# block 1

Fig. 1: block 1, local utilization
14 x 14 tiles, from white (low) to dark blue (high), 0 to 100% covered.
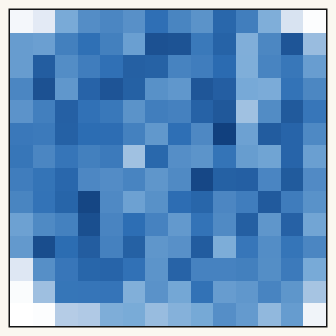
File: src/rtl/mips_pkg.sv
// Shared fetch-path types and constants.
package mips_pkg;

  localparam int unsigned XLEN    = 32;
  localparam int unsigned PC_STEP = 4;
  localparam logic [1:0]  WORD_ALIGN_MASK = 2'b11;

  // One fetched instruction together with the address it came from.
  typedef struct packed {
    logic [XLEN-1:0] pc;
    logic [XLEN-1:0] instr;
  } fetch_pkt_t;

  // Fetch control: running, stopped at PC 0, or stopped on a bad redirect.
  typedef enum logic [1:0] {
    ST_RUN    = 2'd0,
    ST_HALTED = 2'd1,
    ST_FAULT  = 2'd2
  } fetch_state_e;

endpackage

File: src/rtl/fetch_skid_fifo.sv
// Two-entry buffer between the instruction memory response and decode.
module fetch_skid_fifo
  import mips_pkg::*;
(
  input  logic       clk,
  input  logic       rst_n,
  input  logic       push,
  input  fetch_pkt_t push_pkt,
  input  logic       pop,
  input  logic       flush,
  output logic       full,
  output logic       empty,
  output fetch_pkt_t head
);

  fetch_pkt_t mem [2];
  logic       rd_ptr;
  logic       wr_ptr;
  logic [1:0] cnt;
  logic       pop_ok;
  logic       push_ok;

  // Guard against popping empty / pushing full without a matching pop.
  always_comb begin
    pop_ok  = pop && (cnt != 2'd0);
    push_ok = push && ((cnt != 2'd2) || pop_ok);
  end

  // Storage and pointers; flush drops contents but leaves stale data behind.
  always_ff @(posedge clk or negedge rst_n) begin
    if (!rst_n) begin
      mem[0] <= '0;
      mem[1] <= '0;
      rd_ptr <= 1'b0;
      wr_ptr <= 1'b0;
      cnt    <= 2'd0;
    end else if (flush) begin
      rd_ptr <= 1'b0;
      wr_ptr <= 1'b0;
      cnt    <= 2'd0;
    end else begin
      if (push_ok) begin
        mem[wr_ptr] <= push_pkt;
        wr_ptr      <= ~wr_ptr;
      end
      if (pop_ok) begin
        rd_ptr <= ~rd_ptr;
      end
      cnt <= cnt + 2'(push_ok) - 2'(pop_ok);
    end
  end

  assign full  = (cnt == 2'd2);
  assign empty = (cnt == 2'd0);
  assign head  = mem[rd_ptr];

endmodule

File: src/rtl/fetch_stage.sv
// Instruction fetch: PC sequencing, single outstanding memory read, decode buffer.
module fetch_stage
  import mips_pkg::*;
#(
  parameter logic [31:0] pc_init = 32'h80020000
) (
  input  logic        clk,
  input  logic        reset,
  output logic [31:0] instr_addr,
  input  logic [31:0] instr_in,
  output logic        dec_valid,
  input  logic        dec_ready,
  output logic [31:0] dec_instr,
  output logic [31:0] dec_pc,
  input  logic        redirect_valid,
  input  logic [31:0] redirect_target,
  output logic        halted,
  output logic        fault
);

  fetch_state_e    state;
  fetch_state_e    state_n;
  logic [XLEN-1:0] pc;
  logic [XLEN-1:0] req_pc;
  logic            inflight;

  logic            pop;
  logic            push;
  logic            issue;
  logic            redirect_acc;
  logic            misaligned;
  logic [2:0]      occ_after_pop;
  logic            fifo_full;
  logic            fifo_empty;
  fetch_pkt_t      fifo_head;
  fetch_pkt_t      push_pkt;

  // Next state and per-cycle control; a redirect overrides push and issue.
  always_comb begin
    state_n       = state;
    issue         = 1'b0;
    pop           = !fifo_empty && dec_ready;
    redirect_acc  = redirect_valid && (state == ST_RUN);
    misaligned    = |(redirect_target[1:0] & WORD_ALIGN_MASK);
    push          = inflight && !redirect_acc;
    occ_after_pop = (fifo_full ? 3'd2 : (fifo_empty ? 3'd0 : 3'd1)) - 3'(pop);
    case (state)
      ST_RUN: begin
        if (redirect_acc) begin
          if (misaligned) begin
            state_n = ST_FAULT;
          end else if (redirect_target == '0) begin
            state_n = ST_HALTED;
          end
        end else if (pc == '0) begin
          state_n = ST_HALTED;
        end else if ((occ_after_pop + 3'(inflight)) <= 3'd1) begin
          issue = 1'b1;
        end
      end
      default: begin
        state_n = state;
      end
    endcase
  end

  // Control state register.
  always_ff @(posedge clk or negedge reset) begin
    if (!reset) begin
      state <= ST_RUN;
    end else begin
      state <= state_n;
    end
  end

  // PC and outstanding-request tracking; the response in a redirect cycle is dropped.
  always_ff @(posedge clk or negedge reset) begin
    if (!reset) begin
      pc       <= pc_init;
      req_pc   <= '0;
      inflight <= 1'b0;
    end else begin
      inflight <= issue;
      if (issue) begin
        req_pc <= pc;
      end
      if (redirect_acc && !misaligned) begin
        pc <= redirect_target;
      end else if (issue) begin
        pc <= pc + XLEN'(PC_STEP);
      end
    end
  end

  assign push_pkt = '{pc: req_pc, instr: instr_in};

  fetch_skid_fifo u_fifo (
    .clk      (clk),
    .rst_n    (reset),
    .push     (push),
    .push_pkt (push_pkt),
    .pop      (pop),
    .flush    (redirect_acc),
    .full     (fifo_full),
    .empty    (fifo_empty),
    .head     (fifo_head)
  );

  assign instr_addr = pc;
  assign dec_valid  = !fifo_empty;
  assign dec_instr  = fifo_head.instr;
  assign dec_pc     = fifo_head.pc;
  assign halted     = (state == ST_HALTED);
  assign fault      = (state == ST_FAULT);

endmodule

File: config.mk
export PLATFORM = sky130hd
export DESIGN_NAME = fetch_stage
export DESIGN_NICKNAME = d
export VERILOG_FILES = /design/src/rtl/mips_pkg.sv /design/src/rtl/fetch_skid_fifo.sv /design/src/rtl/fetch_stage.sv
export SDC_FILE = /design/constraint.sdc
export NUM_CORES = 1
export LEC_CHECK = 0
export ABC_AREA = 1
export ABC_CLOCK_PERIOD_IN_PS = 3500
export CAP_MARGIN = 5
export CORE_UTILIZATION = 54
export DETAILED_ROUTE_END_ITERATION = 7
export GPL_ROUTABILITY_DRIVEN = 1
export PLACE_DENSITY = 0.81
export REMOVE_ABC_BUFFERS = 1
export SETUP_SLACK_MARGIN = 0.3
export SLEW_MARGIN = 0
export SYNTH_ARGS = -nofsm -noshare
export SYNTH_HDL_FRONTEND = slang
export SYNTH_SLANG_ARGS = --single-unit
File: constraint.sdc
create_clock -name clk -period 3.5 [get_ports clk]
set_clock_uncertainty 0.05 [all_clocks]
set_input_delay 0.7 -clock clk [delete_from_list [all_inputs] [get_ports clk]]
set_output_delay 0.7 -clock clk [all_outputs]
set_load 0.01 [all_outputs]
==> impl_metrics.yaml <==
# generated from flow reports
global_route:
  grt_max_degree: 91
critical_path:
  rr_worst_depth: 14
  start_kind: "flip-flop"
  cp_data_arrival_time_ps: 2280
clocking:
  clock_path_buffers: 2
  clock_latency_ps: 430
  h-tree-depth: 4
detailed_routing:
  wl_met1_um: 10960
sta:
  max_clock_freq_mhz: 330.0
synth:
  area_leaders: "dfrtp_1 50%, nand2_1 20%, o21ai_0 6.8%, inv_1 4.4%, nand3_1 3.4%"
  ys_area_mm2: 0.009847
  postSynthAreaPerCell_um2: 7.586
  synthSimpleGateAreaFrac: 0.2920
power_and_ir_drop:
  cellPowerDensity_mw_per_mm2: 404.7
floorplanning:
  dieArea_mm2: 0.01878
  chipWidth_um: 137.0
run_status:
  status: "completed"
final_layout:
  seq_area_frac: 0.4068
  comb_share: 0.3286
  final_area_mm2: 0.01225
place:
  globalplace.congestion: 0.9448
Notes on Fig. 1 above:
1.5% of the tiles are nearly empty. The fullest tile reaches 94%. 25% of the tiles are over 75% full. The mean over all tiles is 64%.
utilization after layout: 0.6843
Core Area: 0.01790 mm^2

==> worst max-delay path by stage <==
stage | end | slack (ps)
after CTS | dec_pc[16] | 450
final | dec_pc[16] | 470
after global placement | instr_addr[3] | 400
after global routing | dec_pc[16] | 350
after detailed placement | instr_addr[4] | 330
after floorplan | req_pc[11] | 100
==> report_power, final <==
group          total [mW]  switching [mW]  internal [mW]  leakage, nW
logic               0.586           0.408          0.177         2.98
registers            2.33          0.0156           2.32         2.67
clock network        2.04           0.850           1.19        0.292
total                4.96            1.27           3.68         5.94

# block 2

Fig. 2: block 2, routed clock nets over the placement
The bar under the picture is 50 um long.
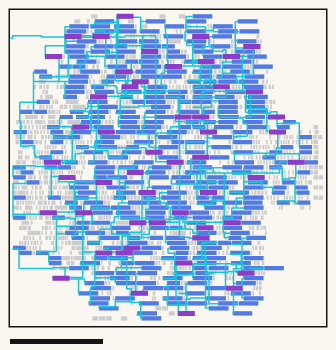
Fig. 3: block 2, cell outlines without signal wires
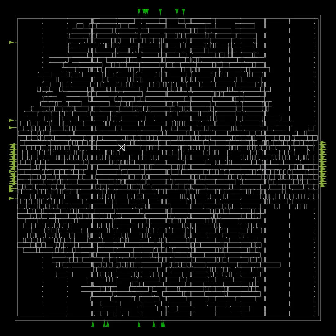
Fig. 4: block 2, pin placement
Pins as bars across the die edge, other pins in gray.
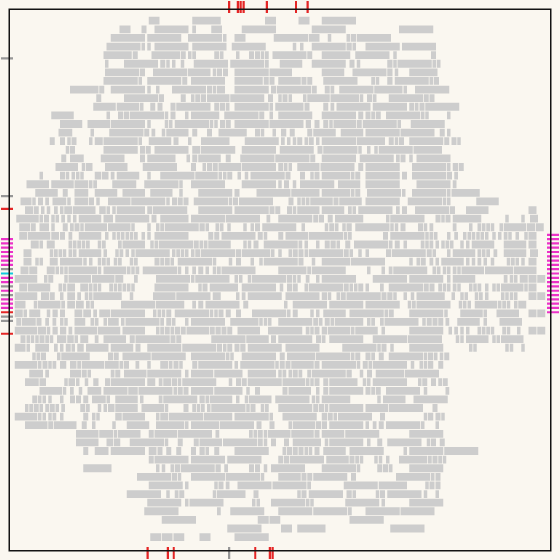
--- src/rtl/phy_rx_pkg.sv ---
// -----------------------------------------------------------------------------
// phy_rx_pkg
// Shared definitions for the PCI PHY RX lane merger (phy_rx_destripe):
//   - state_e : merger state machine encoding
//   - BYTE_W  : width of one lane byte
//   - clog2() : pointer width helper, never returns less than 1
// -----------------------------------------------------------------------------
package phy_rx_pkg;

  localparam int unsigned BYTE_W = 8;

  typedef enum logic [1:0] {
    IDLE  = 2'd0,
    ALIGN = 2'd1,
    RUN   = 2'd2,
    ERROR = 2'd3
  } state_e;

  // Bits needed to index 'value' entries; a single entry still gets one bit.
  function automatic int unsigned clog2(input int unsigned value);
    int unsigned width;
    width = 1;
    while ((32'd1 << width) < value) begin
      width = width + 1;
    end
    return width;
  endfunction

endpackage

--- src/rtl/phy_rx_lane_buf.sv ---
// -----------------------------------------------------------------------------
// phy_rx_lane_buf
// One lane of the RX merger: packs qualified bytes MSB-first into words and
// buffers completed words in a small deskew FIFO.
// Ports:
//   clk_4f, reset        byte-rate clock, synchronous active-high reset
//   i_byte               lane byte
//   i_valid, i_active    byte is taken only when both are high
//   i_pop                remove the head word (ignored when empty)
//   i_flush              drop the partial word and empty the FIFO
//   o_head_c             word at the FIFO head
//   o_empty_c, o_full_c  FIFO occupancy flags
//   o_overflow_pulse_c   a completed word was dropped this cycle
// -----------------------------------------------------------------------------
module phy_rx_lane_buf
  import phy_rx_pkg::*;
#(
  parameter int unsigned BYTES_PER_WORD = 4,
  parameter int unsigned FIFO_DEPTH     = 4
) (
  input  logic                             clk_4f,
  input  logic                             reset,
  input  logic [BYTE_W-1:0]                i_byte,
  input  logic                             i_valid,
  input  logic                             i_active,
  input  logic                             i_pop,
  input  logic                             i_flush,
  output logic [BYTES_PER_WORD*BYTE_W-1:0] o_head_c,
  output logic                             o_empty_c,
  output logic                             o_full_c,
  output logic                             o_overflow_pulse_c
);

  localparam int unsigned WORD_W = BYTES_PER_WORD * BYTE_W;
  localparam int unsigned CNT_W  = clog2(BYTES_PER_WORD);
  localparam int unsigned AW     = clog2(FIFO_DEPTH);
  localparam int unsigned OCC_W  = AW + 1;

  logic [CNT_W-1:0]  r_byte_cnt;
  logic [WORD_W-1:0] r_word;
  logic [WORD_W-1:0] r_mem [FIFO_DEPTH];
  logic [AW-1:0]     r_wr_ptr;
  logic [AW-1:0]     r_rd_ptr;
  logic [OCC_W-1:0]  r_occ;

  logic              w_take;
  logic              w_word_done;
  logic              w_pop_ok;
  logic              w_push_ok;
  logic [WORD_W-1:0] w_word_asm;

  assign w_take      = i_valid & i_active;
  assign w_word_done = w_take & (r_byte_cnt == CNT_W'(BYTES_PER_WORD - 1));
  // Earlier bytes shift toward the MSB, so the first byte ends up on top.
  assign w_word_asm  = (r_word << BYTE_W) | WORD_W'(i_byte);

  assign o_empty_c = (r_occ == '0);
  assign o_full_c  = (r_occ == OCC_W'(FIFO_DEPTH));
  assign o_head_c  = r_mem[r_rd_ptr];

  // A simultaneous pop frees the slot, so a push into a full FIFO is still legal.
  assign w_pop_ok           = i_pop & ~o_empty_c;
  assign w_push_ok          = w_word_done & (~o_full_c | w_pop_ok);
  assign o_overflow_pulse_c = w_word_done & o_full_c & ~w_pop_ok;

  // Byte packer
  always_ff @(posedge clk_4f) begin
    if (reset || i_flush) begin
      r_byte_cnt <= '0;
      r_word     <= '0;
    end else if (w_take) begin
      r_word     <= w_word_asm;
      r_byte_cnt <= w_word_done ? '0 : r_byte_cnt + CNT_W'(1);
    end
  end

  // FIFO storage; contents are don't-care once the occupancy is cleared
  always_ff @(posedge clk_4f) begin
    if (w_push_ok) begin
      r_mem[r_wr_ptr] <= w_word_asm;
    end
  end

  // FIFO pointers and occupancy
  always_ff @(posedge clk_4f) begin
    if (reset || i_flush) begin
      r_wr_ptr <= '0;
      r_rd_ptr <= '0;
      r_occ    <= '0;
    end else begin
      if (w_push_ok) begin
        r_wr_ptr <= r_wr_ptr + AW'(1);
      end
      if (w_pop_ok) begin
        r_rd_ptr <= r_rd_ptr + AW'(1);
      end
      case ({w_push_ok, w_pop_ok})
        2'b10:   r_occ <= r_occ + OCC_W'(1);
        2'b01:   r_occ <= r_occ - OCC_W'(1);
        default: r_occ <= r_occ;
      endcase
    end
  end

endmodule

--- src/rtl/phy_rx_destripe.sv ---
// -----------------------------------------------------------------------------
// phy_rx_destripe
// RX lane merger: packs each lane into words, absorbs inter-lane skew in
// per-lane FIFOs and re-interleaves words round-robin (lane 0 first).
// Ports:
//   clk_4f          byte-rate clock
//   reset           synchronous active-high reset
//   lane_data_in    one byte per lane, lane k at [8k+7:8k]
//   lane_valid_in   per-lane byte qualifier
//   lane_active_in  per-lane sync flag; any low lane drops back to IDLE
//   data_out        merged word (registered, holds when valid_out is low)
//   valid_out       data_out qualifier
//   aligned         high while merging (RUN)
//   overflow_err    sticky FIFO overflow flag, cleared only by reset
// -----------------------------------------------------------------------------
module phy_rx_destripe
  import phy_rx_pkg::*;
#(
  parameter int unsigned LANES          = 2,
  parameter int unsigned BYTES_PER_WORD = 4,
  parameter int unsigned FIFO_DEPTH     = 4
) (
  input  logic                             clk_4f,
  input  logic                             reset,
  input  logic [BYTE_W*LANES-1:0]          lane_data_in,
  input  logic [LANES-1:0]                 lane_valid_in,
  input  logic [LANES-1:0]                 lane_active_in,
  output logic [BYTE_W*BYTES_PER_WORD-1:0] data_out,
  output logic                             valid_out,
  output logic                             aligned,
  output logic                             overflow_err
);

  localparam int unsigned WORD_W = BYTE_W * BYTES_PER_WORD;
  localparam int unsigned PTR_W  = clog2(LANES);

  state_e            r_state;
  state_e            w_state_nxt;
  logic [PTR_W-1:0]  r_ptr;
  logic [PTR_W-1:0]  w_ptr_nxt;
  logic [PTR_W-1:0]  w_ptr_adv;
  logic [WORD_W-1:0] w_data_nxt;
  logic              w_valid_nxt;
  logic              w_aligned_nxt;
  logic              w_ovf_nxt;
  logic              w_flush;

  logic [WORD_W-1:0] w_head [LANES];
  logic [LANES-1:0]  w_empty;
  logic [LANES-1:0]  w_full;
  logic [LANES-1:0]  w_ovf_pulse;
  logic [LANES-1:0]  w_pop;
  logic [WORD_W-1:0] w_head_sel;
  logic              w_sel_empty;
  logic              w_all_active;
  logic              w_all_ready;
  logic              w_any_ovf;

  assign w_all_active = &lane_active_in;
  assign w_all_ready  = ~|w_empty;
  // A dropped word always lands on a full FIFO.
  assign w_any_ovf    = |(w_ovf_pulse & w_full);
  assign w_ptr_adv    = (r_ptr == PTR_W'(LANES - 1)) ? '0 : r_ptr + PTR_W'(1);

  for (genvar k = 0; k < LANES; k++) begin : g_lane
    phy_rx_lane_buf #(
      .BYTES_PER_WORD (BYTES_PER_WORD),
      .FIFO_DEPTH     (FIFO_DEPTH)
    ) u_lane_buf (
      .clk_4f             (clk_4f),
      .reset              (reset),
      .i_byte             (lane_data_in[k*BYTE_W +: BYTE_W]),
      .i_valid            (lane_valid_in[k]),
      .i_active           (lane_active_in[k]),
      .i_pop              (w_pop[k]),
      .i_flush            (w_flush),
      .o_head_c           (w_head[k]),
      .o_empty_c          (w_empty[k]),
      .o_full_c           (w_full[k]),
      .o_overflow_pulse_c (w_ovf_pulse[k])
    );
  end

  // Head word and empty flag of the lane the round-robin pointer selects
  always_comb begin
    w_head_sel  = '0;
    w_sel_empty = 1'b1;
    for (int k = 0; k < LANES; k++) begin
      if (r_ptr == PTR_W'(k)) begin
        w_head_sel  = w_head[k];
        w_sel_empty = w_empty[k];
      end
    end
  end

  // Pops depend only on state, so the overflow pulse never feeds back into them
  always_comb begin
    w_pop = '0;
    for (int k = 0; k < LANES; k++) begin
      w_pop[k] = (r_state == RUN) && w_all_active && (r_ptr == PTR_W'(k)) && !w_empty[k];
    end
  end

  // Next-state and registered-output values
  always_comb begin
    w_state_nxt = r_state;
    w_ptr_nxt   = r_ptr;
    w_data_nxt  = data_out;
    w_valid_nxt = 1'b0;
    w_flush     = 1'b0;

    case (r_state)
      IDLE: begin
        if (w_all_active) begin
          w_state_nxt = ALIGN;
        end
      end
      ALIGN: begin
        if (!w_all_active) begin
          w_state_nxt = IDLE;
          w_flush     = 1'b1;
        end else if (w_all_ready) begin
          w_state_nxt = RUN;
          w_ptr_nxt   = '0;
        end
      end
      RUN: begin
        if (!w_all_active) begin
          w_state_nxt = IDLE;
          w_flush     = 1'b1;
        end else if (!w_sel_empty) begin
          w_valid_nxt = 1'b1;
          w_data_nxt  = w_head_sel;
          w_ptr_nxt   = w_ptr_adv;
        end
      end
      ERROR: begin
        w_state_nxt = ERROR;
      end
      default: begin
        w_state_nxt = IDLE;
      end
    endcase

    // Overflow beats every other transition, including an active drop.
    if (w_any_ovf) begin
      w_state_nxt = ERROR;
      w_valid_nxt = 1'b0;
      w_data_nxt  = data_out;
      w_flush     = 1'b0;
    end

    w_aligned_nxt = (w_state_nxt == RUN);
    w_ovf_nxt     = overflow_err | w_any_ovf;
  end

  // State and output registers
  always_ff @(posedge clk_4f) begin
    if (reset) begin
      r_state      <= IDLE;
      r_ptr        <= '0;
      data_out     <= '0;
      valid_out    <= 1'b0;
      aligned      <= 1'b0;
      overflow_err <= 1'b0;
    end else begin
      r_state      <= w_state_nxt;
      r_ptr        <= w_ptr_nxt;
      data_out     <= w_data_nxt;
      valid_out    <= w_valid_nxt;
      aligned      <= w_aligned_nxt;
      overflow_err <= w_ovf_nxt;
    end
  end

endmodule
--- config.mk ---
export PLATFORM = sky130hd
export DESIGN_NAME = phy_rx_destripe
export DESIGN_NICKNAME = d
export VERILOG_FILES = /design/src/rtl/phy_rx_pkg.sv /design/src/rtl/phy_rx_lane_buf.sv /design/src/rtl/phy_rx_destripe.sv
export SDC_FILE = /design/constraint.sdc
export NUM_CORES = 1
export LEC_CHECK = 0
export ABC_AREA = 1
export CAP_MARGIN = 20
export CORE_UTILIZATION = 51
export CTS_CLUSTER_SIZE = 8
export DETAILED_ROUTE_END_ITERATION = 6
export GPL_TIMING_DRIVEN = 1
export PLACE_DENSITY = 0.79
export SYNTH_ARGS = -nofsm -noshare
export SYNTH_HDL_FRONTEND = slang
export SYNTH_SLANG_ARGS = --single-unit
--- constraint.sdc ---
create_clock -name clk_4f -period 2.8 [get_ports clk_4f]
set_clock_uncertainty 0.05 [all_clocks]
set_input_delay 0.42 -clock clk_4f [delete_from_list [all_inputs] [get_ports clk_4f]]
set_output_delay 0.42 -clock clk_4f [all_outputs]
set_load 0.1 [all_outputs]
==> impl_metrics.yaml <==
# generated from flow reports
sta:
  maxSlewViolCount: 0
clocking:
  h-tree-depth: 2
  clock_path_buffers: 3
synth:
  top_area_frac: 0.5298
  yosysTopAreaCell: "edfxtp_1"
  top_cells_by_count: "342 x nand2_1, 256 x edfxtp_1, 193 x nor2_1"
  fp_nets: 1455
  yosysSeqAreaShare: 0.6789
  ys_ff: 364
detailed_routing:
  drc_errors: 3
  wl_um: 33050
power_and_ir_drop:
  ir_drop_mv: 0.4732
  p_switching_mw: 2.335
min_path:
  hold_depth: 2
critical_path:
  worstReg2RegStart: "r_state[0]"
  slowest_delay_ps: 390
global_route:
  grt_pass1_wl_um: 51580
  grt.overflow.total: 0
final_layout:
  postLayoutCoreUtil: 0.6100
  final_area_mm2: 0.01699
job:
  drv_cap: 0
run_status:
  status: "finished, violations left"
  violations: "design-rule violations"
place:
  dp_hpwl_um: 18990
About Fig. 2:
Key: flip-flops = blue [count 364]; clock wires = cyan [length 4,250 um]; clock-net drivers = purple [count 51]
There are 52 routed clock nets.
clk pwr: 5.64 mW
Latency at later pin: 540 ps

About Fig. 3:
well tap count: 378
FF+latch count: 364
FILL cells: 2,113
Core Area: 0.02786 mm^2
Seq/total area: 0.5798

About Fig. 4:
Key: `overflow_err` = cyan [pins 1, direction output, edge left]; `lane_data_in` = red [pins 16, direction input, edge 7 top, 6 bottom, 3 left]; `data_out` = magenta [pins 32, direction output, edge 19 right, 13 left]
All pins by edge: 24 left, 19 right, 7 bottom, 7 top.
Die H: 170.7 um
Die Wd: 170.7 um

## area by class of cell
cell class                 count  area (um^2)  share of cell area
sequential                   364         9853              0.5798
multi-input combinational    897         4020              0.2366
clock buffer                  94         1480             0.08710
timing repair buffer          87        880.8             0.05183
tap                          378        473.0             0.02783
inverter                      75        281.5             0.01657
clock inverter                 1        5.005           0.0002945
## critical path: cells and delay by family (launching register included)
family	cells	cell delay, ps
flip-flops	1	390
buffers and inverters	2	170
XOR/XNOR	1	150
adder cells (fa/ha/maj)	3	770
AND/OR/NAND/NOR	6	560
AND-OR/OR-AND	2	260

# block 3

$ cat src/rtl/lock_pkg.sv
// Shared types and constants for the lock code transmitter: FSM states,
// the all-released key pattern and the contact-bounce length.
package lock_pkg;

  typedef enum logic [1:0] {
    IDLE,
    PRESS,
    GAP,
    DONE
  } lock_state_e;

  localparam logic [3:0] KEY_IDLE   = 4'b1111;
  localparam int         BOUNCE_LEN = 4;

  // Active-low key pattern with only key k pressed.
  function automatic logic [3:0] key_low(input logic [1:0] k);
    return KEY_IDLE & ~(4'b0001 << k);
  endfunction

endpackage

$ cat src/rtl/lock_tx_timer.sv
// Loadable down-counter with a zero flag; it holds at zero rather than wrapping.
module lock_tx_timer #(
  parameter int W = 4
) (
  input  logic         clk,
  input  logic         rst,
  input  logic         load_i,
  input  logic [W-1:0] load_val_i,
  output logic [W-1:0] count_o,
  output logic         zero_o
);

  logic [W-1:0] count_q;
  logic [W-1:0] count_d;

  always_comb begin
    count_d = count_q;
    if (load_i) begin
      count_d = load_val_i;
    end else if (count_q != '0) begin
      count_d = count_q - 1'b1;
    end
  end

  always_ff @(posedge clk or posedge rst) begin
    if (rst) begin
      count_q <= '0;
    end else begin
      count_q <= count_d;
    end
  end

  assign count_o = count_q;
  assign zero_o  = (count_q == '0);

endmodule

$ cat src/rtl/lock_code_tx.sv
// Emulates a keypad typing a CODE_LEN-digit code on four active-low buttons.
// Optional macro LOCK_TX_BOUNCE_EN adds contact bounce at every press and release edge.
module lock_code_tx
  import lock_pkg::*;
#(
  parameter int CODE_LEN  = 4,
  parameter int PRESS_CYC = 1000000,
  parameter int GAP_CYC   = 1000000
) (
  input  logic                  clk,
  input  logic                  rst,
  input  logic                  start_i,
  input  logic                  abort_i,
  input  logic [2*CODE_LEN-1:0] code_i,
  output logic [3:0]            key_out_o,
  output logic                  busy_o,
  output logic                  done_o
);

  localparam int MAX_CYC = (PRESS_CYC > GAP_CYC) ? PRESS_CYC : GAP_CYC;
  localparam int CW      = $clog2(MAX_CYC + 1);
  localparam int DW      = (CODE_LEN > 1) ? $clog2(CODE_LEN) : 1;

  lock_state_e           state_q;
  logic [2*CODE_LEN-1:0] code_q;
  logic [DW-1:0]         digit_q;
  logic [3:0]            key_q;
  logic                  busy_q;
  logic                  done_q;

  logic                  loadEn;
  logic [CW-1:0]         loadVal;
  logic [CW-1:0]         timerCnt;
  logic                  timerZero;
  logic                  lastDigit;
  logic [2*CODE_LEN-1:0] codeShift;
  logic [1:0]            curKey;
  logic [1:0]            nextKey;

  assign lastDigit = (digit_q == DW'(CODE_LEN - 1));
  assign codeShift = code_q >> 2;
  assign curKey    = code_q[1:0];
  assign nextKey   = codeShift[1:0];

  // Reload the timer on every state entry so each state runs its full length.
  always_comb begin
    loadEn  = 1'b0;
    loadVal = CW'(PRESS_CYC - 1);
    unique case (state_q)
      IDLE:  if (start_i && !abort_i) loadEn = 1'b1;
      PRESS: if (!abort_i && timerZero) begin
        loadEn  = 1'b1;
        loadVal = CW'(GAP_CYC - 1);
      end
      GAP:   if (!abort_i && timerZero && !lastDigit) loadEn = 1'b1;
      default: ;
    endcase
  end

  lock_tx_timer #(.W(CW)) uTimer (
    .clk       (clk),
    .rst       (rst),
    .load_i    (loadEn),
    .load_val_i(loadVal),
    .count_o   (timerCnt),
    .zero_o    (timerZero)
  );

`ifdef LOCK_TX_BOUNCE_EN
  // Index within the state of the cycle being registered next; odd early cycles bounce.
  logic [CW-1:0] pressElapsed;
  logic [CW-1:0] gapElapsed;
  logic          pressBounce;
  logic          gapBounce;

  assign pressElapsed = CW'(PRESS_CYC) - timerCnt;
  assign gapElapsed   = CW'(GAP_CYC) - timerCnt;
  assign pressBounce  = (pressElapsed < CW'(BOUNCE_LEN)) && pressElapsed[0];
  assign gapBounce    = (gapElapsed < CW'(BOUNCE_LEN)) && gapElapsed[0];
`else
  logic unusedCnt;
  assign unusedCnt = ^timerCnt;
`endif

  always_ff @(posedge clk or posedge rst) begin
    if (rst) begin
      state_q <= IDLE;
      code_q  <= '0;
      digit_q <= '0;
      key_q   <= KEY_IDLE;
      busy_q  <= 1'b0;
      done_q  <= 1'b0;
    end else begin
      done_q <= 1'b0;
      unique case (state_q)
        IDLE: begin
          key_q  <= KEY_IDLE;
          busy_q <= 1'b0;
          if (start_i && !abort_i) begin
            code_q  <= code_i;
            digit_q <= '0;
            key_q   <= key_low(code_i[1:0]);
            busy_q  <= 1'b1;
            state_q <= PRESS;
          end
        end
        PRESS: begin
          if (abort_i) begin
            key_q   <= KEY_IDLE;
            busy_q  <= 1'b0;
            state_q <= IDLE;
          end else if (timerZero) begin
            key_q   <= KEY_IDLE;
            state_q <= GAP;
          end else begin
`ifdef LOCK_TX_BOUNCE_EN
            key_q <= pressBounce ? KEY_IDLE : key_low(curKey);
`else
            key_q <= key_low(curKey);
`endif
          end
        end
        GAP: begin
          if (abort_i) begin
            key_q   <= KEY_IDLE;
            busy_q  <= 1'b0;
            state_q <= IDLE;
          end else if (timerZero) begin
            if (lastDigit) begin
              key_q   <= KEY_IDLE;
              busy_q  <= 1'b0;
              done_q  <= 1'b1;
              state_q <= DONE;
            end else begin
              code_q  <= codeShift;
              digit_q <= digit_q + 1'b1;
              key_q   <= key_low(nextKey);
              state_q <= PRESS;
            end
          end else begin
`ifdef LOCK_TX_BOUNCE_EN
            key_q <= gapBounce ? key_low(curKey) : KEY_IDLE;
`else
            key_q <= KEY_IDLE;
`endif
          end
        end
        DONE: begin
          key_q   <= KEY_IDLE;
          busy_q  <= 1'b0;
          state_q <= IDLE;
        end
        default: begin
          key_q   <= KEY_IDLE;
          busy_q  <= 1'b0;
          state_q <= IDLE;
        end
      endcase
    end
  end

  assign key_out_o = key_q;
  assign busy_o    = busy_q;
  assign done_o    = done_q;

endmodule
$ cat config.mk
export PLATFORM = sky130hd
export DESIGN_NAME = lock_code_tx
export DESIGN_NICKNAME = d
export VERILOG_FILES = /design/src/rtl/lock_pkg.sv /design/src/rtl/lock_tx_timer.sv /design/src/rtl/lock_code_tx.sv
export SDC_FILE = /design/constraint.sdc
export NUM_CORES = 1
export LEC_CHECK = 0
export CORE_UTILIZATION = 35
export CTS_BUF_LIST = sky130_fd_sc_hd__clkbuf_16
export CTS_CLUSTER_SIZE = 12
export DETAILED_ROUTE_END_ITERATION = 10
export SLEW_MARGIN = 40
export SYNTH_ARGS = -nofsm -noshare
export SYNTH_HDL_FRONTEND = slang
export SYNTH_SLANG_ARGS = --single-unit
$ cat constraint.sdc
create_clock -name clk -period 2.5 [get_ports clk]
set_input_delay 0.5 -clock clk [delete_from_list [all_inputs] [get_ports clk]]
set_output_delay 0.5 -clock clk [all_outputs]
set_load 0.005 [all_outputs]
==> impl_metrics.yaml <==
# generated from flow reports
clocking:
  cts_setup_buffers: 0
  clock_path_buffers: 2
critical_path:
  slowest_delay_ps: 560
  worstReg2RegStart: "uTimer.count_o[0]"
  crit_family: "simple AND/OR/NAND/NOR gates"
  timing.rr.end: "state_q[0]"
  crit_fanout: 8
detailed_routing:
  first_pass_iters: 4
  drtAntennaViolNets: 0
  drt_iter0_markers: 123
  top_layer: "met4"
  wire_per_inst_um: 14.85
final_layout:
  seq_area_frac: 0.3756
  nets: 244
  top_area_cell_class: "logic gates"
global_route:
  grt_util_met2: 0.2427
  grt.overflow.total: 0
  antenna_found_initial: 0
  grt_pass1_wl_um: 7955
run_status:
  status: "completed"
power_and_ir_drop:
  ir_drop_mv: 0.4443
synth:
  yosys_warnings: 0
  ys_async_sr_fraction: 1.000
  post-synth-top-count-cell: "dfrtp_1"
sta:
  worstMarginPinSlew_ps: 703.6
place:
  dp_hpwl_um: 3188
  dpl_worst_slack_ps: 96.29
min_path:
  hold_depth: 1
[power breakdown]
group	internal [mW]	switching, mW	total [mW]
logic	0.107	0.0889	0.195
registers	0.679	0.0652	0.745
clock network	0.467	0.244	0.711
[registers in the layout, indices dropped and copies added (netlist names)]
register and flops:
state_q 2, busy_o 1, key_out_o 4, digit_q 2
code_q 8, uTimer.count_o 20, done_o 1
[logic make-up after synthesis]
kind of cell,synth area share
xor+xnor,0.03335
flops,0.4550
buf+inv,0.03216
compound gates,0.1864
simple gates,0.2621
mux,0.01906
fa+ha+maj,0.01191
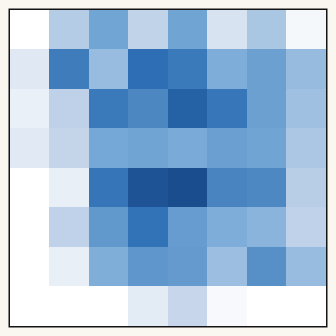
Fig. 5. Local utilization (block 3).
8 x 8 tiles, from white (low) to dark blue (high), 0 to 100% covered.
The densest ninth of the die: center. 4.7% of the tiles are over 75% full. 14% of the tiles are nearly empty. The mean over all tiles is 39%. The fullest tile reaches 88%.
Core Area: 0.005642 mm^2
Starting Density: 0.3724
utilization after layout: 0.4511

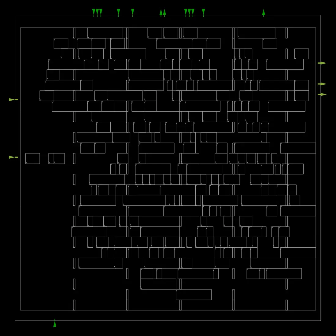
Fig. 6. Cell outlines without signal wires (block 3).
Non-Filler Instances: 303
well tap count: 72
FF+latch count: 38


# block 4

Fig. 7: block 4, cell outlines without signal wires
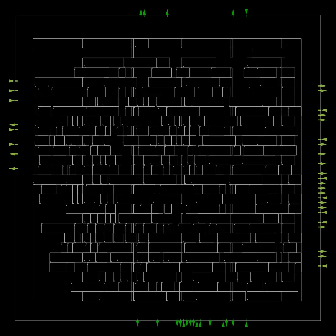
Fig. 8: block 4, pin placement
Pins as bars across the die edge, other pins in gray.
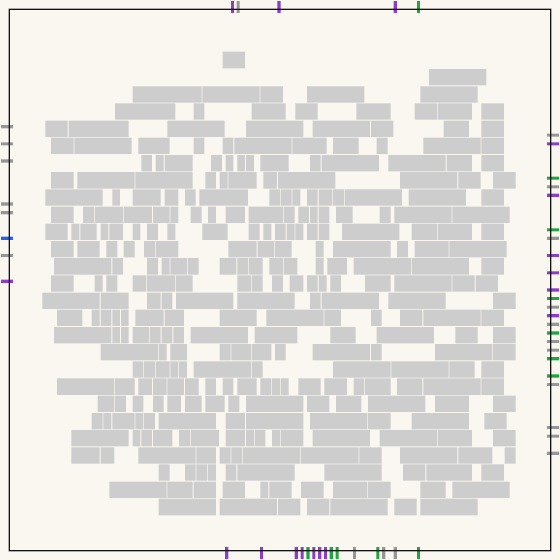
## src/rtl/vga_capture.sv

```systemverilog
// -----------------------------------------------------------------------------
// vga_capture
//
// Receive side of the VGA-style pixel interface. Registers an incoming RGB444
// stream framed by active-low vertical sync and data enable, windows it to an
// X_LIM x Y_LIM frame buffer and issues write requests into video memory. The
// host arms a capture; the block waits for the next frame start (vsync falling
// edge), stores that one frame, then pulses done at the following frame start.
//
// Optional feature (macro VGA_CAPTURE_GRAY_EN):
//   defined   - wdata is grayscale g = (R + 2*G + B) >> 2, replicated {g,g,g}
//   undefined - wdata is the registered pixel unchanged
//
// Ports:
//   clk       in   system / pixel clock
//   rst_n     in   asynchronous active-low reset
//   arm       in   1-cycle request: capture the next complete frame
//   abort     in   cancel any capture in progress (wins over arm)
//   pix_vs_n  in   vertical sync, active low
//   pix_de    in   data enable, high during active pixels
//   pix_data  in   pixel {R[3:0], G[3:0], B[3:0]}
//   we        out  video memory write enable (1 cycle per stored pixel)
//   waddr     out  video memory write address, y*X_LIM + x
//   wdata     out  video memory write data
//   busy      out  high while waiting for frame start or capturing
//   done      out  1-cycle pulse at the end of a captured frame
//   ovf       out  sticky: an active pixel fell outside the stored window
// -----------------------------------------------------------------------------
module vga_capture #(
    parameter int X_LIM  = 512,
    parameter int Y_LIM  = 256,
    parameter int ADDR_W = 17
) (
    input  logic              clk,
    input  logic              rst_n,
    input  logic              arm,
    input  logic              abort,
    input  logic              pix_vs_n,
    input  logic              pix_de,
    input  logic [11:0]       pix_data,
    output logic              we,
    output logic [ADDR_W-1:0] waddr,
    output logic [11:0]       wdata,
    output logic              busy,
    output logic              done,
    output logic              ovf
);

    // Counters must be able to hold the limit itself, which is their
    // saturation value.
    localparam int XW = $clog2(X_LIM + 1);
    localparam int YW = $clog2(Y_LIM + 1);
    localparam logic [XW-1:0] X_MAX = XW'(X_LIM);
    localparam logic [YW-1:0] Y_MAX = YW'(Y_LIM);

    typedef enum logic [1:0] {
        IDLE,
        WAIT_VS,
        CAPTURE,
        DONE
    } state_t;

    state_t          state;
    logic [XW-1:0]   x;
    logic [YW-1:0]   y;

    logic            s_vs_n;
    logic            s_de;
    logic [11:0]     s_data;
    logic            p_vs_n;
    logic            p_de;

    logic            vs_fall;
    logic            de_fall;
    logic            in_win;
    logic [ADDR_W-1:0] pix_addr;
    logic [11:0]     pix_word;

    // -------------------------------------------------------------------------
    // Input stage: one register stage on the pixel bus plus a second stage on
    // the framing signals for edge detection.
    // -------------------------------------------------------------------------
    always_ff @(posedge clk or negedge rst_n) begin
        if (!rst_n) begin
            s_vs_n <= 1'b1;
            s_de   <= 1'b0;
            s_data <= '0;
            p_vs_n <= 1'b1;
            p_de   <= 1'b0;
        end else begin
            // NOTE: non-blocking assignments so every register samples the
            // pre-edge value of its source; blocking here would collapse the
            // s_/p_ pipeline into a single stage.
            s_vs_n <= pix_vs_n;
            s_de   <= pix_de;
            s_data <= pix_data;
            p_vs_n <= s_vs_n;
            p_de   <= s_de;
        end
    end

    assign vs_fall = p_vs_n & ~s_vs_n;
    assign de_fall = p_de & ~s_de;

    // Saturated counters only gate writes; the address is never formed from
    // an out-of-window coordinate, so no wrap can reach memory.
    assign in_win   = (x < X_MAX) && (y < Y_MAX);
    assign pix_addr = ADDR_W'(y) * ADDR_W'(X_LIM) + ADDR_W'(x);

`ifdef VGA_CAPTURE_GRAY_EN
    // 6-bit sum (max 15 + 30 + 15 = 60) keeps the carry; >>2 gives 0..15.
    logic [3:0] gray;
    assign gray = 4'(({2'b00, s_data[11:8]}
                    + {1'b0, s_data[7:4], 1'b0}
                    + {2'b00, s_data[3:0]}) >> 2);
    assign pix_word = {gray, gray, gray};
`else
    assign pix_word = s_data;
`endif

    // busy is a pure decode of the state register.
    assign busy = (state == WAIT_VS) || (state == CAPTURE);

    // -------------------------------------------------------------------------
    // Capture FSM with registered write port and status outputs.
    // -------------------------------------------------------------------------
    always_ff @(posedge clk or negedge rst_n) begin
        if (!rst_n) begin
            state <= IDLE;
            x     <= '0;
            y     <= '0;
            we    <= 1'b0;
            waddr <= '0;
            wdata <= '0;
            done  <= 1'b0;
            ovf   <= 1'b0;
        end else begin
            we   <= 1'b0;
            done <= 1'b0;

            if (abort) begin
                // Drop everything; ovf is kept so the host can still read it.
                state <= IDLE;
            end else begin
                unique case (state)
                    IDLE: begin
                        if (arm) begin
                            state <= WAIT_VS;
                            ovf   <= 1'b0;
                        end
                    end

                    WAIT_VS: begin
                        if (vs_fall) begin
                            state <= CAPTURE;
                            x     <= '0;
                            y     <= '0;
                        end
                    end

                    CAPTURE: begin
                        // Frame boundary takes priority: that cycle's de is
                        // ignored and nothing is written.
                        if (vs_fall) begin
                            state <= DONE;
                            done  <= 1'b1;
                        end else if (s_de) begin
                            if (in_win) begin
                                we    <= 1'b1;
                                waddr <= pix_addr;
                                wdata <= pix_word;
                            end else begin
                                ovf <= 1'b1;
                            end
                            if (x != X_MAX) begin
                                x <= x + 1'b1;
                            end
                        end else if (de_fall) begin
                            x <= '0;
                            if (y != Y_MAX) begin
                                y <= y + 1'b1;
                            end
                        end
                    end

                    DONE: begin
                        state <= IDLE;
                    end

                    default: begin
                        state <= IDLE;
                    end
                endcase
            end
        end
    end

endmodule

```

## config.mk

```make
export PLATFORM = sky130hd
export DESIGN_NAME = vga_capture
export DESIGN_NICKNAME = d
export VERILOG_FILES = /design/src/rtl/vga_capture.sv
export SDC_FILE = /design/constraint.sdc
export NUM_CORES = 1
export LEC_CHECK = 0
export CAP_MARGIN = 15
export CORE_MARGIN = 5
export CORE_UTILIZATION = 55
export CTS_BUF_LIST = sky130_fd_sc_hd__clkbuf_2
export CTS_CLUSTER_DIAMETER = 30
export DETAILED_ROUTE_END_ITERATION = 10
export PLACE_DENSITY = 0.91
export REMOVE_ABC_BUFFERS = 1
export SYNTH_ARGS = -nofsm -noshare
export SYNTH_HDL_FRONTEND = slang
export SYNTH_SLANG_ARGS = --single-unit
```

## constraint.sdc

```tcl
create_clock -name clk -period 2.8 [get_ports clk]
set_input_delay 0.42 -clock clk [delete_from_list [all_inputs] [get_ports clk]]
set_output_delay 0.42 -clock clk [all_outputs]
set_load 0.01 [all_outputs]
```

==> impl_metrics.yaml <==
# generated from flow reports
synth:
  postSynthAreaPerCell_um2: 11.94
  synthAdderAreaFrac: 0.03599
  mux_share: 0.1012
  synth_cell_types: 52
global_route:
  grt_pass1_wl_um: 10140
  grtUsageTotal: 0.1784
  grt.overflow.total: 0
critical_path:
  rr_worst_depth: 7
  start_kind: "flip-flop"
  crit_fanout: 19
final_layout:
  top_area_cell_class: "flip-flops and latches"
  ff_count: 69
  final_area_mm2: 0.003756
power_and_ir_drop:
  p_sw_frac: 0.3153
  cellPowerDensity_mw_per_mm2: 733.5
  ir_drop_mv: 0.5906
  totalPowerFinal_mw: 2.755
sta:
  hold_slack_ps: 310.6
  fin_crit_sh: 0.8269
  relSlewSlack: 0.4070
run_status:
  status: "completed"
job:
  tool_warnings: 29
detailed_routing:
  wire_per_inst_um: 15.33
  drc_errors: 0
  top_layer: "met4"
floorplanning:
  dieArea_mm2: 0.007298
Notes on Fig. 7 above:
Non-Filler Instances: 389
well tap count: 72
Rows: 27

Notes on Fig. 8 above:
Key: `arm` = blue [pins 1, direction input, edge left]; `waddr` = purple [pins 17, direction output, edge 7 bottom, 6 right, 3 top, 1 left]; `pix_data` = green [pins 12, direction input, edge 6 right, 5 bottom, 1 top]
All pins by edge: 23 right, 15 bottom, 8 left, 5 top.
Port Buffers: 50
Die H: 85.43 um
Die Wd: 85.43 um

-- flip-flops by register name (all words and copies together), names as in the netlist, 2 cells and up --
| signal | count |
|---|---|
| x | 10 |
| pix_word | 12 |
| waddr | 17 |
| y | 9 |
| state | 2 |
| wdata | 12 |
-- how the worst max path moves through the flow --
stage	end	startpoint	cells after the start	slack, ps
global placement	wdata[2]	abort	5	460
floorplan	waddr[10]	state[0]	6	-510
global route	wdata[1]	state[0]	7	340
finish	wdata[3]	state[0]	7	480
detailed placement	wdata[3]	abort	5	340
CTS	busy	state[1]	3	490

# block 5

**config.mk**
```make
export PLATFORM = sky130hd
export DESIGN_NAME = onehot_decoder_flat
export DESIGN_NICKNAME = d
export VERILOG_FILES = /design/src/rtl/onehot_decoder_pkg.sv /design/src/rtl/onehot_decoder_if.sv /design/src/rtl/onehot_decoder_mask_fifo.sv /design/src/rtl/onehot_decoder.sv /design/src/flat_wrapper.sv
export SDC_FILE = /design/constraint.sdc
export NUM_CORES = 1
export LEC_CHECK = 0
export CORE_UTILIZATION = 58
export CTS_CLUSTER_SIZE = 8
export DETAILED_ROUTE_END_ITERATION = 6
export HOLD_SLACK_MARGIN = 0.1
export PLACE_DENSITY = 0.95
export SKIP_LAST_GASP = 1
export SYNTH_ARGS = -nofsm -noshare
export SYNTH_HDL_FRONTEND = slang
export SYNTH_SLANG_ARGS = --single-unit
```
**constraint.sdc**
```tcl
create_clock -name clk -period 3.4 [get_ports clk]
set_input_delay 0.51 -clock clk [delete_from_list [all_inputs] [get_ports clk]]
set_output_delay 0.51 -clock clk [all_outputs]
set_load 0.05 [all_outputs]
```
**src/rtl/onehot_decoder_pkg.sv**
```systemverilog
// -----------------------------------------------------------------------------
// onehot_decoder_pkg
//   Shared types and constants for the streaming index-to-mask decoder.
//   - dec_state_t : frame state (IDLE = no partial frame, ACCUM = partial frame)
//   - ERR_CNT_W   : width of the saturating out-of-range beat counter
//   - FIFO_DEPTH  : number of completed masks buffered toward the consumer
// -----------------------------------------------------------------------------
package onehot_decoder_pkg;

  typedef enum logic {
    IDLE  = 1'b0,
    ACCUM = 1'b1
  } dec_state_t;

  localparam int ERR_CNT_W  = 8;
  localparam int FIFO_DEPTH = 2;

  // Saturation ceiling of the error counter (all ones).
  localparam logic [ERR_CNT_W-1:0] ERR_CNT_MAX = '1;

  // Index width for a given mask width; never narrower than one bit.
  function automatic int index_width(input int width);
    return (width > 1) ? $clog2(width) : 1;
  endfunction

endpackage

```
**src/rtl/onehot_decoder_if.sv**
```systemverilog
// -----------------------------------------------------------------------------
// onehot_decoder_if
//   Bundles the input beat stream and the output mask stream of the decoder.
//
//   Handshake rule for both streams: a transfer happens on a rising clock edge
//   where valid and ready are both high. The sender keeps valid and its payload
//   stable until the transfer happens; ready never depends combinationally on
//   valid.
//
//   Signals:
//     in_valid / in_ready / in_index / in_last : producer -> decoder beats
//     out_valid / out_ready / out_mask / out_err : decoder -> consumer masks
//   Modports:
//     master : the surrounding logic (drives beats, accepts masks)
//     slave  : the decoder itself
// -----------------------------------------------------------------------------
interface onehot_decoder_if #(
  parameter int decoderWidth = 16
);
  import onehot_decoder_pkg::*;

  localparam int IW = index_width(decoderWidth);

  logic                    in_valid;
  logic                    in_ready;
  logic [IW-1:0]           in_index;
  logic                    in_last;
  logic                    out_valid;
  logic                    out_ready;
  logic [decoderWidth-1:0] out_mask;
  logic                    out_err;

  modport master (
    output in_valid, in_index, in_last, out_ready,
    input  in_ready, out_valid, out_mask, out_err
  );

  modport slave (
    input  in_valid, in_index, in_last, out_ready,
    output in_ready, out_valid, out_mask, out_err
  );

endinterface

```
**src/rtl/onehot_decoder_mask_fifo.sv**
```systemverilog
// -----------------------------------------------------------------------------
// mask_fifo
//   Two-entry synchronous FIFO holding completed {err, mask} words.
//
//   Ports:
//     clk, rst     : clock, asynchronous active-high reset (empties the FIFO)
//     clk_en       : when low, nothing in the FIFO changes
//     push_i       : write push_data_i at the tail (caller guarantees not full)
//     push_data_i  : word to write
//     pop_i        : drop the head entry (caller guarantees not empty)
//     count_o      : number of valid entries, 0..FIFO_DEPTH
//     head_o       : head entry, or all zeros when empty
// -----------------------------------------------------------------------------
module mask_fifo
  import onehot_decoder_pkg::*;
#(
  parameter int W = 17
) (
  input  logic         clk,
  input  logic         rst,
  input  logic         clk_en,
  input  logic         push_i,
  input  logic [W-1:0] push_data_i,
  input  logic         pop_i,
  output logic [1:0]   count_o,
  output logic [W-1:0] head_o
);

  logic [W-1:0] mem_q [FIFO_DEPTH];
  logic         wr_ptr_q, wr_ptr_d;
  logic         rd_ptr_q, rd_ptr_d;
  logic [1:0]   count_q, count_d;

  // With a depth of two the pointers are single bits that simply toggle.
  always_comb begin
    wr_ptr_d = wr_ptr_q;
    rd_ptr_d = rd_ptr_q;
    count_d  = count_q;
    if (push_i) begin
      wr_ptr_d = ~wr_ptr_q;
    end
    if (pop_i) begin
      rd_ptr_d = ~rd_ptr_q;
    end
    // Simultaneous push and pop leave the occupancy unchanged.
    if (push_i && !pop_i) begin
      count_d = count_q + 2'd1;
    end else if (pop_i && !push_i) begin
      count_d = count_q - 2'd1;
    end
  end

  always_ff @(posedge clk or posedge rst) begin
    if (rst) begin
      for (int i = 0; i < FIFO_DEPTH; i++) begin
        mem_q[i] <= '0;
      end
      wr_ptr_q <= 1'b0;
      rd_ptr_q <= 1'b0;
      count_q  <= 2'd0;
    end else if (clk_en) begin
      if (push_i) begin
        mem_q[wr_ptr_q] <= push_data_i;
      end
      wr_ptr_q <= wr_ptr_d;
      rd_ptr_q <= rd_ptr_d;
      count_q  <= count_d;
    end
  end

  assign count_o = count_q;
  assign head_o  = (count_q != 2'd0) ? mem_q[rd_ptr_q] : '0;

endmodule

```
**src/rtl/onehot_decoder.sv**
```systemverilog
// -----------------------------------------------------------------------------
// onehot_decoder
//   Streaming index-to-mask decoder. Each accepted beat carries a bit index;
//   the decoded one-hot bit is ORed into a frame accumulator. A beat with
//   in_last closes the frame and pushes {err, mask} into a two-entry FIFO that
//   feeds the consumer. Indices at or above decoderWidth contribute nothing to
//   the mask, mark the frame as erroneous and bump a saturating counter.
//
//   Ports:
//     clk, rst     : clock, asynchronous active-high reset
//     clk_en       : clock enable; when low all state holds and no transfer
//                    happens on either stream
//     bus          : onehot_decoder_if slave (beat input, mask output)
//     err_count    : saturating count of out-of-range beats
//     frame_active : high while a partial frame sits in the accumulator
//                    (this is also the state machine's visible state)
// -----------------------------------------------------------------------------
module onehot_decoder
  import onehot_decoder_pkg::*;
#(
  parameter int decoderWidth = 16
) (
  input  logic                 clk,
  input  logic                 rst,
  input  logic                 clk_en,
  onehot_decoder_if.slave      bus,
  output logic [ERR_CNT_W-1:0] err_count,
  output logic                 frame_active
);

  localparam int IW = index_width(decoderWidth);
  localparam int DW = decoderWidth + 1;
  localparam logic [31:0] WIDTH_U = decoderWidth;

  dec_state_t              state_q, state_d;
  logic [decoderWidth-1:0] acc_q, acc_d;
  logic                    err_flag_q, err_flag_d;
  logic [ERR_CNT_W-1:0]    err_cnt_q, err_cnt_d;

  logic                    in_ready_w;
  logic                    out_valid_w;
  logic                    accept;
  logic                    pop;
  logic                    in_range;
  logic                    bad;
  logic [decoderWidth-1:0] dec;
  logic                    push;
  logic [DW-1:0]           push_data;
  logic [1:0]              fifo_count;
  logic [DW-1:0]           fifo_head;

  // Ready/valid come only from the registered occupancy and clk_en. in_ready
  // is also held low while reset is asserted so the whole output set reads
  // zero during reset.
  assign in_ready_w  = clk_en & ~rst & (fifo_count != 2'(FIFO_DEPTH));
  assign out_valid_w = clk_en & (fifo_count != 2'd0);
  assign accept      = bus.in_valid & in_ready_w;
  assign pop         = out_valid_w & bus.out_ready;

  // When decoderWidth is not a power of two the index field can name bits
  // that do not exist; those beats are flagged rather than wrapped.
  assign in_range = ({{(32-IW){1'b0}}, bus.in_index} < WIDTH_U);
  assign bad      = ~in_range;

  always_comb begin
    dec = '0;
    for (int i = 0; i < decoderWidth; i++) begin
      dec[i] = in_range && (bus.in_index == IW'(i));
    end
  end

  always_comb begin
    state_d    = state_q;
    acc_d      = acc_q;
    err_flag_d = err_flag_q;
    err_cnt_d  = err_cnt_q;
    push       = 1'b0;
    push_data  = '0;
    if (accept) begin
      if (bad && (err_cnt_q != ERR_CNT_MAX)) begin
        err_cnt_d = err_cnt_q + 1'b1;
      end
      case (state_q)
        IDLE: begin
          if (bus.in_last) begin
            // Single-beat frame goes straight to the FIFO; the accumulator
            // is already clear in IDLE.
            push      = 1'b1;
            push_data = {bad, dec};
          end else begin
            acc_d      = dec;
            err_flag_d = bad;
            state_d    = ACCUM;
          end
        end
        ACCUM: begin
          if (bus.in_last) begin
            push       = 1'b1;
            push_data  = {err_flag_q | bad, acc_q | dec};
            acc_d      = '0;
            err_flag_d = 1'b0;
            state_d    = IDLE;
          end else begin
            acc_d      = acc_q | dec;
            err_flag_d = err_flag_q | bad;
          end
        end
        default: begin
          state_d = IDLE;
        end
      endcase
    end
  end

  always_ff @(posedge clk or posedge rst) begin
    if (rst) begin
      state_q    <= IDLE;
      acc_q      <= '0;
      err_flag_q <= 1'b0;
      err_cnt_q  <= '0;
    end else if (clk_en) begin
      state_q    <= state_d;
      acc_q      <= acc_d;
      err_flag_q <= err_flag_d;
      err_cnt_q  <= err_cnt_d;
    end
  end

  mask_fifo #(
    .W (DW)
  ) u_fifo (
    .clk         (clk),
    .rst         (rst),
    .clk_en      (clk_en),
    .push_i      (push),
    .push_data_i (push_data),
    .pop_i       (pop),
    .count_o     (fifo_count),
    .head_o      (fifo_head)
  );

  assign bus.in_ready  = in_ready_w;
  assign bus.out_valid = out_valid_w;
  assign bus.out_mask  = fifo_head[decoderWidth-1:0];
  assign bus.out_err   = fifo_head[DW-1];
  assign err_count     = err_cnt_q;
  assign frame_active  = (state_q == ACCUM);

endmodule

```
**src/flat_wrapper.sv**
```systemverilog
// flat-port wrapper written by rule: the top's interface ports become plain ports
module onehot_decoder_flat import onehot_decoder_pkg::*;
#(
  parameter int decoderWidth = 16
)
  (clk, rst, clk_en, err_count, frame_active, bus_in_valid, bus_in_index, bus_in_last, bus_out_ready, bus_in_ready, bus_out_valid, bus_out_mask, bus_out_err);
  onehot_decoder_if #(.decoderWidth(decoderWidth)) bus_i ();
  input  logic clk;
  input  logic rst;
  input  logic clk_en;
  output logic [ERR_CNT_W-1:0] err_count;
  output logic frame_active;
  input wire logic [$bits(bus_i.in_valid)-1:0] bus_in_valid;
  input wire logic [$bits(bus_i.in_index)-1:0] bus_in_index;
  input wire logic [$bits(bus_i.in_last)-1:0] bus_in_last;
  input wire logic [$bits(bus_i.out_ready)-1:0] bus_out_ready;
  output wire logic [$bits(bus_i.in_ready)-1:0] bus_in_ready;
  output wire logic [$bits(bus_i.out_valid)-1:0] bus_out_valid;
  output wire logic [$bits(bus_i.out_mask)-1:0] bus_out_mask;
  output wire logic [$bits(bus_i.out_err)-1:0] bus_out_err;
  assign bus_i.in_valid = bus_in_valid;
  assign bus_i.in_index = bus_in_index;
  assign bus_i.in_last = bus_in_last;
  assign bus_i.out_ready = bus_out_ready;
  assign bus_in_ready = bus_i.in_ready;
  assign bus_out_valid = bus_i.out_valid;
  assign bus_out_mask = bus_i.out_mask;
  assign bus_out_err = bus_i.out_err;
  onehot_decoder #(.decoderWidth(decoderWidth)) u_core (.clk(clk), .rst(rst), .clk_en(clk_en), .bus(bus_i), .err_count(err_count), .frame_active(frame_active));
endmodule
```
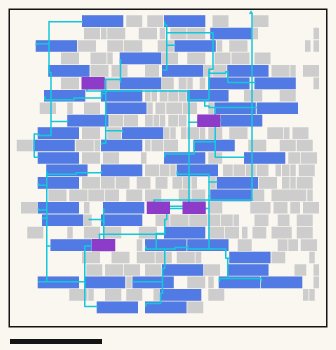
Fig. 9. Routed clock nets over the placement (block 5).
The bar under the picture is 20 um long.
Key: clock wires = cyan [length 531 um]; flip-flops = blue [count 53]; clock-net drivers = purple [count 5]
There are 6 routed clock nets.
Latency at later pin: 300 ps
clk pwr: 0.317 mW
clock skew: 4.723 ps
Clock Power Share: 0.157

==> impl_metrics.yaml <==
# generated from flow reports
min_path:
  hold_class: "flip-flop to flip-flop"
power_and_ir_drop:
  totalPowerFinal_mw: 2.024
  ir_drop_mv: 0.2942
global_route:
  grt_pass1_vias: 1716
  grt_pass1_wl_um: 8224
  grt.overflow.total: 0
floorplanning:
  rows: 24
critical_path:
  crit_end: "bus_in_ready"
  crit_buf_inv: 2
  cp.required_ps: 2890
  rrSetupSlack_ps: 1610
  worstReg2RegStart: "u_core.u_fifo.count_o[0]"
job:
  tool_warnings: 26
  drv_cap: 0
final_layout:
  final_cell_mix: "53 x dfrtp_1, 32 x mux2_2, 28 x clkdlybuf4s50_1"
  clock_area_frac: 0.02500
  ff_count: 53
  antenna_cells: 0
  comb_share: 0.3898
synth:
  synthSimpleGateAreaFrac: 0.1055
  ys_cells: 221
place:
  dp_hpwl_um: 3253
clocking:
  cts_tree: "yes"
sta:
  setup-tns-final_ps: 0
run_status:
  status: "completed"
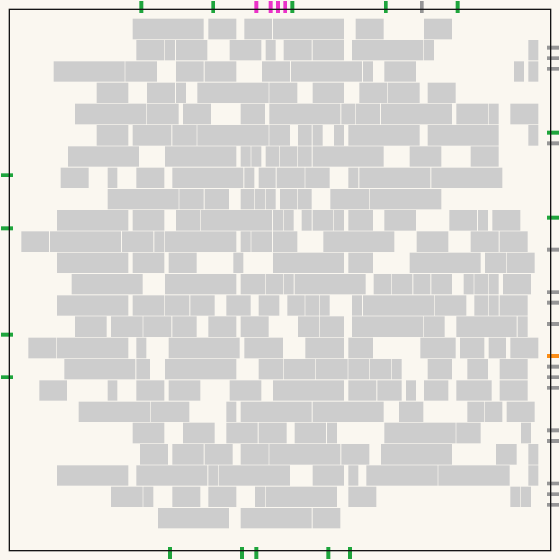
Fig. 10. Pin placement (block 5).
Pins as bars across the die edge, other pins in gray.
Key: `bus_out_mask` = green [pins 16, direction output, edge 5 top, 5 bottom, 4 left, 2 right]; `rst` = orange [pins 1, direction input, edge right]; `bus_in_index` = magenta [pins 4, direction input, edge top]
Port Buffers: 28
Die H: 69.07 um

## where the power goes
part	switching, mW	internal, mW	leakage (nW)	total (mW)
clock network	0.181	0.136	0.0399	0.317
logic	0.491	0.325	0.638	0.817
registers	0.116	0.774	0.719	0.891
## metrics by stage
stage | hold slack [ps] | util | setup WS [ps]
floorplan | 465.9 | - | 1154
global placement | 483.3 | 0.6658 | 699.2
detailed placement | 488.9 | 0.6658 | 689.5
CTS | 513.5 | 0.6829 | 680.4
global route | 522.7 | 0.6829 | 575.1
finish | 509.1 | 0.6829 | 678.9

# block 6

Fig. 11: block 6, pin placement
Pins as bars across the die edge, other pins in gray.
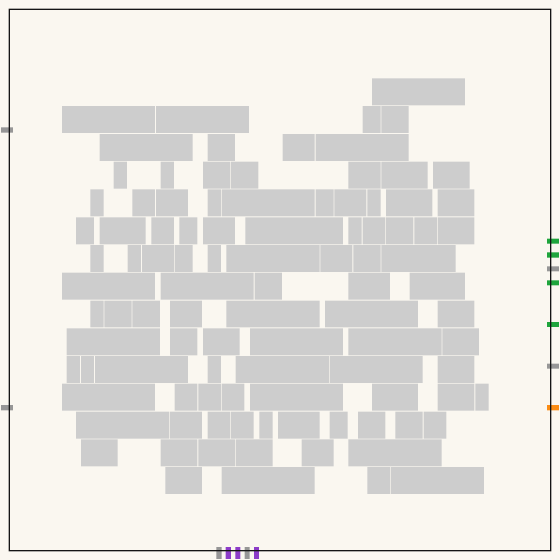
Fig. 12: block 6, the metal 3 layer
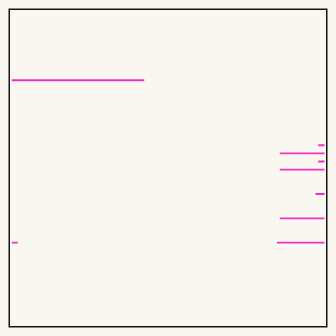
File: config.mk
export PLATFORM = sky130hd
export DESIGN_NAME = lr_car_detector
export DESIGN_NICKNAME = d
export VERILOG_FILES = /design/src/rtl/lr_car_detector.sv
export SDC_FILE = /design/constraint.sdc
export NUM_CORES = 1
export LEC_CHECK = 0
export ABC_CLOCK_PERIOD_IN_PS = 2750
export CAP_MARGIN = 20
export CORE_MARGIN = 5
export CORE_UTILIZATION = 55
export CTS_BUF_LIST = sky130_fd_sc_hd__clkbuf_4
export CTS_CLUSTER_SIZE = 8
export DETAILED_ROUTE_END_ITERATION = 8
export GPL_ROUTABILITY_DRIVEN = 0
export PLACE_DENSITY = 0.83
export SETUP_SLACK_MARGIN = 0.05
export SKIP_CTS_REPAIR_TIMING = 1
export SYNTH_ARGS = -nofsm -noshare
export SYNTH_HDL_FRONTEND = slang
export SYNTH_SLANG_ARGS = --single-unit
File: constraint.sdc
create_clock -name clk -period 2.75 [get_ports clk]
set_input_delay 0.55 -clock clk [delete_from_list [all_inputs] [get_ports clk]]
set_output_delay 0.55 -clock clk [all_outputs]
set_load 0.05 [all_outputs]
File: src/rtl/lr_car_detector.sv
// Local-road inductive-loop car detector: synchronizes and debounces the loop,
// tracks queued cars and latches a stuck-sensor fault that forces a fail-safe request.
module lr_car_detector #(
  parameter int DEB_CYC   = 4,
  parameter int STUCK_CYC = 64,
  parameter int CNT_W     = 4
) (
  input  logic             clk,
  input  logic             rst,
  input  logic             loop_raw,
  input  logic [2:0]       lr_light,
  output logic             lr_has_car,
  output logic [CNT_W-1:0] car_count,
  output logic             sensor_fault,
  output logic [1:0]       dbg_state_o
);

  typedef enum logic [1:0] {
    EMPTY   = 2'd0,
    PRESENT = 2'd1,
    FAULT   = 2'd2
  } loop_state_e;

  localparam int DEB_W = $clog2(DEB_CYC + 1);
  localparam int OCC_W = $clog2(STUCK_CYC + 1);
  localparam logic [CNT_W-1:0] CNT_MAX = {CNT_W{1'b1}};

  logic             sync1_q, s_q;
  logic             det_q, det_d;
  logic [DEB_W-1:0] deb_q, deb_d;
  logic [OCC_W-1:0] occ_q, occ_d;
  loop_state_e      state_q, state_d;
  logic             arr_q, arr_d;
  logic             dep_q, dep_d;
  logic [CNT_W-1:0] count_q, count_d;
  logic             has_car_q, has_car_d;
  logic             fault_q, fault_d;
  logic             light_green, light_go;

  // Only the two legal one-hot codes count as green/yellow; everything else is red.
  assign light_green = (lr_light == 3'b100);
  assign light_go    = light_green || (lr_light == 3'b010);

  always_comb begin
    deb_d = deb_q;
    det_d = det_q;
    if (s_q == det_q) begin
      deb_d = '0;
    end else if (deb_q == DEB_W'(DEB_CYC - 1)) begin
      deb_d = '0;
      det_d = ~det_q;
    end else begin
      deb_d = deb_q + DEB_W'(1);
    end
  end

  // Arrival/departure are registered one edge after the FSM sees det change,
  // so car_count moves two edges after det and lr_has_car one edge later.
  always_comb begin
    state_d = state_q;
    occ_d   = '0;
    arr_d   = 1'b0;
    dep_d   = 1'b0;
    unique case (state_q)
      EMPTY: begin
        if (det_q) begin
          state_d = PRESENT;
          arr_d   = 1'b1;
        end
      end
      PRESENT: begin
        if (!det_q) begin
          state_d = EMPTY;
          dep_d   = light_go;
        end
      end
      FAULT: ;
      default: state_d = EMPTY;
    endcase
    if (state_q != FAULT && det_q && light_green) begin
      if (occ_q == OCC_W'(STUCK_CYC - 1)) begin
        state_d = FAULT;
      end else begin
        occ_d = occ_q + OCC_W'(1);
      end
    end
    fault_d = (state_d == FAULT);
  end

  always_comb begin
    count_d = count_q;
    if (state_q != FAULT) begin
      if (arr_q && count_q != CNT_MAX) begin
        count_d = count_q + CNT_W'(1);
      end else if (dep_q && count_q != '0) begin
        count_d = count_q - CNT_W'(1);
      end
    end
    has_car_d = (count_q != '0) || fault_q;
  end

  always_ff @(posedge clk or posedge rst) begin
    if (rst) begin
      sync1_q   <= 1'b0;
      s_q       <= 1'b0;
      det_q     <= 1'b0;
      deb_q     <= '0;
      occ_q     <= '0;
      state_q   <= EMPTY;
      arr_q     <= 1'b0;
      dep_q     <= 1'b0;
      count_q   <= '0;
      has_car_q <= 1'b0;
      fault_q   <= 1'b0;
    end else begin
      sync1_q   <= loop_raw;
      s_q       <= sync1_q;
      det_q     <= det_d;
      deb_q     <= deb_d;
      occ_q     <= occ_d;
      state_q   <= state_d;
      arr_q     <= arr_d;
      dep_q     <= dep_d;
      count_q   <= count_d;
      has_car_q <= has_car_d;
      fault_q   <= fault_d;
    end
  end

  assign lr_has_car   = has_car_q;
  assign car_count    = count_q;
  assign sensor_fault = fault_q;
  assign dbg_state_o  = state_q;

endmodule
==> impl_metrics.yaml <==
# generated from flow reports
global_route:
  grt-busiest-layer: "met2"
  grt.overflow.total: 0
detailed_routing:
  avgViaCountPerCell: 5.218
  drc_errors: 0
  wl_met2_um: 777
  wire_per_inst_um: 12.79
synth:
  postSynthAreaPerCell_um2: 12.34
place:
  placed_cells: 120
  dpl_worst_slack_ps: 678.7
  postPlaceCellArea_mm2: 0.001174
clocking:
  cts_sinks: 23
  h-tree-depth: 1
  path_clk_slew_ps: 120
  clock_path_buffers: 2
critical_path:
  cp_data_arrival_time_ps: 1640
  cp.required_ps: 2200
  startpoint: "car_count[0]"
power_and_ir_drop:
  cellPowerDensity_mw_per_mm2: 1020
  sequentialPower_mw: 0.506
  clock_net_power_mw: 0.152
  cell_internal_pwr_mw: 0.7224
run_status:
  status: "completed"
floorplanning:
  dieArea_mm2: 0.002798
min_path:
  hold_class: "flip-flop to flip-flop"
## Picture notes: Fig. 11
Key: `lr_light` = purple [pins 3, direction input, edge bottom]; `rst` = orange [pins 1, direction input, edge right]; `car_count` = green [pins 4, direction output, edge right]
All pins by edge: 7 right, 5 bottom, 2 left.
Port Buffers: 13
Die H: 52.90 um
Die Wd: 52.90 um

## Picture notes: Fig. 12
The layer holds 3.4% of the routed length. 9 nets have wire on it. The layer carries 54.5 um of wire. The longest straight run is 21.8 um.
met3 Usage GRT: 0.03380
Routed WL: 1586 um
via count: 647

## synthesized netlist by cell type, drive strengths merged
master,number
o21ai,1
a211o,1
nand2,3
fa,1
nor2,10
inv,2
ha,4
xor2,2
o41a,1
a21o,1
dfrtp,23
and3,3
nor3b,2
o31ai,2
nand4,2
mux2,2
nor3,2
o211ai,1
nor4,2
o221ai,1
nand2b,4
o21bai,1
nor2b,1
nand3,2
a21oi,1
xnor2,7
## final cells by class
type,count,share of cell area
tap,25,0.02599
clock buffer,3,0.01871
inverter,2,0.006237
multi-input combinational,57,0.3566
clock inverter,1,0.006237
sequential,23,0.4782
timing repair buffer,13,0.1081

# block 7

Fig. 13: block 7, pin placement
Pins as bars across the die edge, other pins in gray.
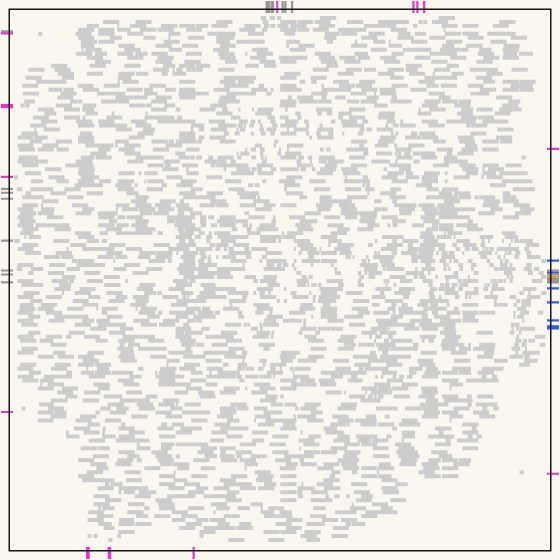
Fig. 14: block 7, local utilization
37 x 37 tiles, from white (low) to dark blue (high), 0 to 100% covered.
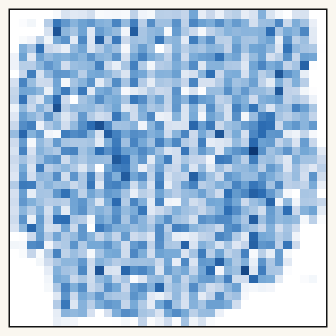
Fig. 15: block 7, routed clock nets over the placement
The bar under the picture is 100 um long.
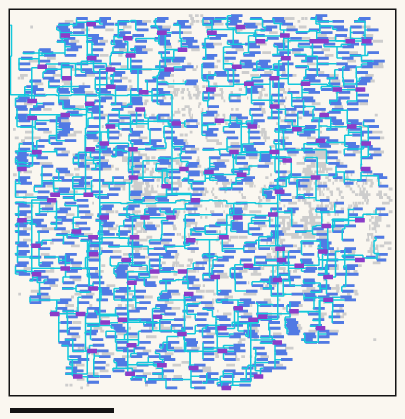
**src/rtl/fifo_pkt.sv**
```systemverilog
// Synchronous FIFO with streaming or store-and-forward packet mode, committed-packet
// counter, forced commit for over-long packets and optional output register; FIFO_PKT_LEVEL_EN adds the level port.
module fifo_pkt #(
  parameter int DEPTH   = 64,
  parameter int DIN     = 16,
  parameter int EOT_BIT = DIN - 1,
  parameter int MODE    = 1,
  parameter int REGOUT  = 0,
  localparam int CW     = $clog2(DEPTH)
) (
  input  logic           clk,
  input  logic           rst,
  input  logic [DIN-1:0] din_data,
  input  logic           din_valid,
  output logic           din_ready,
  output logic [DIN-1:0] dout_data,
  output logic           dout_valid,
  input  logic           dout_ready,
  output logic [CW:0]    pkt_cnt
`ifdef FIFO_PKT_LEVEL_EN
  ,
  output logic [CW:0]    level
`endif
);

  localparam logic [CW:0] ONE = (CW + 1)'(1);

  logic [DIN-1:0] ram [DEPTH];
  logic [CW:0]    waddr, caddr, raddr;
  logic [CW:0]    waddr_nxt, raddr_nxt;
  logic [DIN-1:0] rd_word;
  logic           full, avail, out_ready;
  logic           wr, rd, wr_eot, rd_eot;

  assign rd_word   = ram[raddr[CW-1:0]];
  assign full      = (waddr[CW-1:0] == raddr[CW-1:0]) && (waddr[CW] != raddr[CW]);
  // In packet mode only words behind the commit pointer are visible to the reader.
  assign avail     = (MODE != 0) ? (raddr != caddr) : (raddr != waddr);
  assign rd        = out_ready & avail;
  assign din_ready = ~rst & (~full | rd);
  assign wr        = din_valid & din_ready;
  assign wr_eot    = wr & din_data[EOT_BIT];
  assign rd_eot    = rd & rd_word[EOT_BIT];
  assign waddr_nxt = wr ? waddr + ONE : waddr;
  assign raddr_nxt = rd ? raddr + ONE : raddr;

  // NOTE: the storage array is deliberately not reset; the pointers define which entries are valid.
  always_ff @(posedge clk) begin
    if (wr) ram[waddr[CW-1:0]] <= din_data;
  end

  // NOTE: all state uses non-blocking assignments so every register samples pre-edge values.
  always_ff @(posedge clk or posedge rst) begin
    if (rst) begin
      waddr <= '0;
      raddr <= '0;
      caddr <= '0;
    end else begin
      waddr <= waddr_nxt;
      raddr <= raddr_nxt;
      if (MODE == 0) begin
        caddr <= waddr_nxt;
      end else if (wr_eot) begin
        caddr <= waddr + ONE;
      end else if (full && (caddr == raddr)) begin
        // A packet larger than the RAM is released as cut-through instead of deadlocking.
        caddr <= waddr;
      end
    end
  end

  always_ff @(posedge clk or posedge rst) begin
    if (rst) begin
      pkt_cnt <= '0;
    end else begin
      case ({wr_eot, rd_eot})
        2'b10:   pkt_cnt <= pkt_cnt + ONE;
        2'b01:   pkt_cnt <= pkt_cnt - ONE;
        default: pkt_cnt <= pkt_cnt;
      endcase
    end
  end

`ifdef FIFO_PKT_LEVEL_EN
  always_ff @(posedge clk or posedge rst) begin
    if (rst) level <= '0;
    else     level <= waddr_nxt - raddr_nxt;
  end
`endif

  generate
    if (REGOUT != 0) begin : g_regout
      // The register reloads only when empty or being consumed, so a stalled word stays put.
      assign out_ready = ~dout_valid | dout_ready;
      always_ff @(posedge clk or posedge rst) begin
        if (rst) begin
          dout_valid <= 1'b0;
          dout_data  <= '0;
        end else if (out_ready) begin
          dout_valid <= avail;
          dout_data  <= rd_word;
        end
      end
    end else begin : g_comb
      assign out_ready  = dout_ready;
      assign dout_valid = avail;
      assign dout_data  = rd_word;
    end
  endgenerate

endmodule
```
**config.mk**
```make
export PLATFORM = sky130hd
export DESIGN_NAME = fifo_pkt
export DESIGN_NICKNAME = d
export VERILOG_FILES = /design/src/rtl/fifo_pkt.sv
export SDC_FILE = /design/constraint.sdc
export NUM_CORES = 1
export LEC_CHECK = 0
export CAP_MARGIN = 20
export CORE_MARGIN = 2
export CORE_UTILIZATION = 31
export CTS_CLUSTER_SIZE = 30
export DETAILED_ROUTE_END_ITERATION = 10
export GPL_TIMING_DRIVEN = 0
export PLACE_DENSITY_LB_ADDON = 0.05
export SLEW_MARGIN = 30
export SYNTH_ARGS = -nofsm -noshare
export SYNTH_HDL_FRONTEND = slang
export SYNTH_SLANG_ARGS = --single-unit
```
**constraint.sdc**
```tcl
create_clock -name clk -period 7.3 [get_ports clk]
set_input_delay 1.46 -clock clk [delete_from_list [all_inputs] [get_ports clk]]
set_output_delay 1.46 -clock clk [all_outputs]
set_load 0.005 [all_outputs]
```
==> impl_metrics.yaml <==
# generated from flow reports
final_layout:
  antenna_cells: 2
  n_all_inverters: 12
  syn_to_final_growth_pct: 21.09
  lay_top_count: "edfxtp_1"
  layout.comb_gates.multi_input: 799
  layout-drive-gt1-share: 0.2791
synth:
  top_cells_by_count: "1,024 x edfxtp_1, 208 x mux4_2, 135 x mux2i_1"
  yosys_warnings: 0
  ff_type: "edfxtp_1"
  xor_area_frac: 0.007017
  ys_async_sr_fraction: 0.02662
  syn_area_mm2: 0.04119
detailed_routing:
  drt_iter0_markers: 2445
  wl_met3_um: 8664
sta:
  setup-tns-final_ps: 0
  fin_crit_sh: 0.9946
  setup_viol: 0
critical_path:
  startpoint: "raddr[1]"
  crit_buf_inv: 5
  crit_path_end_kind: "output port"
  cp_cell_sequence: "buf_2, buf_2, buf_2, buf_2, mux4_2, a21oi_1, o21ai_0, o21ai_0, o22ai_1, clkdlybuf4s50_1"
  slowest_delay_ps: 730
  rrSetupSlack_ps: 1400
place:
  postPlaceCellArea_mm2: 0.04608
global_route:
  met1_usage: 0.3078
  antenna_found_initial: 9
clocking:
  cts_hold_buf: 0
run_status:
  status: "completed"
min_path:
  hold_depth: 1
Notes on Fig. 13 above:
Key: `rst` = orange [pins 1, direction input, edge right]; `pkt_cnt` = blue [pins 7, direction output, edge right]; `din_data` = magenta [pins 16, direction input, edge 5 bottom, 5 left, 4 top, 2 right]
All pins by edge: 15 right, 13 left, 12 top, 5 bottom.
Die H: 368.5 um
Die Wd: 368.5 um

Notes on Fig. 14 above:
The fullest tile reaches 97%. 12% of the tiles are nearly empty. The emptiest ninth of the die: lower right. 2.8% of the tiles are over 75% full. The mean over all tiles is 35%.
Core Area: 0.1316 mm^2
Starting Density: 0.3129

Notes on Fig. 15 above:
Key: clock-net drivers = purple [count 119]; flip-flops = blue [count 1,052]; clock wires = cyan [length 14,400 um]
There are 120 routed clock nets.
clk pwr: 5.83 mW
Clock Power Share: 0.295
Latency at later pin: 730 ps
clock skew: 26.06 ps

==> registers in the layout (all words and copies together), names as in the netlist <==
name	cells
caddr	7
pkt_cnt	7
raddr	7
ram	1024
waddr	7
==> report_power, final <==
part / internal, mW / switching [mW] / total [mW]
clock network: 3.35 / 2.48 / 5.83
logic: 2.45 / 4.61 / 7.06
registers: 6.79 / 0.0937 / 6.88

# block 8

## src/rtl/exe_muldiv_ctrl.sv

```systemverilog
// Multi-cycle MULT/MULTU/DIV/DIVU sequencer beside the EXE-stage ALU.
// Iterates one bit per cycle (shift-add / restoring divide) and writes HI/LO.
module exe_muldiv_ctrl #(
   parameter int WIDTH = 32
) (
   input  logic             clk,
   input  logic             clrn,
   input  logic             start,
   input  logic [1:0]       op,
   input  logic [WIDTH-1:0] a,
   input  logic [WIDTH-1:0] b,
   input  logic             use_hilo,
   input  logic             flush,
   output logic             busy,
   output logic             stall_req,
   output logic             done,
   output logic [WIDTH-1:0] hi,
   output logic [WIDTH-1:0] lo,
   output logic             div_zero
);

   localparam int CW = (WIDTH > 1) ? $clog2(WIDTH) : 1;

   typedef enum logic [1:0] {IDLE, RUN, FIX} state_t;

   state_t               state, state_nx;
   logic [CW-1:0]        cnt;
   logic [1:0]           op_q;
   logic                 sa_q, sb_q, dz_q;
   logic [WIDTH-1:0]     opnd;
   logic [WIDTH-1:0]     acc_hi, acc_lo;
   logic [WIDTH-1:0]     a_abs, b_abs;
   logic                 accept, b_zero, fix_wr, neg_res;
   logic [WIDTH:0]       mul_sum;
   logic [WIDTH+1:0]     div_diff;
   logic [2*WIDTH-1:0]   prod_s;
   logic [WIDTH-1:0]     quot, rem;

   function automatic logic [WIDTH-1:0] neg_w(input logic [WIDTH-1:0] x);
      return ~x + WIDTH'(1);
   endfunction

   function automatic logic [2*WIDTH-1:0] neg_2w(input logic [2*WIDTH-1:0] x);
      return ~x + (2*WIDTH)'(1);
   endfunction

   assign b_zero    = (b == '0);
   assign accept    = (state == IDLE) & start & ~flush;
   assign a_abs     = (op[0] & a[WIDTH-1]) ? neg_w(a) : a;
   assign b_abs     = (op[0] & b[WIDTH-1]) ? neg_w(b) : b;
   assign busy      = (state != IDLE);
   assign stall_req = busy & (start | use_hilo);
   assign fix_wr    = (state == FIX) & ~flush;

   always_ff @(posedge clk or negedge clrn) begin
      if (!clrn) state <= IDLE;
      else       state <= state_nx;
   end

   always_comb begin
      state_nx = state;
      case (state)
         IDLE:    if (accept) state_nx = (op[1] & b_zero) ? FIX : RUN;
         RUN:     if (cnt == '0) state_nx = FIX;
         FIX:     state_nx = IDLE;
         default: state_nx = IDLE;
      endcase
      if (flush) state_nx = IDLE;
   end

   // One iteration step: multiply adds the multiplicand when the low bit is set;
   // divide trial-subtracts the divisor from the partial remainder.
   assign mul_sum  = {1'b0, acc_hi} + (acc_lo[0] ? {1'b0, opnd} : {(WIDTH+1){1'b0}});
   assign div_diff = {1'b0, acc_hi, acc_lo[WIDTH-1]} - {2'b00, opnd};

   assign neg_res = op_q[0] & (sa_q ^ sb_q);
   assign prod_s  = neg_res ? neg_2w({acc_hi, acc_lo}) : {acc_hi, acc_lo};
   assign quot    = neg_res ? neg_w(acc_lo) : acc_lo;
   assign rem     = (op_q[0] & sa_q) ? neg_w(acc_hi) : acc_hi;

   always_ff @(posedge clk or negedge clrn) begin
      if (!clrn) begin
         cnt      <= '0;
         op_q     <= '0;
         sa_q     <= 1'b0;
         sb_q     <= 1'b0;
         dz_q     <= 1'b0;
         opnd     <= '0;
         acc_hi   <= '0;
         acc_lo   <= '0;
         hi       <= '0;
         lo       <= '0;
         div_zero <= 1'b0;
         done     <= 1'b0;
      end else begin
         done <= fix_wr;
         if (accept) begin
            op_q     <= op;
            sa_q     <= op[0] & a[WIDTH-1];
            sb_q     <= op[0] & b[WIDTH-1];
            dz_q     <= op[1] & b_zero;
            cnt      <= CW'(WIDTH-1);
            acc_hi   <= '0;
            div_zero <= 1'b0;
            if (op[1]) begin
               // divide by zero keeps raw a so it can be returned in HI
               acc_lo <= b_zero ? a : a_abs;
               opnd   <= b_abs;
            end else begin
               acc_lo <= b_abs;
               opnd   <= a_abs;
            end
         end else if (state == RUN) begin
            if (cnt != '0) cnt <= cnt - CW'(1);
            if (op_q[1]) begin
               if (!div_diff[WIDTH+1]) begin
                  acc_hi <= div_diff[WIDTH-1:0];
                  acc_lo <= {acc_lo[WIDTH-2:0], 1'b1};
               end else begin
                  acc_hi <= {acc_hi[WIDTH-2:0], acc_lo[WIDTH-1]};
                  acc_lo <= {acc_lo[WIDTH-2:0], 1'b0};
               end
            end else begin
               acc_hi <= mul_sum[WIDTH:1];
               acc_lo <= {mul_sum[0], acc_lo[WIDTH-1:1]};
            end
         end
         if (fix_wr) begin
            if (dz_q) begin
               hi       <= acc_lo;
               lo       <= '1;
               div_zero <= 1'b1;
            end else if (op_q[1]) begin
               hi <= rem;
               lo <= quot;
            end else begin
               {hi, lo} <= prod_s;
            end
         end
      end
   end

endmodule
```

## config.mk

```make
export PLATFORM = sky130hd
export DESIGN_NAME = exe_muldiv_ctrl
export DESIGN_NICKNAME = d
export VERILOG_FILES = /design/src/rtl/exe_muldiv_ctrl.sv
export SDC_FILE = /design/constraint.sdc
export NUM_CORES = 1
export LEC_CHECK = 0
export CAP_MARGIN = 20
export CORE_ASPECT_RATIO = 0.6
export CORE_MARGIN = 2
export CORE_UTILIZATION = 40
export DETAILED_ROUTE_END_ITERATION = 7
export DONT_BUFFER_PORTS = 1
export SLEW_MARGIN = 15
export SYNTH_ARGS = -nofsm -noshare
export SYNTH_HDL_FRONTEND = slang
export SYNTH_SLANG_ARGS = --single-unit
```

## constraint.sdc

```tcl
create_clock -name clk -period 5.4 [get_ports clk]
set_input_delay 1.08 -clock clk [delete_from_list [all_inputs] [get_ports clk]]
set_output_delay 1.08 -clock clk [all_outputs]
set_load 0.02 [all_outputs]
```

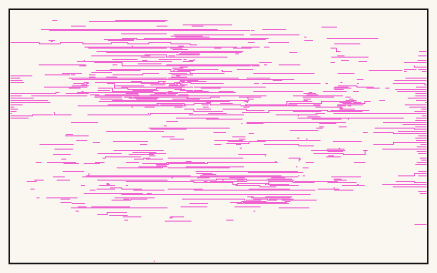
Fig. 16. The metal 3 layer (block 8).
The layer holds 14% of the routed length. The layer carries 8,380 um of wire. 322 nets have wire on it.
met3 Usage GRT: 0.1031
Routed WL: 62,120 um
via count: 15.34k

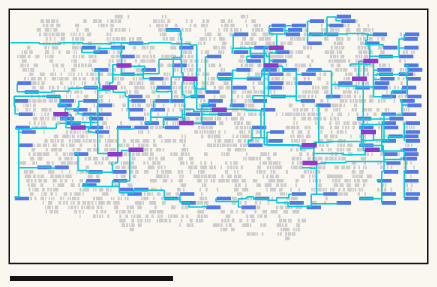
Fig. 17. Routed clock nets over the placement (block 8).
The bar under the picture is 100 um long.
Key: clock wires = cyan [length 2,780 um]; flip-flops = blue [count 174]; clock-net drivers = purple [count 17]
There are 18 routed clock nets.
Clock Power Share: 0.169
Latency at later pin: 470 ps
clk pwr: 1.32 mW

==> impl_metrics.yaml <==
# generated from flow reports
power_and_ir_drop:
  leakagePower_nw: 6.918
floorplanning:
  die_h_um: 155.0
  chipWidth_um: 255.7
  coreArea_mm2: 0.03757
synth:
  yosysSeqAreaShare: 0.2863
  top_area_frac: 0.2863
  synthSimpleGateAreaFrac: 0.1991
sta:
  rsz0062_at_grt: "false"
  relSlewSlack: 0.3120
  hold_viol: 0
  worstMarginPinSlew_ps: 1028
  setup-tns-final_ps: 0
  layout_setup_ws_ps: 1225
clocking:
  clock_path_buffers: 2
  path_clk_slew_ps: 90
  cts_hold_buf: 0
final_layout:
  lay_top_count: "nor2_1"
  seq_area_frac: 0.2691
  ff_count: 174
  final_cell_mix: "235 x nor2_1, 195 x nand2_1, 187 x a21oi_1"
  logic_area_mm2: 0.01012
critical_path:
  cp_data_arrival_time_ps: 4490
  rrSetupSlack_ps: 1230
  crit_fanout: 19
global_route:
  grtUsageTotal: 0.3046
  grt_pass1_vias: 13890
  grt_max_degree: 175
run_status:
  status: "completed"
metal layers:
metal  up-vias  track usage  part of all wire
met3        80       0.1031              0.13
met4         0      0.08382             0.022
met2       907       0.3803              0.37
met1      7453       0.4772              0.48
met5         -            0                 0
li1       6904            -                 -
stage by stage:
step	cell area, um^2	power [mW]	util	std cells	hold slack (ps)
floorplan	15210	4.967	-	1958	449.8
global placement	15590	6.299	0.4149	2381	468.0
detailed placement	15590	6.302	0.4149	2381	476.2
CTS	16190	7.619	0.4308	2413	292.9
global route	16190	8.226	0.4308	2413	289.6
finish	16190	7.809	0.4308	2413	307.6

# block 9

Fig. 18: block 9, routed clock nets over the placement
The bar under the picture is 50 um long.
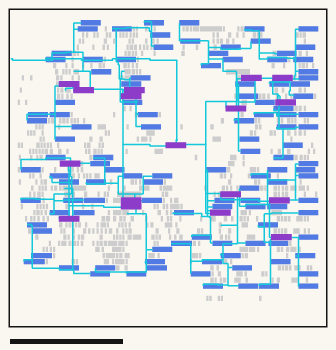
`src/rtl/de_sram_responder_pkg.sv`:
```
// Shared definitions for the drawing-engine SRAM responder: state encoding,
// byte-enable constants and beat-counter sizing.
package de_sram_responder_pkg;

  typedef enum logic [1:0] {
    IDLE    = 2'd0,
    LO_BEAT = 2'd1,
    HI_BEAT = 2'd2,
    ACK     = 2'd3
  } de_state_e;

  localparam logic [3:0] NBYTE_NONE = 4'b1111;

  // Counter must hold 0 .. WAIT_CYCLES+1 (setup plus all strobe cycles).
  function automatic int unsigned beat_cnt_w(input int unsigned wait_cycles);
    return $clog2(wait_cycles + 2);
  endfunction

endpackage

```
`src/rtl/de_sram_responder_hword_beat.sv`:
```
// Setup/strobe timer for one SRAM halfword beat; back-to-back beats chain
// without a gap when start is raised in the final strobe cycle.
module sram_hword_beat
  import de_sram_responder_pkg::*;
#(
  parameter int unsigned WAIT_CYCLES = 1
) (
  input  logic clk,
  input  logic reset,
  input  logic start,
  input  logic rnw,
  output logic we_n,
  output logic oe_n,
  output logic capture,
  output logic done
);

  localparam int unsigned    CNT_W = beat_cnt_w(WAIT_CYCLES);
  localparam logic [CNT_W-1:0] LAST  = CNT_W'(WAIT_CYCLES + 1);

  logic             busy;
  logic             rnw_q;
  logic [CNT_W-1:0] cnt;

  assign done    = busy && (cnt == LAST);
  assign capture = done && rnw_q;

  always_ff @(posedge clk or posedge reset) begin
    if (reset) begin
      busy  <= 1'b0;
      rnw_q <= 1'b0;
      cnt   <= '0;
      we_n  <= 1'b1;
      oe_n  <= 1'b1;
    end else if (start && (!busy || done)) begin
      // Setup cycle: reads open the output enable immediately.
      busy  <= 1'b1;
      rnw_q <= rnw;
      cnt   <= '0;
      we_n  <= 1'b1;
      oe_n  <= !rnw;
    end else if (busy) begin
      if (done) begin
        busy <= 1'b0;
        we_n <= 1'b1;
        oe_n <= 1'b1;
      end else begin
        cnt <= cnt + CNT_W'(1);
        if (cnt == '0) we_n <= rnw_q;
      end
    end
  end

endmodule

```
`src/rtl/de_sram_responder.sv`:
```
// Drawing-engine memory responder: one 32-bit word per request, split into
// low/high 16-bit beats on an asynchronous SRAM with configurable wait states.
module de_sram_responder
  import de_sram_responder_pkg::*;
#(
  parameter int unsigned WAIT_CYCLES = 1,
  parameter int unsigned ADDR_W      = 18
) (
  input  logic              clk,
  input  logic              reset,
  input  logic              de_req,
  output logic              de_ack,
  input  logic [ADDR_W-1:0] de_addr,
  input  logic [3:0]        de_nbyte,
  input  logic              de_rnw,
  input  logic [31:0]       de_w_data,
  output logic [31:0]       de_r_data,
  output logic [ADDR_W:0]   sram_addr,
  output logic [15:0]       sram_wdata,
  input  logic [15:0]       sram_rdata,
  output logic              sram_data_oe,
  output logic              sram_oe_n,
  output logic              sram_we_n,
  output logic              sram_lb_n,
  output logic              sram_ub_n
);

  de_state_e         state;
  logic [ADDR_W-1:0] addr_q;
  logic [1:0]        nbyte_hi_q;
  logic [15:0]       wdata_hi_q;
  logic              rnw_q;

  logic beat_start;
  logic beat_rnw;
  logic beat_done;
  logic beat_capture;

  // Beat start is decided in the cycle before the beat so the timer and the
  // address/lane registers all load on the same edge.
  always_comb begin
    beat_start = 1'b0;
    beat_rnw   = rnw_q;
    if (state == IDLE) begin
      beat_rnw   = de_rnw;
      beat_start = de_req && (de_rnw || (de_nbyte != NBYTE_NONE));
    end else if (state == LO_BEAT) begin
      beat_start = beat_done && (rnw_q || (nbyte_hi_q != 2'b11));
    end
  end

  sram_hword_beat #(
    .WAIT_CYCLES(WAIT_CYCLES)
  ) u_beat (
    .clk    (clk),
    .reset  (reset),
    .start  (beat_start),
    .rnw    (beat_rnw),
    .we_n   (sram_we_n),
    .oe_n   (sram_oe_n),
    .capture(beat_capture),
    .done   (beat_done)
  );

  always_ff @(posedge clk or posedge reset) begin
    if (reset) begin
      state        <= IDLE;
      de_ack       <= 1'b0;
      de_r_data    <= '0;
      sram_addr    <= '0;
      sram_wdata   <= '0;
      sram_data_oe <= 1'b0;
      sram_lb_n    <= 1'b1;
      sram_ub_n    <= 1'b1;
      addr_q       <= '0;
      nbyte_hi_q   <= 2'b11;
      wdata_hi_q   <= '0;
      rnw_q        <= 1'b0;
    end else begin
      de_ack <= 1'b0;
      case (state)
        IDLE: begin
          if (de_req) begin
            addr_q     <= de_addr;
            nbyte_hi_q <= de_nbyte[3:2];
            wdata_hi_q <= de_w_data[31:16];
            rnw_q      <= de_rnw;
            if (de_rnw || (de_nbyte[1:0] != 2'b11)) begin
              state        <= LO_BEAT;
              sram_addr    <= {de_addr, 1'b0};
              sram_wdata   <= de_w_data[15:0];
              sram_lb_n    <= de_rnw ? 1'b0 : de_nbyte[0];
              sram_ub_n    <= de_rnw ? 1'b0 : de_nbyte[1];
              sram_data_oe <= !de_rnw;
            end else if (de_nbyte[3:2] != 2'b11) begin
              state        <= HI_BEAT;
              sram_addr    <= {de_addr, 1'b1};
              sram_wdata   <= de_w_data[31:16];
              sram_lb_n    <= de_nbyte[2];
              sram_ub_n    <= de_nbyte[3];
              sram_data_oe <= 1'b1;
            end else begin
              state  <= ACK;
              de_ack <= 1'b1;
            end
          end
        end
        LO_BEAT: begin
          if (beat_done) begin
            if (beat_capture) de_r_data[15:0] <= sram_rdata;
            if (rnw_q || (nbyte_hi_q != 2'b11)) begin
              state        <= HI_BEAT;
              sram_addr    <= {addr_q, 1'b1};
              sram_wdata   <= wdata_hi_q;
              sram_lb_n    <= rnw_q ? 1'b0 : nbyte_hi_q[0];
              sram_ub_n    <= rnw_q ? 1'b0 : nbyte_hi_q[1];
              sram_data_oe <= !rnw_q;
            end else begin
              state        <= ACK;
              de_ack       <= 1'b1;
              sram_data_oe <= 1'b0;
              sram_lb_n    <= 1'b1;
              sram_ub_n    <= 1'b1;
            end
          end
        end
        HI_BEAT: begin
          if (beat_done) begin
            if (beat_capture) de_r_data[31:16] <= sram_rdata;
            state        <= ACK;
            de_ack       <= 1'b1;
            sram_data_oe <= 1'b0;
            sram_lb_n    <= 1'b1;
            sram_ub_n    <= 1'b1;
          end
        end
        ACK: begin
          state <= IDLE;
        end
        default: state <= IDLE;
      endcase
    end
  end

endmodule

```
`config.mk`:
```
export PLATFORM = sky130hd
export DESIGN_NAME = de_sram_responder
export DESIGN_NICKNAME = d
export VERILOG_FILES = /design/src/rtl/de_sram_responder_pkg.sv /design/src/rtl/de_sram_responder_hword_beat.sv /design/src/rtl/de_sram_responder.sv
export SDC_FILE = /design/constraint.sdc
export NUM_CORES = 1
export LEC_CHECK = 0
export ABC_AREA = 1
export CORE_MARGIN = 3
export CORE_UTILIZATION = 30
export CTS_CLUSTER_SIZE = 25
export DETAILED_ROUTE_END_ITERATION = 8
export DONT_BUFFER_PORTS = 1
export GPL_TIMING_DRIVEN = 0
export HOLD_SLACK_MARGIN = 0.08
export PLACE_DENSITY_LB_ADDON = 0.2
export SYNTH_ARGS = -nofsm -noshare
export SYNTH_HDL_FRONTEND = slang
export SYNTH_SLANG_ARGS = --single-unit
```
`constraint.sdc`:
```
create_clock -name clk -period 10.2 [get_ports clk]
set_clock_uncertainty 0.05 [all_clocks]
set_input_delay 2.55 -clock clk [delete_from_list [all_inputs] [get_ports clk]]
set_output_delay 2.55 -clock clk [all_outputs]
set_load 0.005 [all_outputs]
```
==> impl_metrics.yaml <==
# generated from flow reports
sta:
  worstMarginPinSlew_ps: 560.8
  max_clock_freq_mhz: 280.3
  rsz0062_at_grt: "false"
clocking:
  ctsResizeCount: 0
  cts_sinks: 116
  h-tree-depth: 4
power_and_ir_drop:
  cellPowerDensity_mw_per_mm2: 344.3
  cell_internal_pwr_mw: 1.343
  ir_drop_mv: 0.1501
floorplanning:
  dieArea_mm2: 0.01968
final_layout:
  logic_area_mm2: 0.001983
  layout.cells.non_filler: 927
  postLayoutCoreUtil: 0.3623
  largest_reg_flops: 32
run_status:
  status: "completed"
global_route:
  grt_pass1_vias: 4520
place:
  dp_hpwl_um: 10700
  placed_cells: 896
synth:
  syn_area_mm2: 0.005410
  top_cells_by_count: "246 x nand2_1, 110 x dfrtp_1, 89 x inv_1"
  yosysSeqAreaShare: 0.5379
  mux_share: 0.001850
  yosys_warnings: 0
critical_path:
  cp_data_arrival_time_ps: 970
  rr_worst_depth: 8
detailed_routing:
  drtAntennaViolNets: 0
  avgViaCountPerCell: 4.606
About Fig. 18:
Key: clock-net drivers = purple [count 17]; flip-flops = blue [count 116]; clock wires = cyan [length 1,720 um]
There are 18 routed clock nets. Position of the flops: widely spread.
clk pwr: 0.611 mW
Clock Power Share: 0.280

[area by class of cell]
type | instances | area share
inverters | 91 | 0.05473
clock buffers | 19 | 0.07153
multi-input cells | 433 | 0.3132
plain buffers | 30 | 0.02766
repair buffers | 1 | 0.004347
flip-flops and latches | 116 | 0.4596
well taps | 225 | 0.04446
clock inverters | 12 | 0.02450
[layer usage]
metal | global-route usage | part of all wire | vias to the layer above
met5 | 0 | 0 | -
met4 | 0.04589 | 0.011 | 0
met3 | 0.06453 | 0.087 | 14
met2 | 0.2437 | 0.46 | 146
met1 | 0.1998 | 0.44 | 1991
li1 | - | - | 2119

# block 10

`src/rtl/pipe_hazard_ctrl.sv`:
```
// Interlock/sequencing controller for the F/D/E/M/W pipeline: RAW scoreboard,
// decode stall with bubble injection, wrong-path squash on M redirect, halt drain.
module pipe_hazard_ctrl #(
  parameter bit WB_BYPASS = 1'b0,
  parameter int CNT_W     = 32
) (
  input  logic             clk,
  input  logic             reset,
  input  logic             dec_valid,
  input  logic [4:0]       dec_rs1,
  input  logic [4:0]       dec_rs2,
  input  logic             dec_use_rs1,
  input  logic             dec_use_rs2,
  input  logic [4:0]       dec_rd,
  input  logic             dec_writesreg,
  input  logic             dec_halt,
  input  logic             mem_redirect,
  output logic             stall_fd,
  output logic             flush_fd,
  output logic             bubble_e,
  output logic             kill_m,
  output logic             halted,
  output logic [CNT_W-1:0] stall_cnt
);

  typedef struct packed {
    logic       v;
    logic [4:0] rd;
    logic       h;
  } sbEntry_t;

  typedef enum logic [1:0] {RUN, DRAIN, HALTED} state_t;

  // W is only a hazard source when a same-cycle regfile write is not visible to D.
  localparam int NUM_CHK = WB_BYPASS ? 2 : 3;

  state_t   state, stateNxt;
  sbEntry_t sbE, sbM, sbW;
  sbEntry_t [2:0] sbVec;
  logic [2:0] hit;
  logic       useRs1, useRs2, hz, issue;

  assign sbVec  = {sbW, sbM, sbE};
  assign useRs1 = dec_use_rs1 & (dec_rs1 != 5'd0);
  assign useRs2 = dec_use_rs2 & (dec_rs2 != 5'd0);

  for (genvar i = 0; i < 3; i++) begin : g_chk
    if (i < NUM_CHK) begin : g_on
      assign hit[i] = sbVec[i].v & ((useRs1 & (sbVec[i].rd == dec_rs1)) |
                                    (useRs2 & (sbVec[i].rd == dec_rs2)));
    end else begin : g_off
      assign hit[i] = 1'b0;
    end
  end

  assign hz     = |hit;
  assign issue  = dec_valid & (state == RUN) & ~hz & ~mem_redirect;
  assign halted = (state == HALTED);

  // Control outputs; reset forces every pipeline register to hold/clear.
  always_comb begin
    stall_fd = 1'b0;
    flush_fd = 1'b0;
    bubble_e = 1'b0;
    kill_m   = 1'b0;
    if (!reset) begin
      stall_fd = 1'b1;
      flush_fd = 1'b1;
      bubble_e = 1'b1;
      kill_m   = 1'b1;
    end else if (mem_redirect) begin
      flush_fd = 1'b1;
      bubble_e = 1'b1;
      kill_m   = 1'b1;
    end else if ((state != RUN) || hz) begin
      stall_fd = 1'b1;
      bubble_e = 1'b1;
    end
  end

  always_comb begin
    stateNxt = state;
    case (state)
      RUN:     if (issue && dec_halt) stateNxt = DRAIN;
      DRAIN:   if (mem_redirect)      stateNxt = RUN;
               else if (sbW.h)        stateNxt = HALTED;
      HALTED:  stateNxt = HALTED;
      default: stateNxt = RUN;
    endcase
  end

  always_ff @(posedge clk or negedge reset) begin
    if (!reset) begin
      state <= RUN;
      sbE   <= '0;
      sbM   <= '0;
      sbW   <= '0;
    end else begin
      state <= stateNxt;
      sbW   <= sbM;
      sbM   <= kill_m ? sbEntry_t'('0) : sbE;
      sbE   <= issue ? sbEntry_t'{dec_writesreg & (dec_rd != 5'd0), dec_rd, dec_halt}
                     : sbEntry_t'('0);
    end
  end

  always_ff @(posedge clk or negedge reset) begin
    if (!reset) begin
      stall_cnt <= '0;
    end else if ((state == RUN) && hz && !mem_redirect && (stall_cnt != {CNT_W{1'b1}})) begin
      stall_cnt <= stall_cnt + CNT_W'(1);
    end
  end

endmodule

```
`config.mk`:
```
export PLATFORM = sky130hd
export DESIGN_NAME = pipe_hazard_ctrl
export DESIGN_NICKNAME = d
export VERILOG_FILES = /design/src/rtl/pipe_hazard_ctrl.sv
export SDC_FILE = /design/constraint.sdc
export NUM_CORES = 1
export LEC_CHECK = 0
export ABC_AREA = 1
export CORE_UTILIZATION = 48
export DETAILED_ROUTE_END_ITERATION = 6
export PLACE_DENSITY = 0.78
export SLEW_MARGIN = 0
export SYNTH_ARGS = -nofsm -noshare
export SYNTH_HDL_FRONTEND = slang
export SYNTH_SLANG_ARGS = --single-unit
export TNS_END_PERCENT = 20
```
`constraint.sdc`:
```
create_clock -name clk -period 1.6 [get_ports clk]
set_input_delay 0.32 -clock clk [delete_from_list [all_inputs] [get_ports clk]]
set_output_delay 0.32 -clock clk [all_outputs]
set_load 0.02 [all_outputs]
```
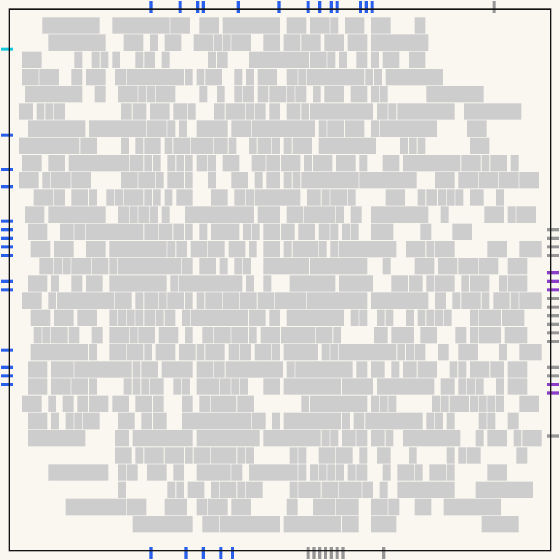
Fig. 19. Pin placement (block 10).
Pins as bars across the die edge, other pins in gray.
Key: `dec_rs1` = purple [pins 5, direction input, edge right]; `stall_cnt` = blue [pins 32, direction output, edge 14 left, 13 top, 5 bottom]; `clk` = cyan [pins 1, direction input, edge left]
Die H: 85.41 um
Port Buffers: 59
Die Wd: 85.41 um

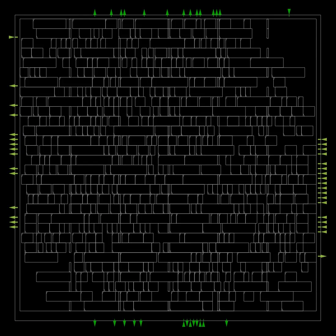
Fig. 20. Cell outlines without signal wires (block 10).
Rows: 30
Core Area: 0.006756 mm^2

==> impl_metrics.yaml <==
# generated from flow reports
place:
  dpl_worst_slack_ps: -1125
critical_path:
  timing.rr.end: "stall_cnt[29]"
  crit_path_end_kind: "output port"
  cp_data_arrival_time_ps: 1790
  path_depth: 9
synth:
  top_cells_by_count: "137 x nand2_1, 56 x nor2_1, 55 x dfrtp_1"
  fp_nets: 473
  ys_cells: 449
  postSynthAreaPerCell_um2: 7.438
power_and_ir_drop:
  seq_power_share: 0.504
  totalPowerFinal_mw: 2.836
sta:
  setup_viol: 34
  fin_crit_sh: 1.321
  layout_setup_ws_ps: -513.8
global_route:
  grt-busiest-layer: "met2"
  antenna_found_initial: 0
  gr-usage-met3: 0.05545
final_layout:
  layout-drive-gt1-share: 0.2374
clocking:
  cts_setup_buffers: 2
  root_buffer: "clkbuf_8"
  ctsResizeCount: 90
  cts_hold_buf: 0
floorplanning:
  dieArea_mm2: 0.007295
detailed_routing:
  drt_iter0_markers: 189
  wl_um: 10660
run_status:
  status: "finished, violations left"
  violations: "negative setup slack"
## worst register-to-register path, stage by stage, from the launching register on
cell and delay (ps):
dfrtp_2 450, xor2_1 170, nor2_1 140, nand3_1 120
nand2_1 90, nand2_1 60, nand3_2 90, nand2_1 90
inv_4 110, nand2_8 120, buf_16 170, nand2_1 80
nand2_1 70
## area by class of cell
cell class,instances,area (um^2),area share
flip-flops and latches,55,1388,0.2796
repair buffers,146,1336,0.2693
multi-input cells,338,1827,0.3681
clock buffers,6,72.57,0.01462
clock inverters,2,60.06,0.01210
well taps,80,100.1,0.02017
inverters,47,178.9,0.03606

# block 11

Fig. 21: block 11, local utilization
11 x 15 tiles, from white (low) to dark blue (high), 0 to 100% covered.
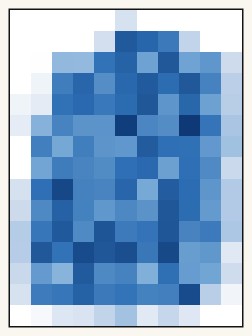
$ cat src/rtl/prog_loader_pkg.sv
// Shared definitions for the UART program loader: word width, bytes per
// word and the state encodings of the loader and its serial receiver.
package prog_loader_pkg;

  localparam int REGWIDTH       = 32;
  localparam int BYTES_PER_WORD = 4;

  typedef enum logic [1:0] {
    ST_RUN  = 2'd0,
    ST_LEN  = 2'd1,
    ST_DATA = 2'd2,
    ST_DONE = 2'd3
  } ld_state_e;

  typedef enum logic [1:0] {
    RX_IDLE  = 2'd0,
    RX_START = 2'd1,
    RX_DATA  = 2'd2,
    RX_STOP  = 2'd3
  } rx_state_e;

endpackage

$ cat src/rtl/uart_rx.sv
// 8N1 UART receiver with a double-flop input synchronizer and mid-bit
// sampling driven by a down-counter.
//
// state    | meaning
// RX_IDLE  | line idle, waiting for a falling edge
// RX_START | falling edge seen, waiting for the start-bit midpoint
// RX_DATA  | sampling 8 data bits LSB-first at mid-bit
// RX_STOP  | waiting for the stop-bit midpoint, then valid/frame_err
module uart_rx
  import prog_loader_pkg::*;
#(
  parameter int CLKS_PER_BIT = 868
) (
  input  logic       clk,
  input  logic       rst,
  input  logic       rx,
  output logic [7:0] data,
  output logic       valid,
  output logic       frame_err
);

  localparam int CNT_W = (CLKS_PER_BIT > 2) ? $clog2(CLKS_PER_BIT) : 1;
  localparam logic [CNT_W-1:0] FULL_LOAD = CNT_W'(CLKS_PER_BIT - 1);
  localparam logic [CNT_W-1:0] HALF_LOAD = CNT_W'(CLKS_PER_BIT / 2 - 1);

  rx_state_e        state_q, state_d;
  logic             sync1_q, sync1_d;
  logic             sync2_q, sync2_d;
  logic             prev_q, prev_d;
  logic [CNT_W-1:0] cnt_q, cnt_d;
  logic [2:0]       bit_q, bit_d;
  logic [7:0]       shreg_q, shreg_d;
  logic             tick;
  logic             fall;

  assign tick = (cnt_q == '0);
  assign fall = prev_q & ~sync2_q;

  // State, synchronizer and datapath registers; reset leaves the line idle-high.
  always_ff @(posedge clk) begin
    if (!rst) begin
      state_q <= RX_IDLE;
      sync1_q <= 1'b1;
      sync2_q <= 1'b1;
      prev_q  <= 1'b1;
      cnt_q   <= '0;
      bit_q   <= '0;
      shreg_q <= '0;
    end else begin
      state_q <= state_d;
      sync1_q <= sync1_d;
      sync2_q <= sync2_d;
      prev_q  <= prev_d;
      cnt_q   <= cnt_d;
      bit_q   <= bit_d;
      shreg_q <= shreg_d;
    end
  end

  // Next-state logic; a start bit that is high again at its midpoint is a glitch.
  always_comb begin
    state_d = state_q;
    unique case (state_q)
      RX_IDLE:  if (fall) state_d = RX_START;
      RX_START: if (tick) state_d = sync2_q ? RX_IDLE : RX_DATA;
      RX_DATA:  if (tick && (bit_q == 3'd7)) state_d = RX_STOP;
      RX_STOP:  if (tick) state_d = RX_IDLE;
      default:  state_d = RX_IDLE;
    endcase
  end

  // Bit timer, bit index and shift register updates.
  always_comb begin
    sync1_d = rx;
    sync2_d = sync1_q;
    prev_d  = sync2_q;
    cnt_d   = tick ? cnt_q : cnt_q - CNT_W'(1);
    bit_d   = bit_q;
    shreg_d = shreg_q;
    unique case (state_q)
      RX_IDLE: if (fall) cnt_d = HALF_LOAD;
      RX_START: begin
        if (tick) begin
          cnt_d = FULL_LOAD;
          bit_d = '0;
        end
      end
      RX_DATA: begin
        if (tick) begin
          shreg_d = {sync2_q, shreg_q[7:1]};
          cnt_d   = FULL_LOAD;
          bit_d   = bit_q + 3'd1;
        end
      end
      default: ;
    endcase
  end

  // Outputs: single-cycle strobes at the stop-bit midpoint.
  always_comb begin
    data      = shreg_q;
    valid     = (state_q == RX_STOP) && tick && sync2_q;
    frame_err = (state_q == RX_STOP) && tick && !sync2_q;
  end

endmodule

$ cat src/rtl/prog_loader.sv
// UART program loader: holds the CPU in reset, receives a little-endian
// word count followed by that many little-endian words, and writes them
// into instruction memory from address 0.
//
// state   | meaning
// ST_RUN  | CPU running, waiting for load_req
// ST_LEN  | assembling the 4-byte word count
// ST_DATA | assembling words and writing them to instruction memory
// ST_DONE | one-cycle pause before releasing the CPU
module prog_loader
  import prog_loader_pkg::*;
#(
  parameter int CLKS_PER_BIT   = 868,
  parameter int ADDR_W         = 14,
  parameter int TIMEOUT_CYCLES = 10_000_000
) (
  input  logic                clk,
  input  logic                rst,
  input  logic                rx,
  input  logic                load_req,
  output logic                cpu_hold,
  output logic                imem_we,
  output logic [ADDR_W-1:0]   imem_addr,
  output logic [REGWIDTH-1:0] imem_wdata,
  output logic                busy,
  output logic                err,
  output logic [ADDR_W:0]     words_loaded
);

  localparam int TMR_W = $clog2(TIMEOUT_CYCLES + 1);
  localparam int BC_W  = $clog2(BYTES_PER_WORD);
  localparam logic [TMR_W-1:0]  TMR_RELOAD = TMR_W'(TIMEOUT_CYCLES - 1);
  localparam logic [BC_W-1:0]   BC_LAST    = BC_W'(BYTES_PER_WORD - 1);
  localparam logic [REGWIDTH:0] MAX_WORDS  = (REGWIDTH + 1)'(1) << ADDR_W;

  ld_state_e           state_q, state_d;
  logic                err_q, err_d;
  logic                we_q, we_d;
  logic [ADDR_W-1:0]   addr_q, addr_d;
  logic [ADDR_W:0]     words_q, words_d;
  logic [ADDR_W:0]     len_q, len_d;
  logic [REGWIDTH-1:0] asm_q, asm_d;
  logic [BC_W-1:0]     byte_cnt_q, byte_cnt_d;
  logic [TMR_W-1:0]    timer_q, timer_d;

  logic [7:0]          rx_data;
  logic                rx_valid;
  logic                rx_ferr;
  logic [REGWIDTH-1:0] assembled;
  logic [ADDR_W:0]     words_inc;
  logic                in_load, last_byte, timed_out, abort, len_zero, len_over;

  uart_rx #(
    .CLKS_PER_BIT(CLKS_PER_BIT)
  ) u_rx (
    .clk      (clk),
    .rst      (rst),
    .rx       (rx),
    .data     (rx_data),
    .valid    (rx_valid),
    .frame_err(rx_ferr)
  );

  // New bytes enter at the top so the first byte ends up in bits 7:0.
  assign assembled = {rx_data, asm_q[REGWIDTH-1:8]};
  assign words_inc = words_q + (ADDR_W + 1)'(1);
  assign in_load   = (state_q == ST_LEN) || (state_q == ST_DATA);
  assign last_byte = rx_valid && (byte_cnt_q == BC_LAST);
  assign timed_out = in_load && (timer_q == '0) && !rx_valid;
  assign abort     = in_load && (rx_ferr || timed_out);
  assign len_zero  = (assembled == '0);
  assign len_over  = ({1'b0, assembled} > MAX_WORDS);

  // State and datapath registers with synchronous active-low reset.
  always_ff @(posedge clk) begin
    if (!rst) begin
      state_q    <= ST_RUN;
      err_q      <= 1'b0;
      we_q       <= 1'b0;
      addr_q     <= '0;
      words_q    <= '0;
      len_q      <= '0;
      asm_q      <= '0;
      byte_cnt_q <= '0;
      timer_q    <= '0;
    end else begin
      state_q    <= state_d;
      err_q      <= err_d;
      we_q       <= we_d;
      addr_q     <= addr_d;
      words_q    <= words_d;
      len_q      <= len_d;
      asm_q      <= asm_d;
      byte_cnt_q <= byte_cnt_d;
      timer_q    <= timer_d;
    end
  end

  // Next-state logic; completion is detected as the last write retires.
  always_comb begin
    state_d = state_q;
    unique case (state_q)
      ST_RUN: if (load_req) state_d = ST_LEN;
      ST_LEN: begin
        if (abort) state_d = ST_RUN;
        else if (last_byte) begin
          if (len_zero)      state_d = ST_DONE;
          else if (len_over) state_d = ST_RUN;
          else               state_d = ST_DATA;
        end
      end
      ST_DATA: begin
        if (abort) state_d = ST_RUN;
        else if (we_q && (words_inc == len_q)) state_d = ST_DONE;
      end
      ST_DONE: state_d = ST_RUN;
      default: state_d = ST_RUN;
    endcase
  end

  // Byte assembly, write strobe, address/count advance and idle timeout.
  always_comb begin
    err_d      = err_q;
    we_d       = 1'b0;
    addr_d     = addr_q;
    words_d    = words_q;
    len_d      = len_q;
    asm_d      = asm_q;
    byte_cnt_d = byte_cnt_q;
    timer_d    = (timer_q == '0) ? timer_q : timer_q - TMR_W'(1);
    unique case (state_q)
      ST_RUN: begin
        if (load_req) begin
          err_d      = 1'b0;
          addr_d     = '0;
          words_d    = '0;
          len_d      = '0;
          byte_cnt_d = '0;
          timer_d    = TMR_RELOAD;
        end
      end
      ST_LEN, ST_DATA: begin
        if (abort) begin
          err_d = 1'b1;
        end else if (rx_valid) begin
          timer_d    = TMR_RELOAD;
          asm_d      = assembled;
          byte_cnt_d = last_byte ? '0 : byte_cnt_q + BC_W'(1);
          if (last_byte && (state_q == ST_LEN)) begin
            len_d = assembled[ADDR_W:0];
            err_d = len_over;
          end
          if (last_byte && (state_q == ST_DATA)) we_d = 1'b1;
        end
        if (we_q) begin
          addr_d  = addr_q + ADDR_W'(1);
          words_d = words_inc;
        end
      end
      default: ;
    endcase
  end

  // Outputs: the CPU is held for the whole time the loader is not in RUN.
  always_comb begin
    cpu_hold     = (state_q != ST_RUN);
    busy         = (state_q != ST_RUN);
    imem_we      = we_q;
    imem_addr    = addr_q;
    imem_wdata   = asm_q;
    err          = err_q;
    words_loaded = words_q;
  end

endmodule

$ cat config.mk
export PLATFORM = sky130hd
export DESIGN_NAME = prog_loader
export DESIGN_NICKNAME = d
export VERILOG_FILES = /design/src/rtl/prog_loader_pkg.sv /design/src/rtl/uart_rx.sv /design/src/rtl/prog_loader.sv
export SDC_FILE = /design/constraint.sdc
export NUM_CORES = 1
export LEC_CHECK = 0
export CAP_MARGIN = 10
export CORE_ASPECT_RATIO = 1.4
export CORE_MARGIN = 5
export CORE_UTILIZATION = 50
export CTS_BUF_LIST = sky130_fd_sc_hd__clkbuf_4 sky130_fd_sc_hd__clkbuf_8 sky130_fd_sc_hd__clkbuf_16
export DETAILED_ROUTE_END_ITERATION = 8
export PLACE_DENSITY = 0.72
export SLEW_MARGIN = 10
export SYNTH_ARGS = -nofsm -noshare
export SYNTH_HDL_FRONTEND = slang
export SYNTH_HIERARCHICAL = 1
export SYNTH_SLANG_ARGS = --single-unit
export TNS_END_PERCENT = 20
$ cat constraint.sdc
create_clock -name clk -period 3.2 [get_ports clk]
set_input_delay 0.8 -clock clk [delete_from_list [all_inputs] [get_ports clk]]
set_output_delay 0.8 -clock clk [all_outputs]
set_load 0.01 [all_outputs]
==> impl_metrics.yaml <==
# generated from flow reports
run_status:
  status: "completed"
synth:
  yosys_warnings: 6
  compound_area_frac: 0.1767
  top_cells_by_count: "132 x dfxtp_1, 131 x nand2_1, 52 x nor2_1"
  synth_cell_types: 70
sta:
  relSlewSlack: 0.6287
  layout_min_cycle_time_ps: 2840
  setup_viol: 0
  clock_skew_ps: 17.82
floorplanning:
  die_h_um: 146.1
place:
  globalplace.congestion: 0.9432
  placed_cells: 1021
clocking:
  cts_hold_buf: 0
  path_clk_slew_ps: 60
  clock_path_buffers: 2
final_layout:
  final_cell_mix: "132 x dfxtp_1, 131 x nand2_1, 67 x clkdlybuf4s50_1"
  layout.cells.non_filler: 1053
  num-fill-cells: 1104
  final_area_mm2: 0.008001
critical_path:
  crit_fanout: 13
  slowest_delay_ps: 620
power_and_ir_drop:
  combPwrFrac: 0.313
detailed_routing:
  top_layer: "met4"
global_route:
  grt_pass1_wl_um: 27470
  grt_pass1_vias: 5706
Notes on Fig. 21 above:
The emptiest ninth of the die: upper left. The fullest tile reaches 96%. 14% of the tiles are nearly empty. 21% of the tiles are over 75% full. The mean over all tiles is 50%.
Core Area: 0.01294 mm^2
utilization after layout: 0.6185
Starting Density: 0.5118

-- worst paths after layout --
path / from / end / cells after the start
setup / recovery: words_loaded[2] / state_q[0] / 7
hold / removal: u_rx/sync1_q / u_rx/prev_d / 1
setup reg to reg: words_loaded[2] / state_q[0] / 7
hold reg to reg: u_rx/sync1_q / u_rx/prev_d / 1
-- worst reg2reg max path: cells and delay by family (launching register included) --
kind | cells | cell delay [ps]
AOI/OAI and AO/OA | 3 | 680
DFF | 1 | 600
and+or+nand+nor | 4 | 1500

# block 12

File: config.mk
export PLATFORM = sky130hd
export DESIGN_NAME = uart_tx_fast
export DESIGN_NICKNAME = d
export VERILOG_FILES = /design/src/rtl/uart_tx_fast.sv
export SDC_FILE = /design/constraint.sdc
export NUM_CORES = 1
export LEC_CHECK = 0
export CAP_MARGIN = 20
export CORE_UTILIZATION = 28
export DETAILED_ROUTE_END_ITERATION = 12
export GPL_TIMING_DRIVEN = 0
export SLEW_MARGIN = 20
export SYNTH_ARGS = -nofsm -noshare
export SYNTH_HDL_FRONTEND = slang
export SYNTH_SLANG_ARGS = --single-unit
File: constraint.sdc
create_clock -name clk -period 2 [get_ports clk]
set_input_delay 0.2 -clock clk [delete_from_list [all_inputs] [get_ports clk]]
set_output_delay 0.2 -clock clk [all_outputs]
set_load 0.03 [all_outputs]
File: src/rtl/uart_tx_fast.sv
// UART transmitter with a fixed 3-clock bit period, one shift register and a
// one-entry holding buffer so that consecutive frames go out with no idle gap.
module uart_tx_fast #(
   parameter int    DATA_WIDTH   = 8,
   parameter string PARITY_CHECK = "NONE",
   parameter int    CLK_FREQ     = 240000000,
   parameter int    BAUD_RATE    = 80000000
) (
   input  logic                  clk,
   input  logic                  rst_n,
   input  logic                  i_vld,
   input  logic [DATA_WIDTH-1:0] i_data,
   output logic                  o_rdy,
   output logic                  tx,
   output logic                  o_busy
);

   localparam int DIV     = CLK_FREQ / BAUD_RATE;
   localparam bit PAR_EN  = (PARITY_CHECK != "NONE");
   localparam bit PAR_ODD = (PARITY_CHECK == "ODD");
   localparam int IW      = (DATA_WIDTH > 1) ? $clog2(DATA_WIDTH) : 1;

   localparam logic [1:0]    CNT_LAST = 2'(DIV - 1);
   localparam logic [IW-1:0] IDX_LAST = IW'(DATA_WIDTH - 1);
   localparam logic [IW-1:0] IDX_ONE  = IW'(1);

   if (PARITY_CHECK != "NONE" && PARITY_CHECK != "EVEN" && PARITY_CHECK != "ODD") begin : g_bad_parity
      $fatal(1, "uart_tx_fast: PARITY_CHECK must be NONE, EVEN or ODD");
   end
   if (DIV != 3) begin : g_bad_div
      $fatal(1, "uart_tx_fast: CLK_FREQ/BAUD_RATE must equal 3");
   end
   if (DATA_WIDTH < 2) begin : g_bad_width
      $fatal(1, "uart_tx_fast: DATA_WIDTH must be at least 2");
   end
   if (DATA_WIDTH > 8) begin : g_wide_width
      $warning("uart_tx_fast: DATA_WIDTH above 8 is non-standard");
   end

   typedef enum logic [2:0] {IDLE, START, DATA, PARITY, STOP} state_t;

   state_t                  state, state_nx;
   logic [1:0]              cnt, cnt_nx;
   logic [IW-1:0]           idx, idx_nx;
   logic                    tx_q, tx_nx;
   logic                    buf_vld, buf_vld_nx;
   logic                    alive;
   logic [DATA_WIDTH-1:0]   sh, hold;
   logic                    par_bit, hold_par;
   logic                    accept, bit_end;
   logic                    load_new, load_buf, shift_en, fill_buf;

   function automatic logic parity_of(input logic [DATA_WIDTH-1:0] word);
      return (^word) ^ PAR_ODD;
   endfunction

   assign o_rdy  = alive & ~buf_vld;
   assign accept = i_vld & o_rdy;
   assign tx     = tx_q;
   assign o_busy = (state != IDLE);

   // tx_nx is the line value for the cycle that follows the coming edge, so
   // every state change and its bit appear on tx together.
   always_comb begin
      state_nx   = state;
      cnt_nx     = cnt;
      idx_nx     = idx;
      tx_nx      = tx_q;
      buf_vld_nx = buf_vld;
      load_new   = 1'b0;
      load_buf   = 1'b0;
      shift_en   = 1'b0;
      fill_buf   = 1'b0;
      bit_end    = (cnt == CNT_LAST);

      if (state != IDLE) begin
         cnt_nx = bit_end ? 2'd0 : cnt + 2'd1;
      end

      case (state)
         IDLE: begin
            if (accept) begin
               load_new = 1'b1;
               state_nx = START;
               cnt_nx   = 2'd0;
               tx_nx    = 1'b0;
            end
         end
         START: begin
            if (bit_end) begin
               state_nx = DATA;
               idx_nx   = '0;
               tx_nx    = sh[0];
            end
         end
         DATA: begin
            if (bit_end) begin
               if (idx == IDX_LAST) begin
                  state_nx = PAR_EN ? PARITY : STOP;
                  tx_nx    = PAR_EN ? par_bit : 1'b1;
               end else begin
                  shift_en = 1'b1;
                  idx_nx   = idx + IDX_ONE;
                  tx_nx    = sh[1];
               end
            end
         end
         PARITY: begin
            if (bit_end) begin
               state_nx = STOP;
               tx_nx    = 1'b1;
            end
         end
         STOP: begin
            // A word arriving on the very last stop cycle goes straight into
            // the shift register; otherwise it would sit in the buffer while idle.
            if (bit_end) begin
               if (buf_vld) begin
                  load_buf   = 1'b1;
                  buf_vld_nx = 1'b0;
                  state_nx   = START;
                  tx_nx      = 1'b0;
               end else if (accept) begin
                  load_new = 1'b1;
                  state_nx = START;
                  tx_nx    = 1'b0;
               end else begin
                  state_nx = IDLE;
                  tx_nx    = 1'b1;
               end
            end
         end
         default: begin
            state_nx = IDLE;
            tx_nx    = 1'b1;
         end
      endcase

      if (accept && !load_new) begin
         fill_buf   = 1'b1;
         buf_vld_nx = 1'b1;
      end
   end

   always_ff @(posedge clk or negedge rst_n) begin
      if (!rst_n) begin
         state   <= IDLE;
         cnt     <= 2'd0;
         idx     <= '0;
         tx_q    <= 1'b1;
         buf_vld <= 1'b0;
         alive   <= 1'b0;
      end else begin
         state   <= state_nx;
         cnt     <= cnt_nx;
         idx     <= idx_nx;
         tx_q    <= tx_nx;
         buf_vld <= buf_vld_nx;
         alive   <= 1'b1;
      end
   end

   always_ff @(posedge clk) begin
      if (load_new) begin
         sh      <= i_data;
         par_bit <= parity_of(i_data);
      end else if (load_buf) begin
         sh      <= hold;
         par_bit <= hold_par;
      end else if (shift_en) begin
         sh      <= sh >> 1;
      end
      if (fill_buf) begin
         hold     <= i_data;
         hold_par <= parity_of(i_data);
      end
   end

endmodule

==> impl_metrics.yaml <==
# generated from flow reports
critical_path:
  rr_worst_depth: 3
  cp_cell_sequence: "nand3b_4, a2111oi_4, a311o_2"
  crit_end: "sh[5]"
floorplanning:
  dieArea_mm2: 0.005007
  io_pins: 14
clocking:
  cts_sinks: 27
  cts_setup_buffers: 0
  cts_tree: "yes"
  ctsResizeCount: 1
final_layout:
  num-fill-cells: 458
  seq_area_frac: 0.4817
synth:
  area_leaders: "edfxtp_1 36%, dfrtp_1 19%, mux2i_1 6.0%, nand2_1 3.7%, o21ai_0 2.6%"
  ys_cells: 107
power_and_ir_drop:
  cell_internal_pwr_mw: 1.147
  top_power_group: "registers"
sta:
  rsz0062_at_grt: "false"
  worstMarginPinSlew_ps: 862.9
  layout_setup_ws_ps: 158.2
run_status:
  status: "completed"
detailed_routing:
  first_pass_iters: 4
worst reg2reg max path: cells and delay by family (launching register included):
kind / cells / cell delay, ps
AND-OR/OR-AND: 2 / 890
flip-flops: 1 / 450
AND/OR/NAND/NOR: 1 / 210
sequential cells by signal (all words and copies together), names as in the netlist:
signal	flops
alive	1
buf_vld	1
cnt	2
hold	8
idx	3
sh	8
state	3
tx	1
metal layers:
layer / vias up / global-route usage / routed length (um)
met5: - / 0 / 0
met4: 0 / 0.04000 / 30
met3: 4 / 0.02137 / 48
met2: 14 / 0.1838 / 1272
met1: 457 / 0.1581 / 1244
li1: 438 / - / -
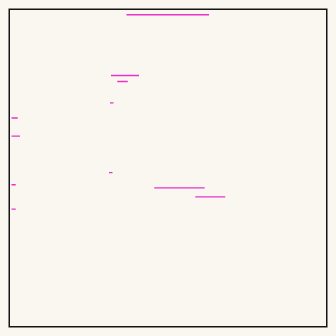
Fig. 22. The metal 3 layer (block 12).
The layer carries 48.3 um of wire. The layer holds 1.9% of the routed length. The longest straight run is 18.2 um.
met3 Usage GRT: 0.02137
Routed WL: 2595 um
via count: 913

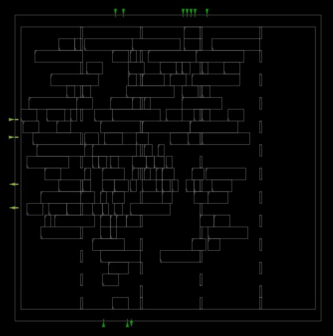
Fig. 23. Cell outlines without signal wires (block 12).
utilization after layout: 0.3536
FF+latch count: 27
Rows: 24
Core Area: 0.004444 mm^2

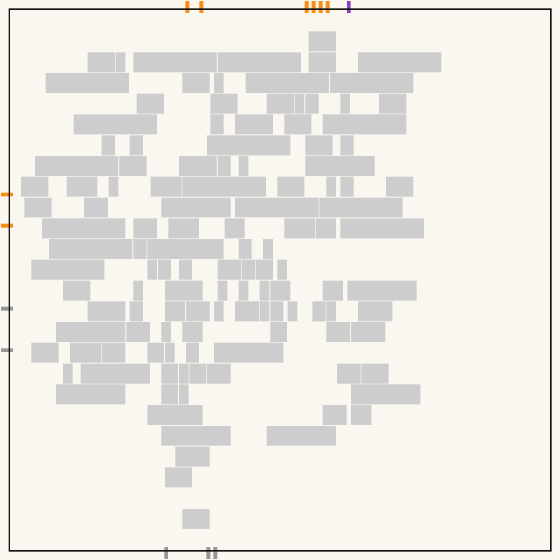
Fig. 24. Pin placement (block 12).
Pins as bars across the die edge, other pins in gray.
Key: `clk` = purple [pins 1, direction input, edge top]; `i_data` = orange [pins 8, direction input, edge 6 top, 2 left]
All pins by edge: 7 top, 4 left, 3 bottom.
Port Buffers: 13
Die Wd: 70.76 um
Die H: 70.76 um



## Gallery

Cell outlines without signal wires.
Plate I
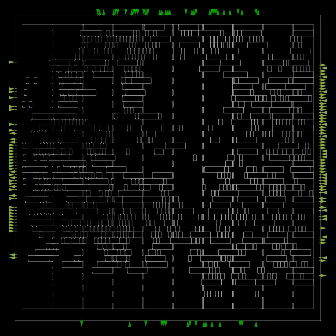
Plate II
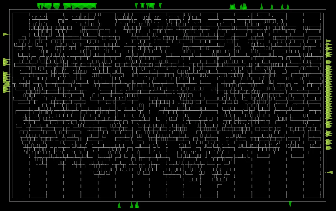
Plate III
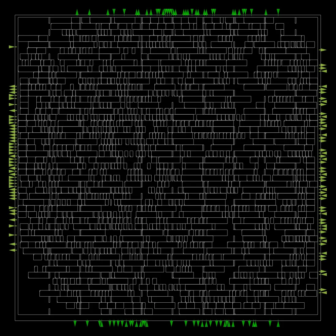
Plate IV
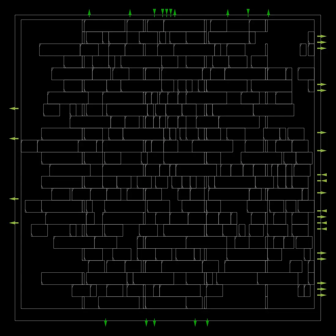
Plate V
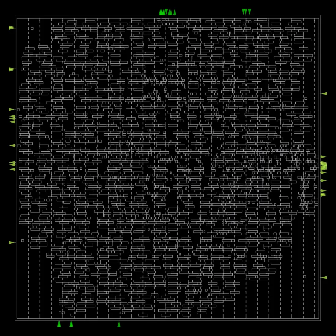
Plate V comes from block 7.
Plate IV comes from block 5.
Plate II comes from block 8.
Plate III comes from block 1.
Plate I comes from block 9.
Of these, fewest sequential cells: Plate IV
Of these, most sequential cells: Plate V


## Gallery

The metal 3 layer.
picture 1
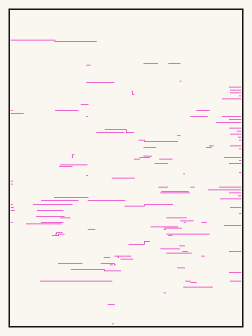
picture 2
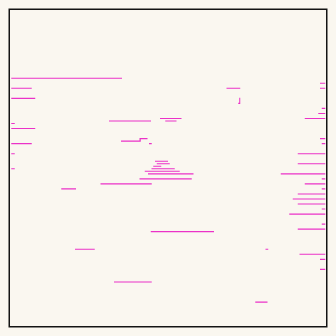
picture 3
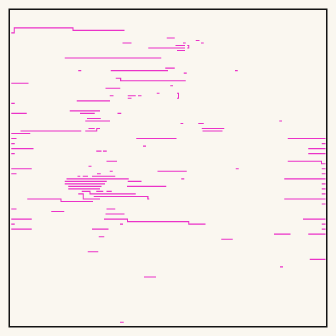
picture 4
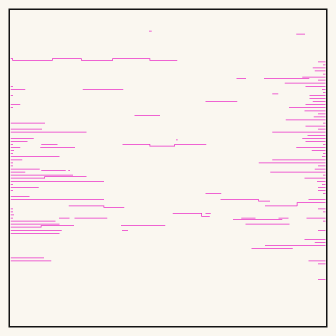
picture 5
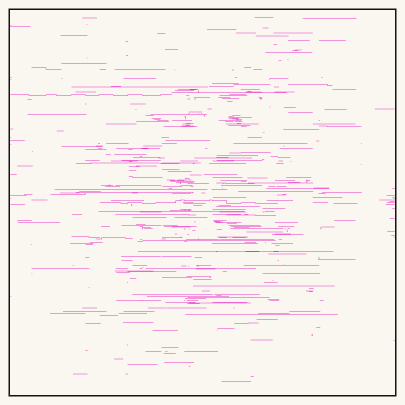
picture 6
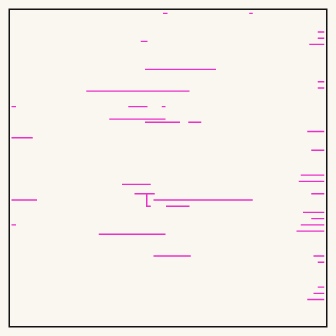
Block 5 is picture 6.
Block 10 is picture 3.
Block 7 is picture 5.
Block 9 is picture 4.
Block 4 is picture 2.
Block 11 is picture 1.

Power is estimated from default activity; no workload was simulated.
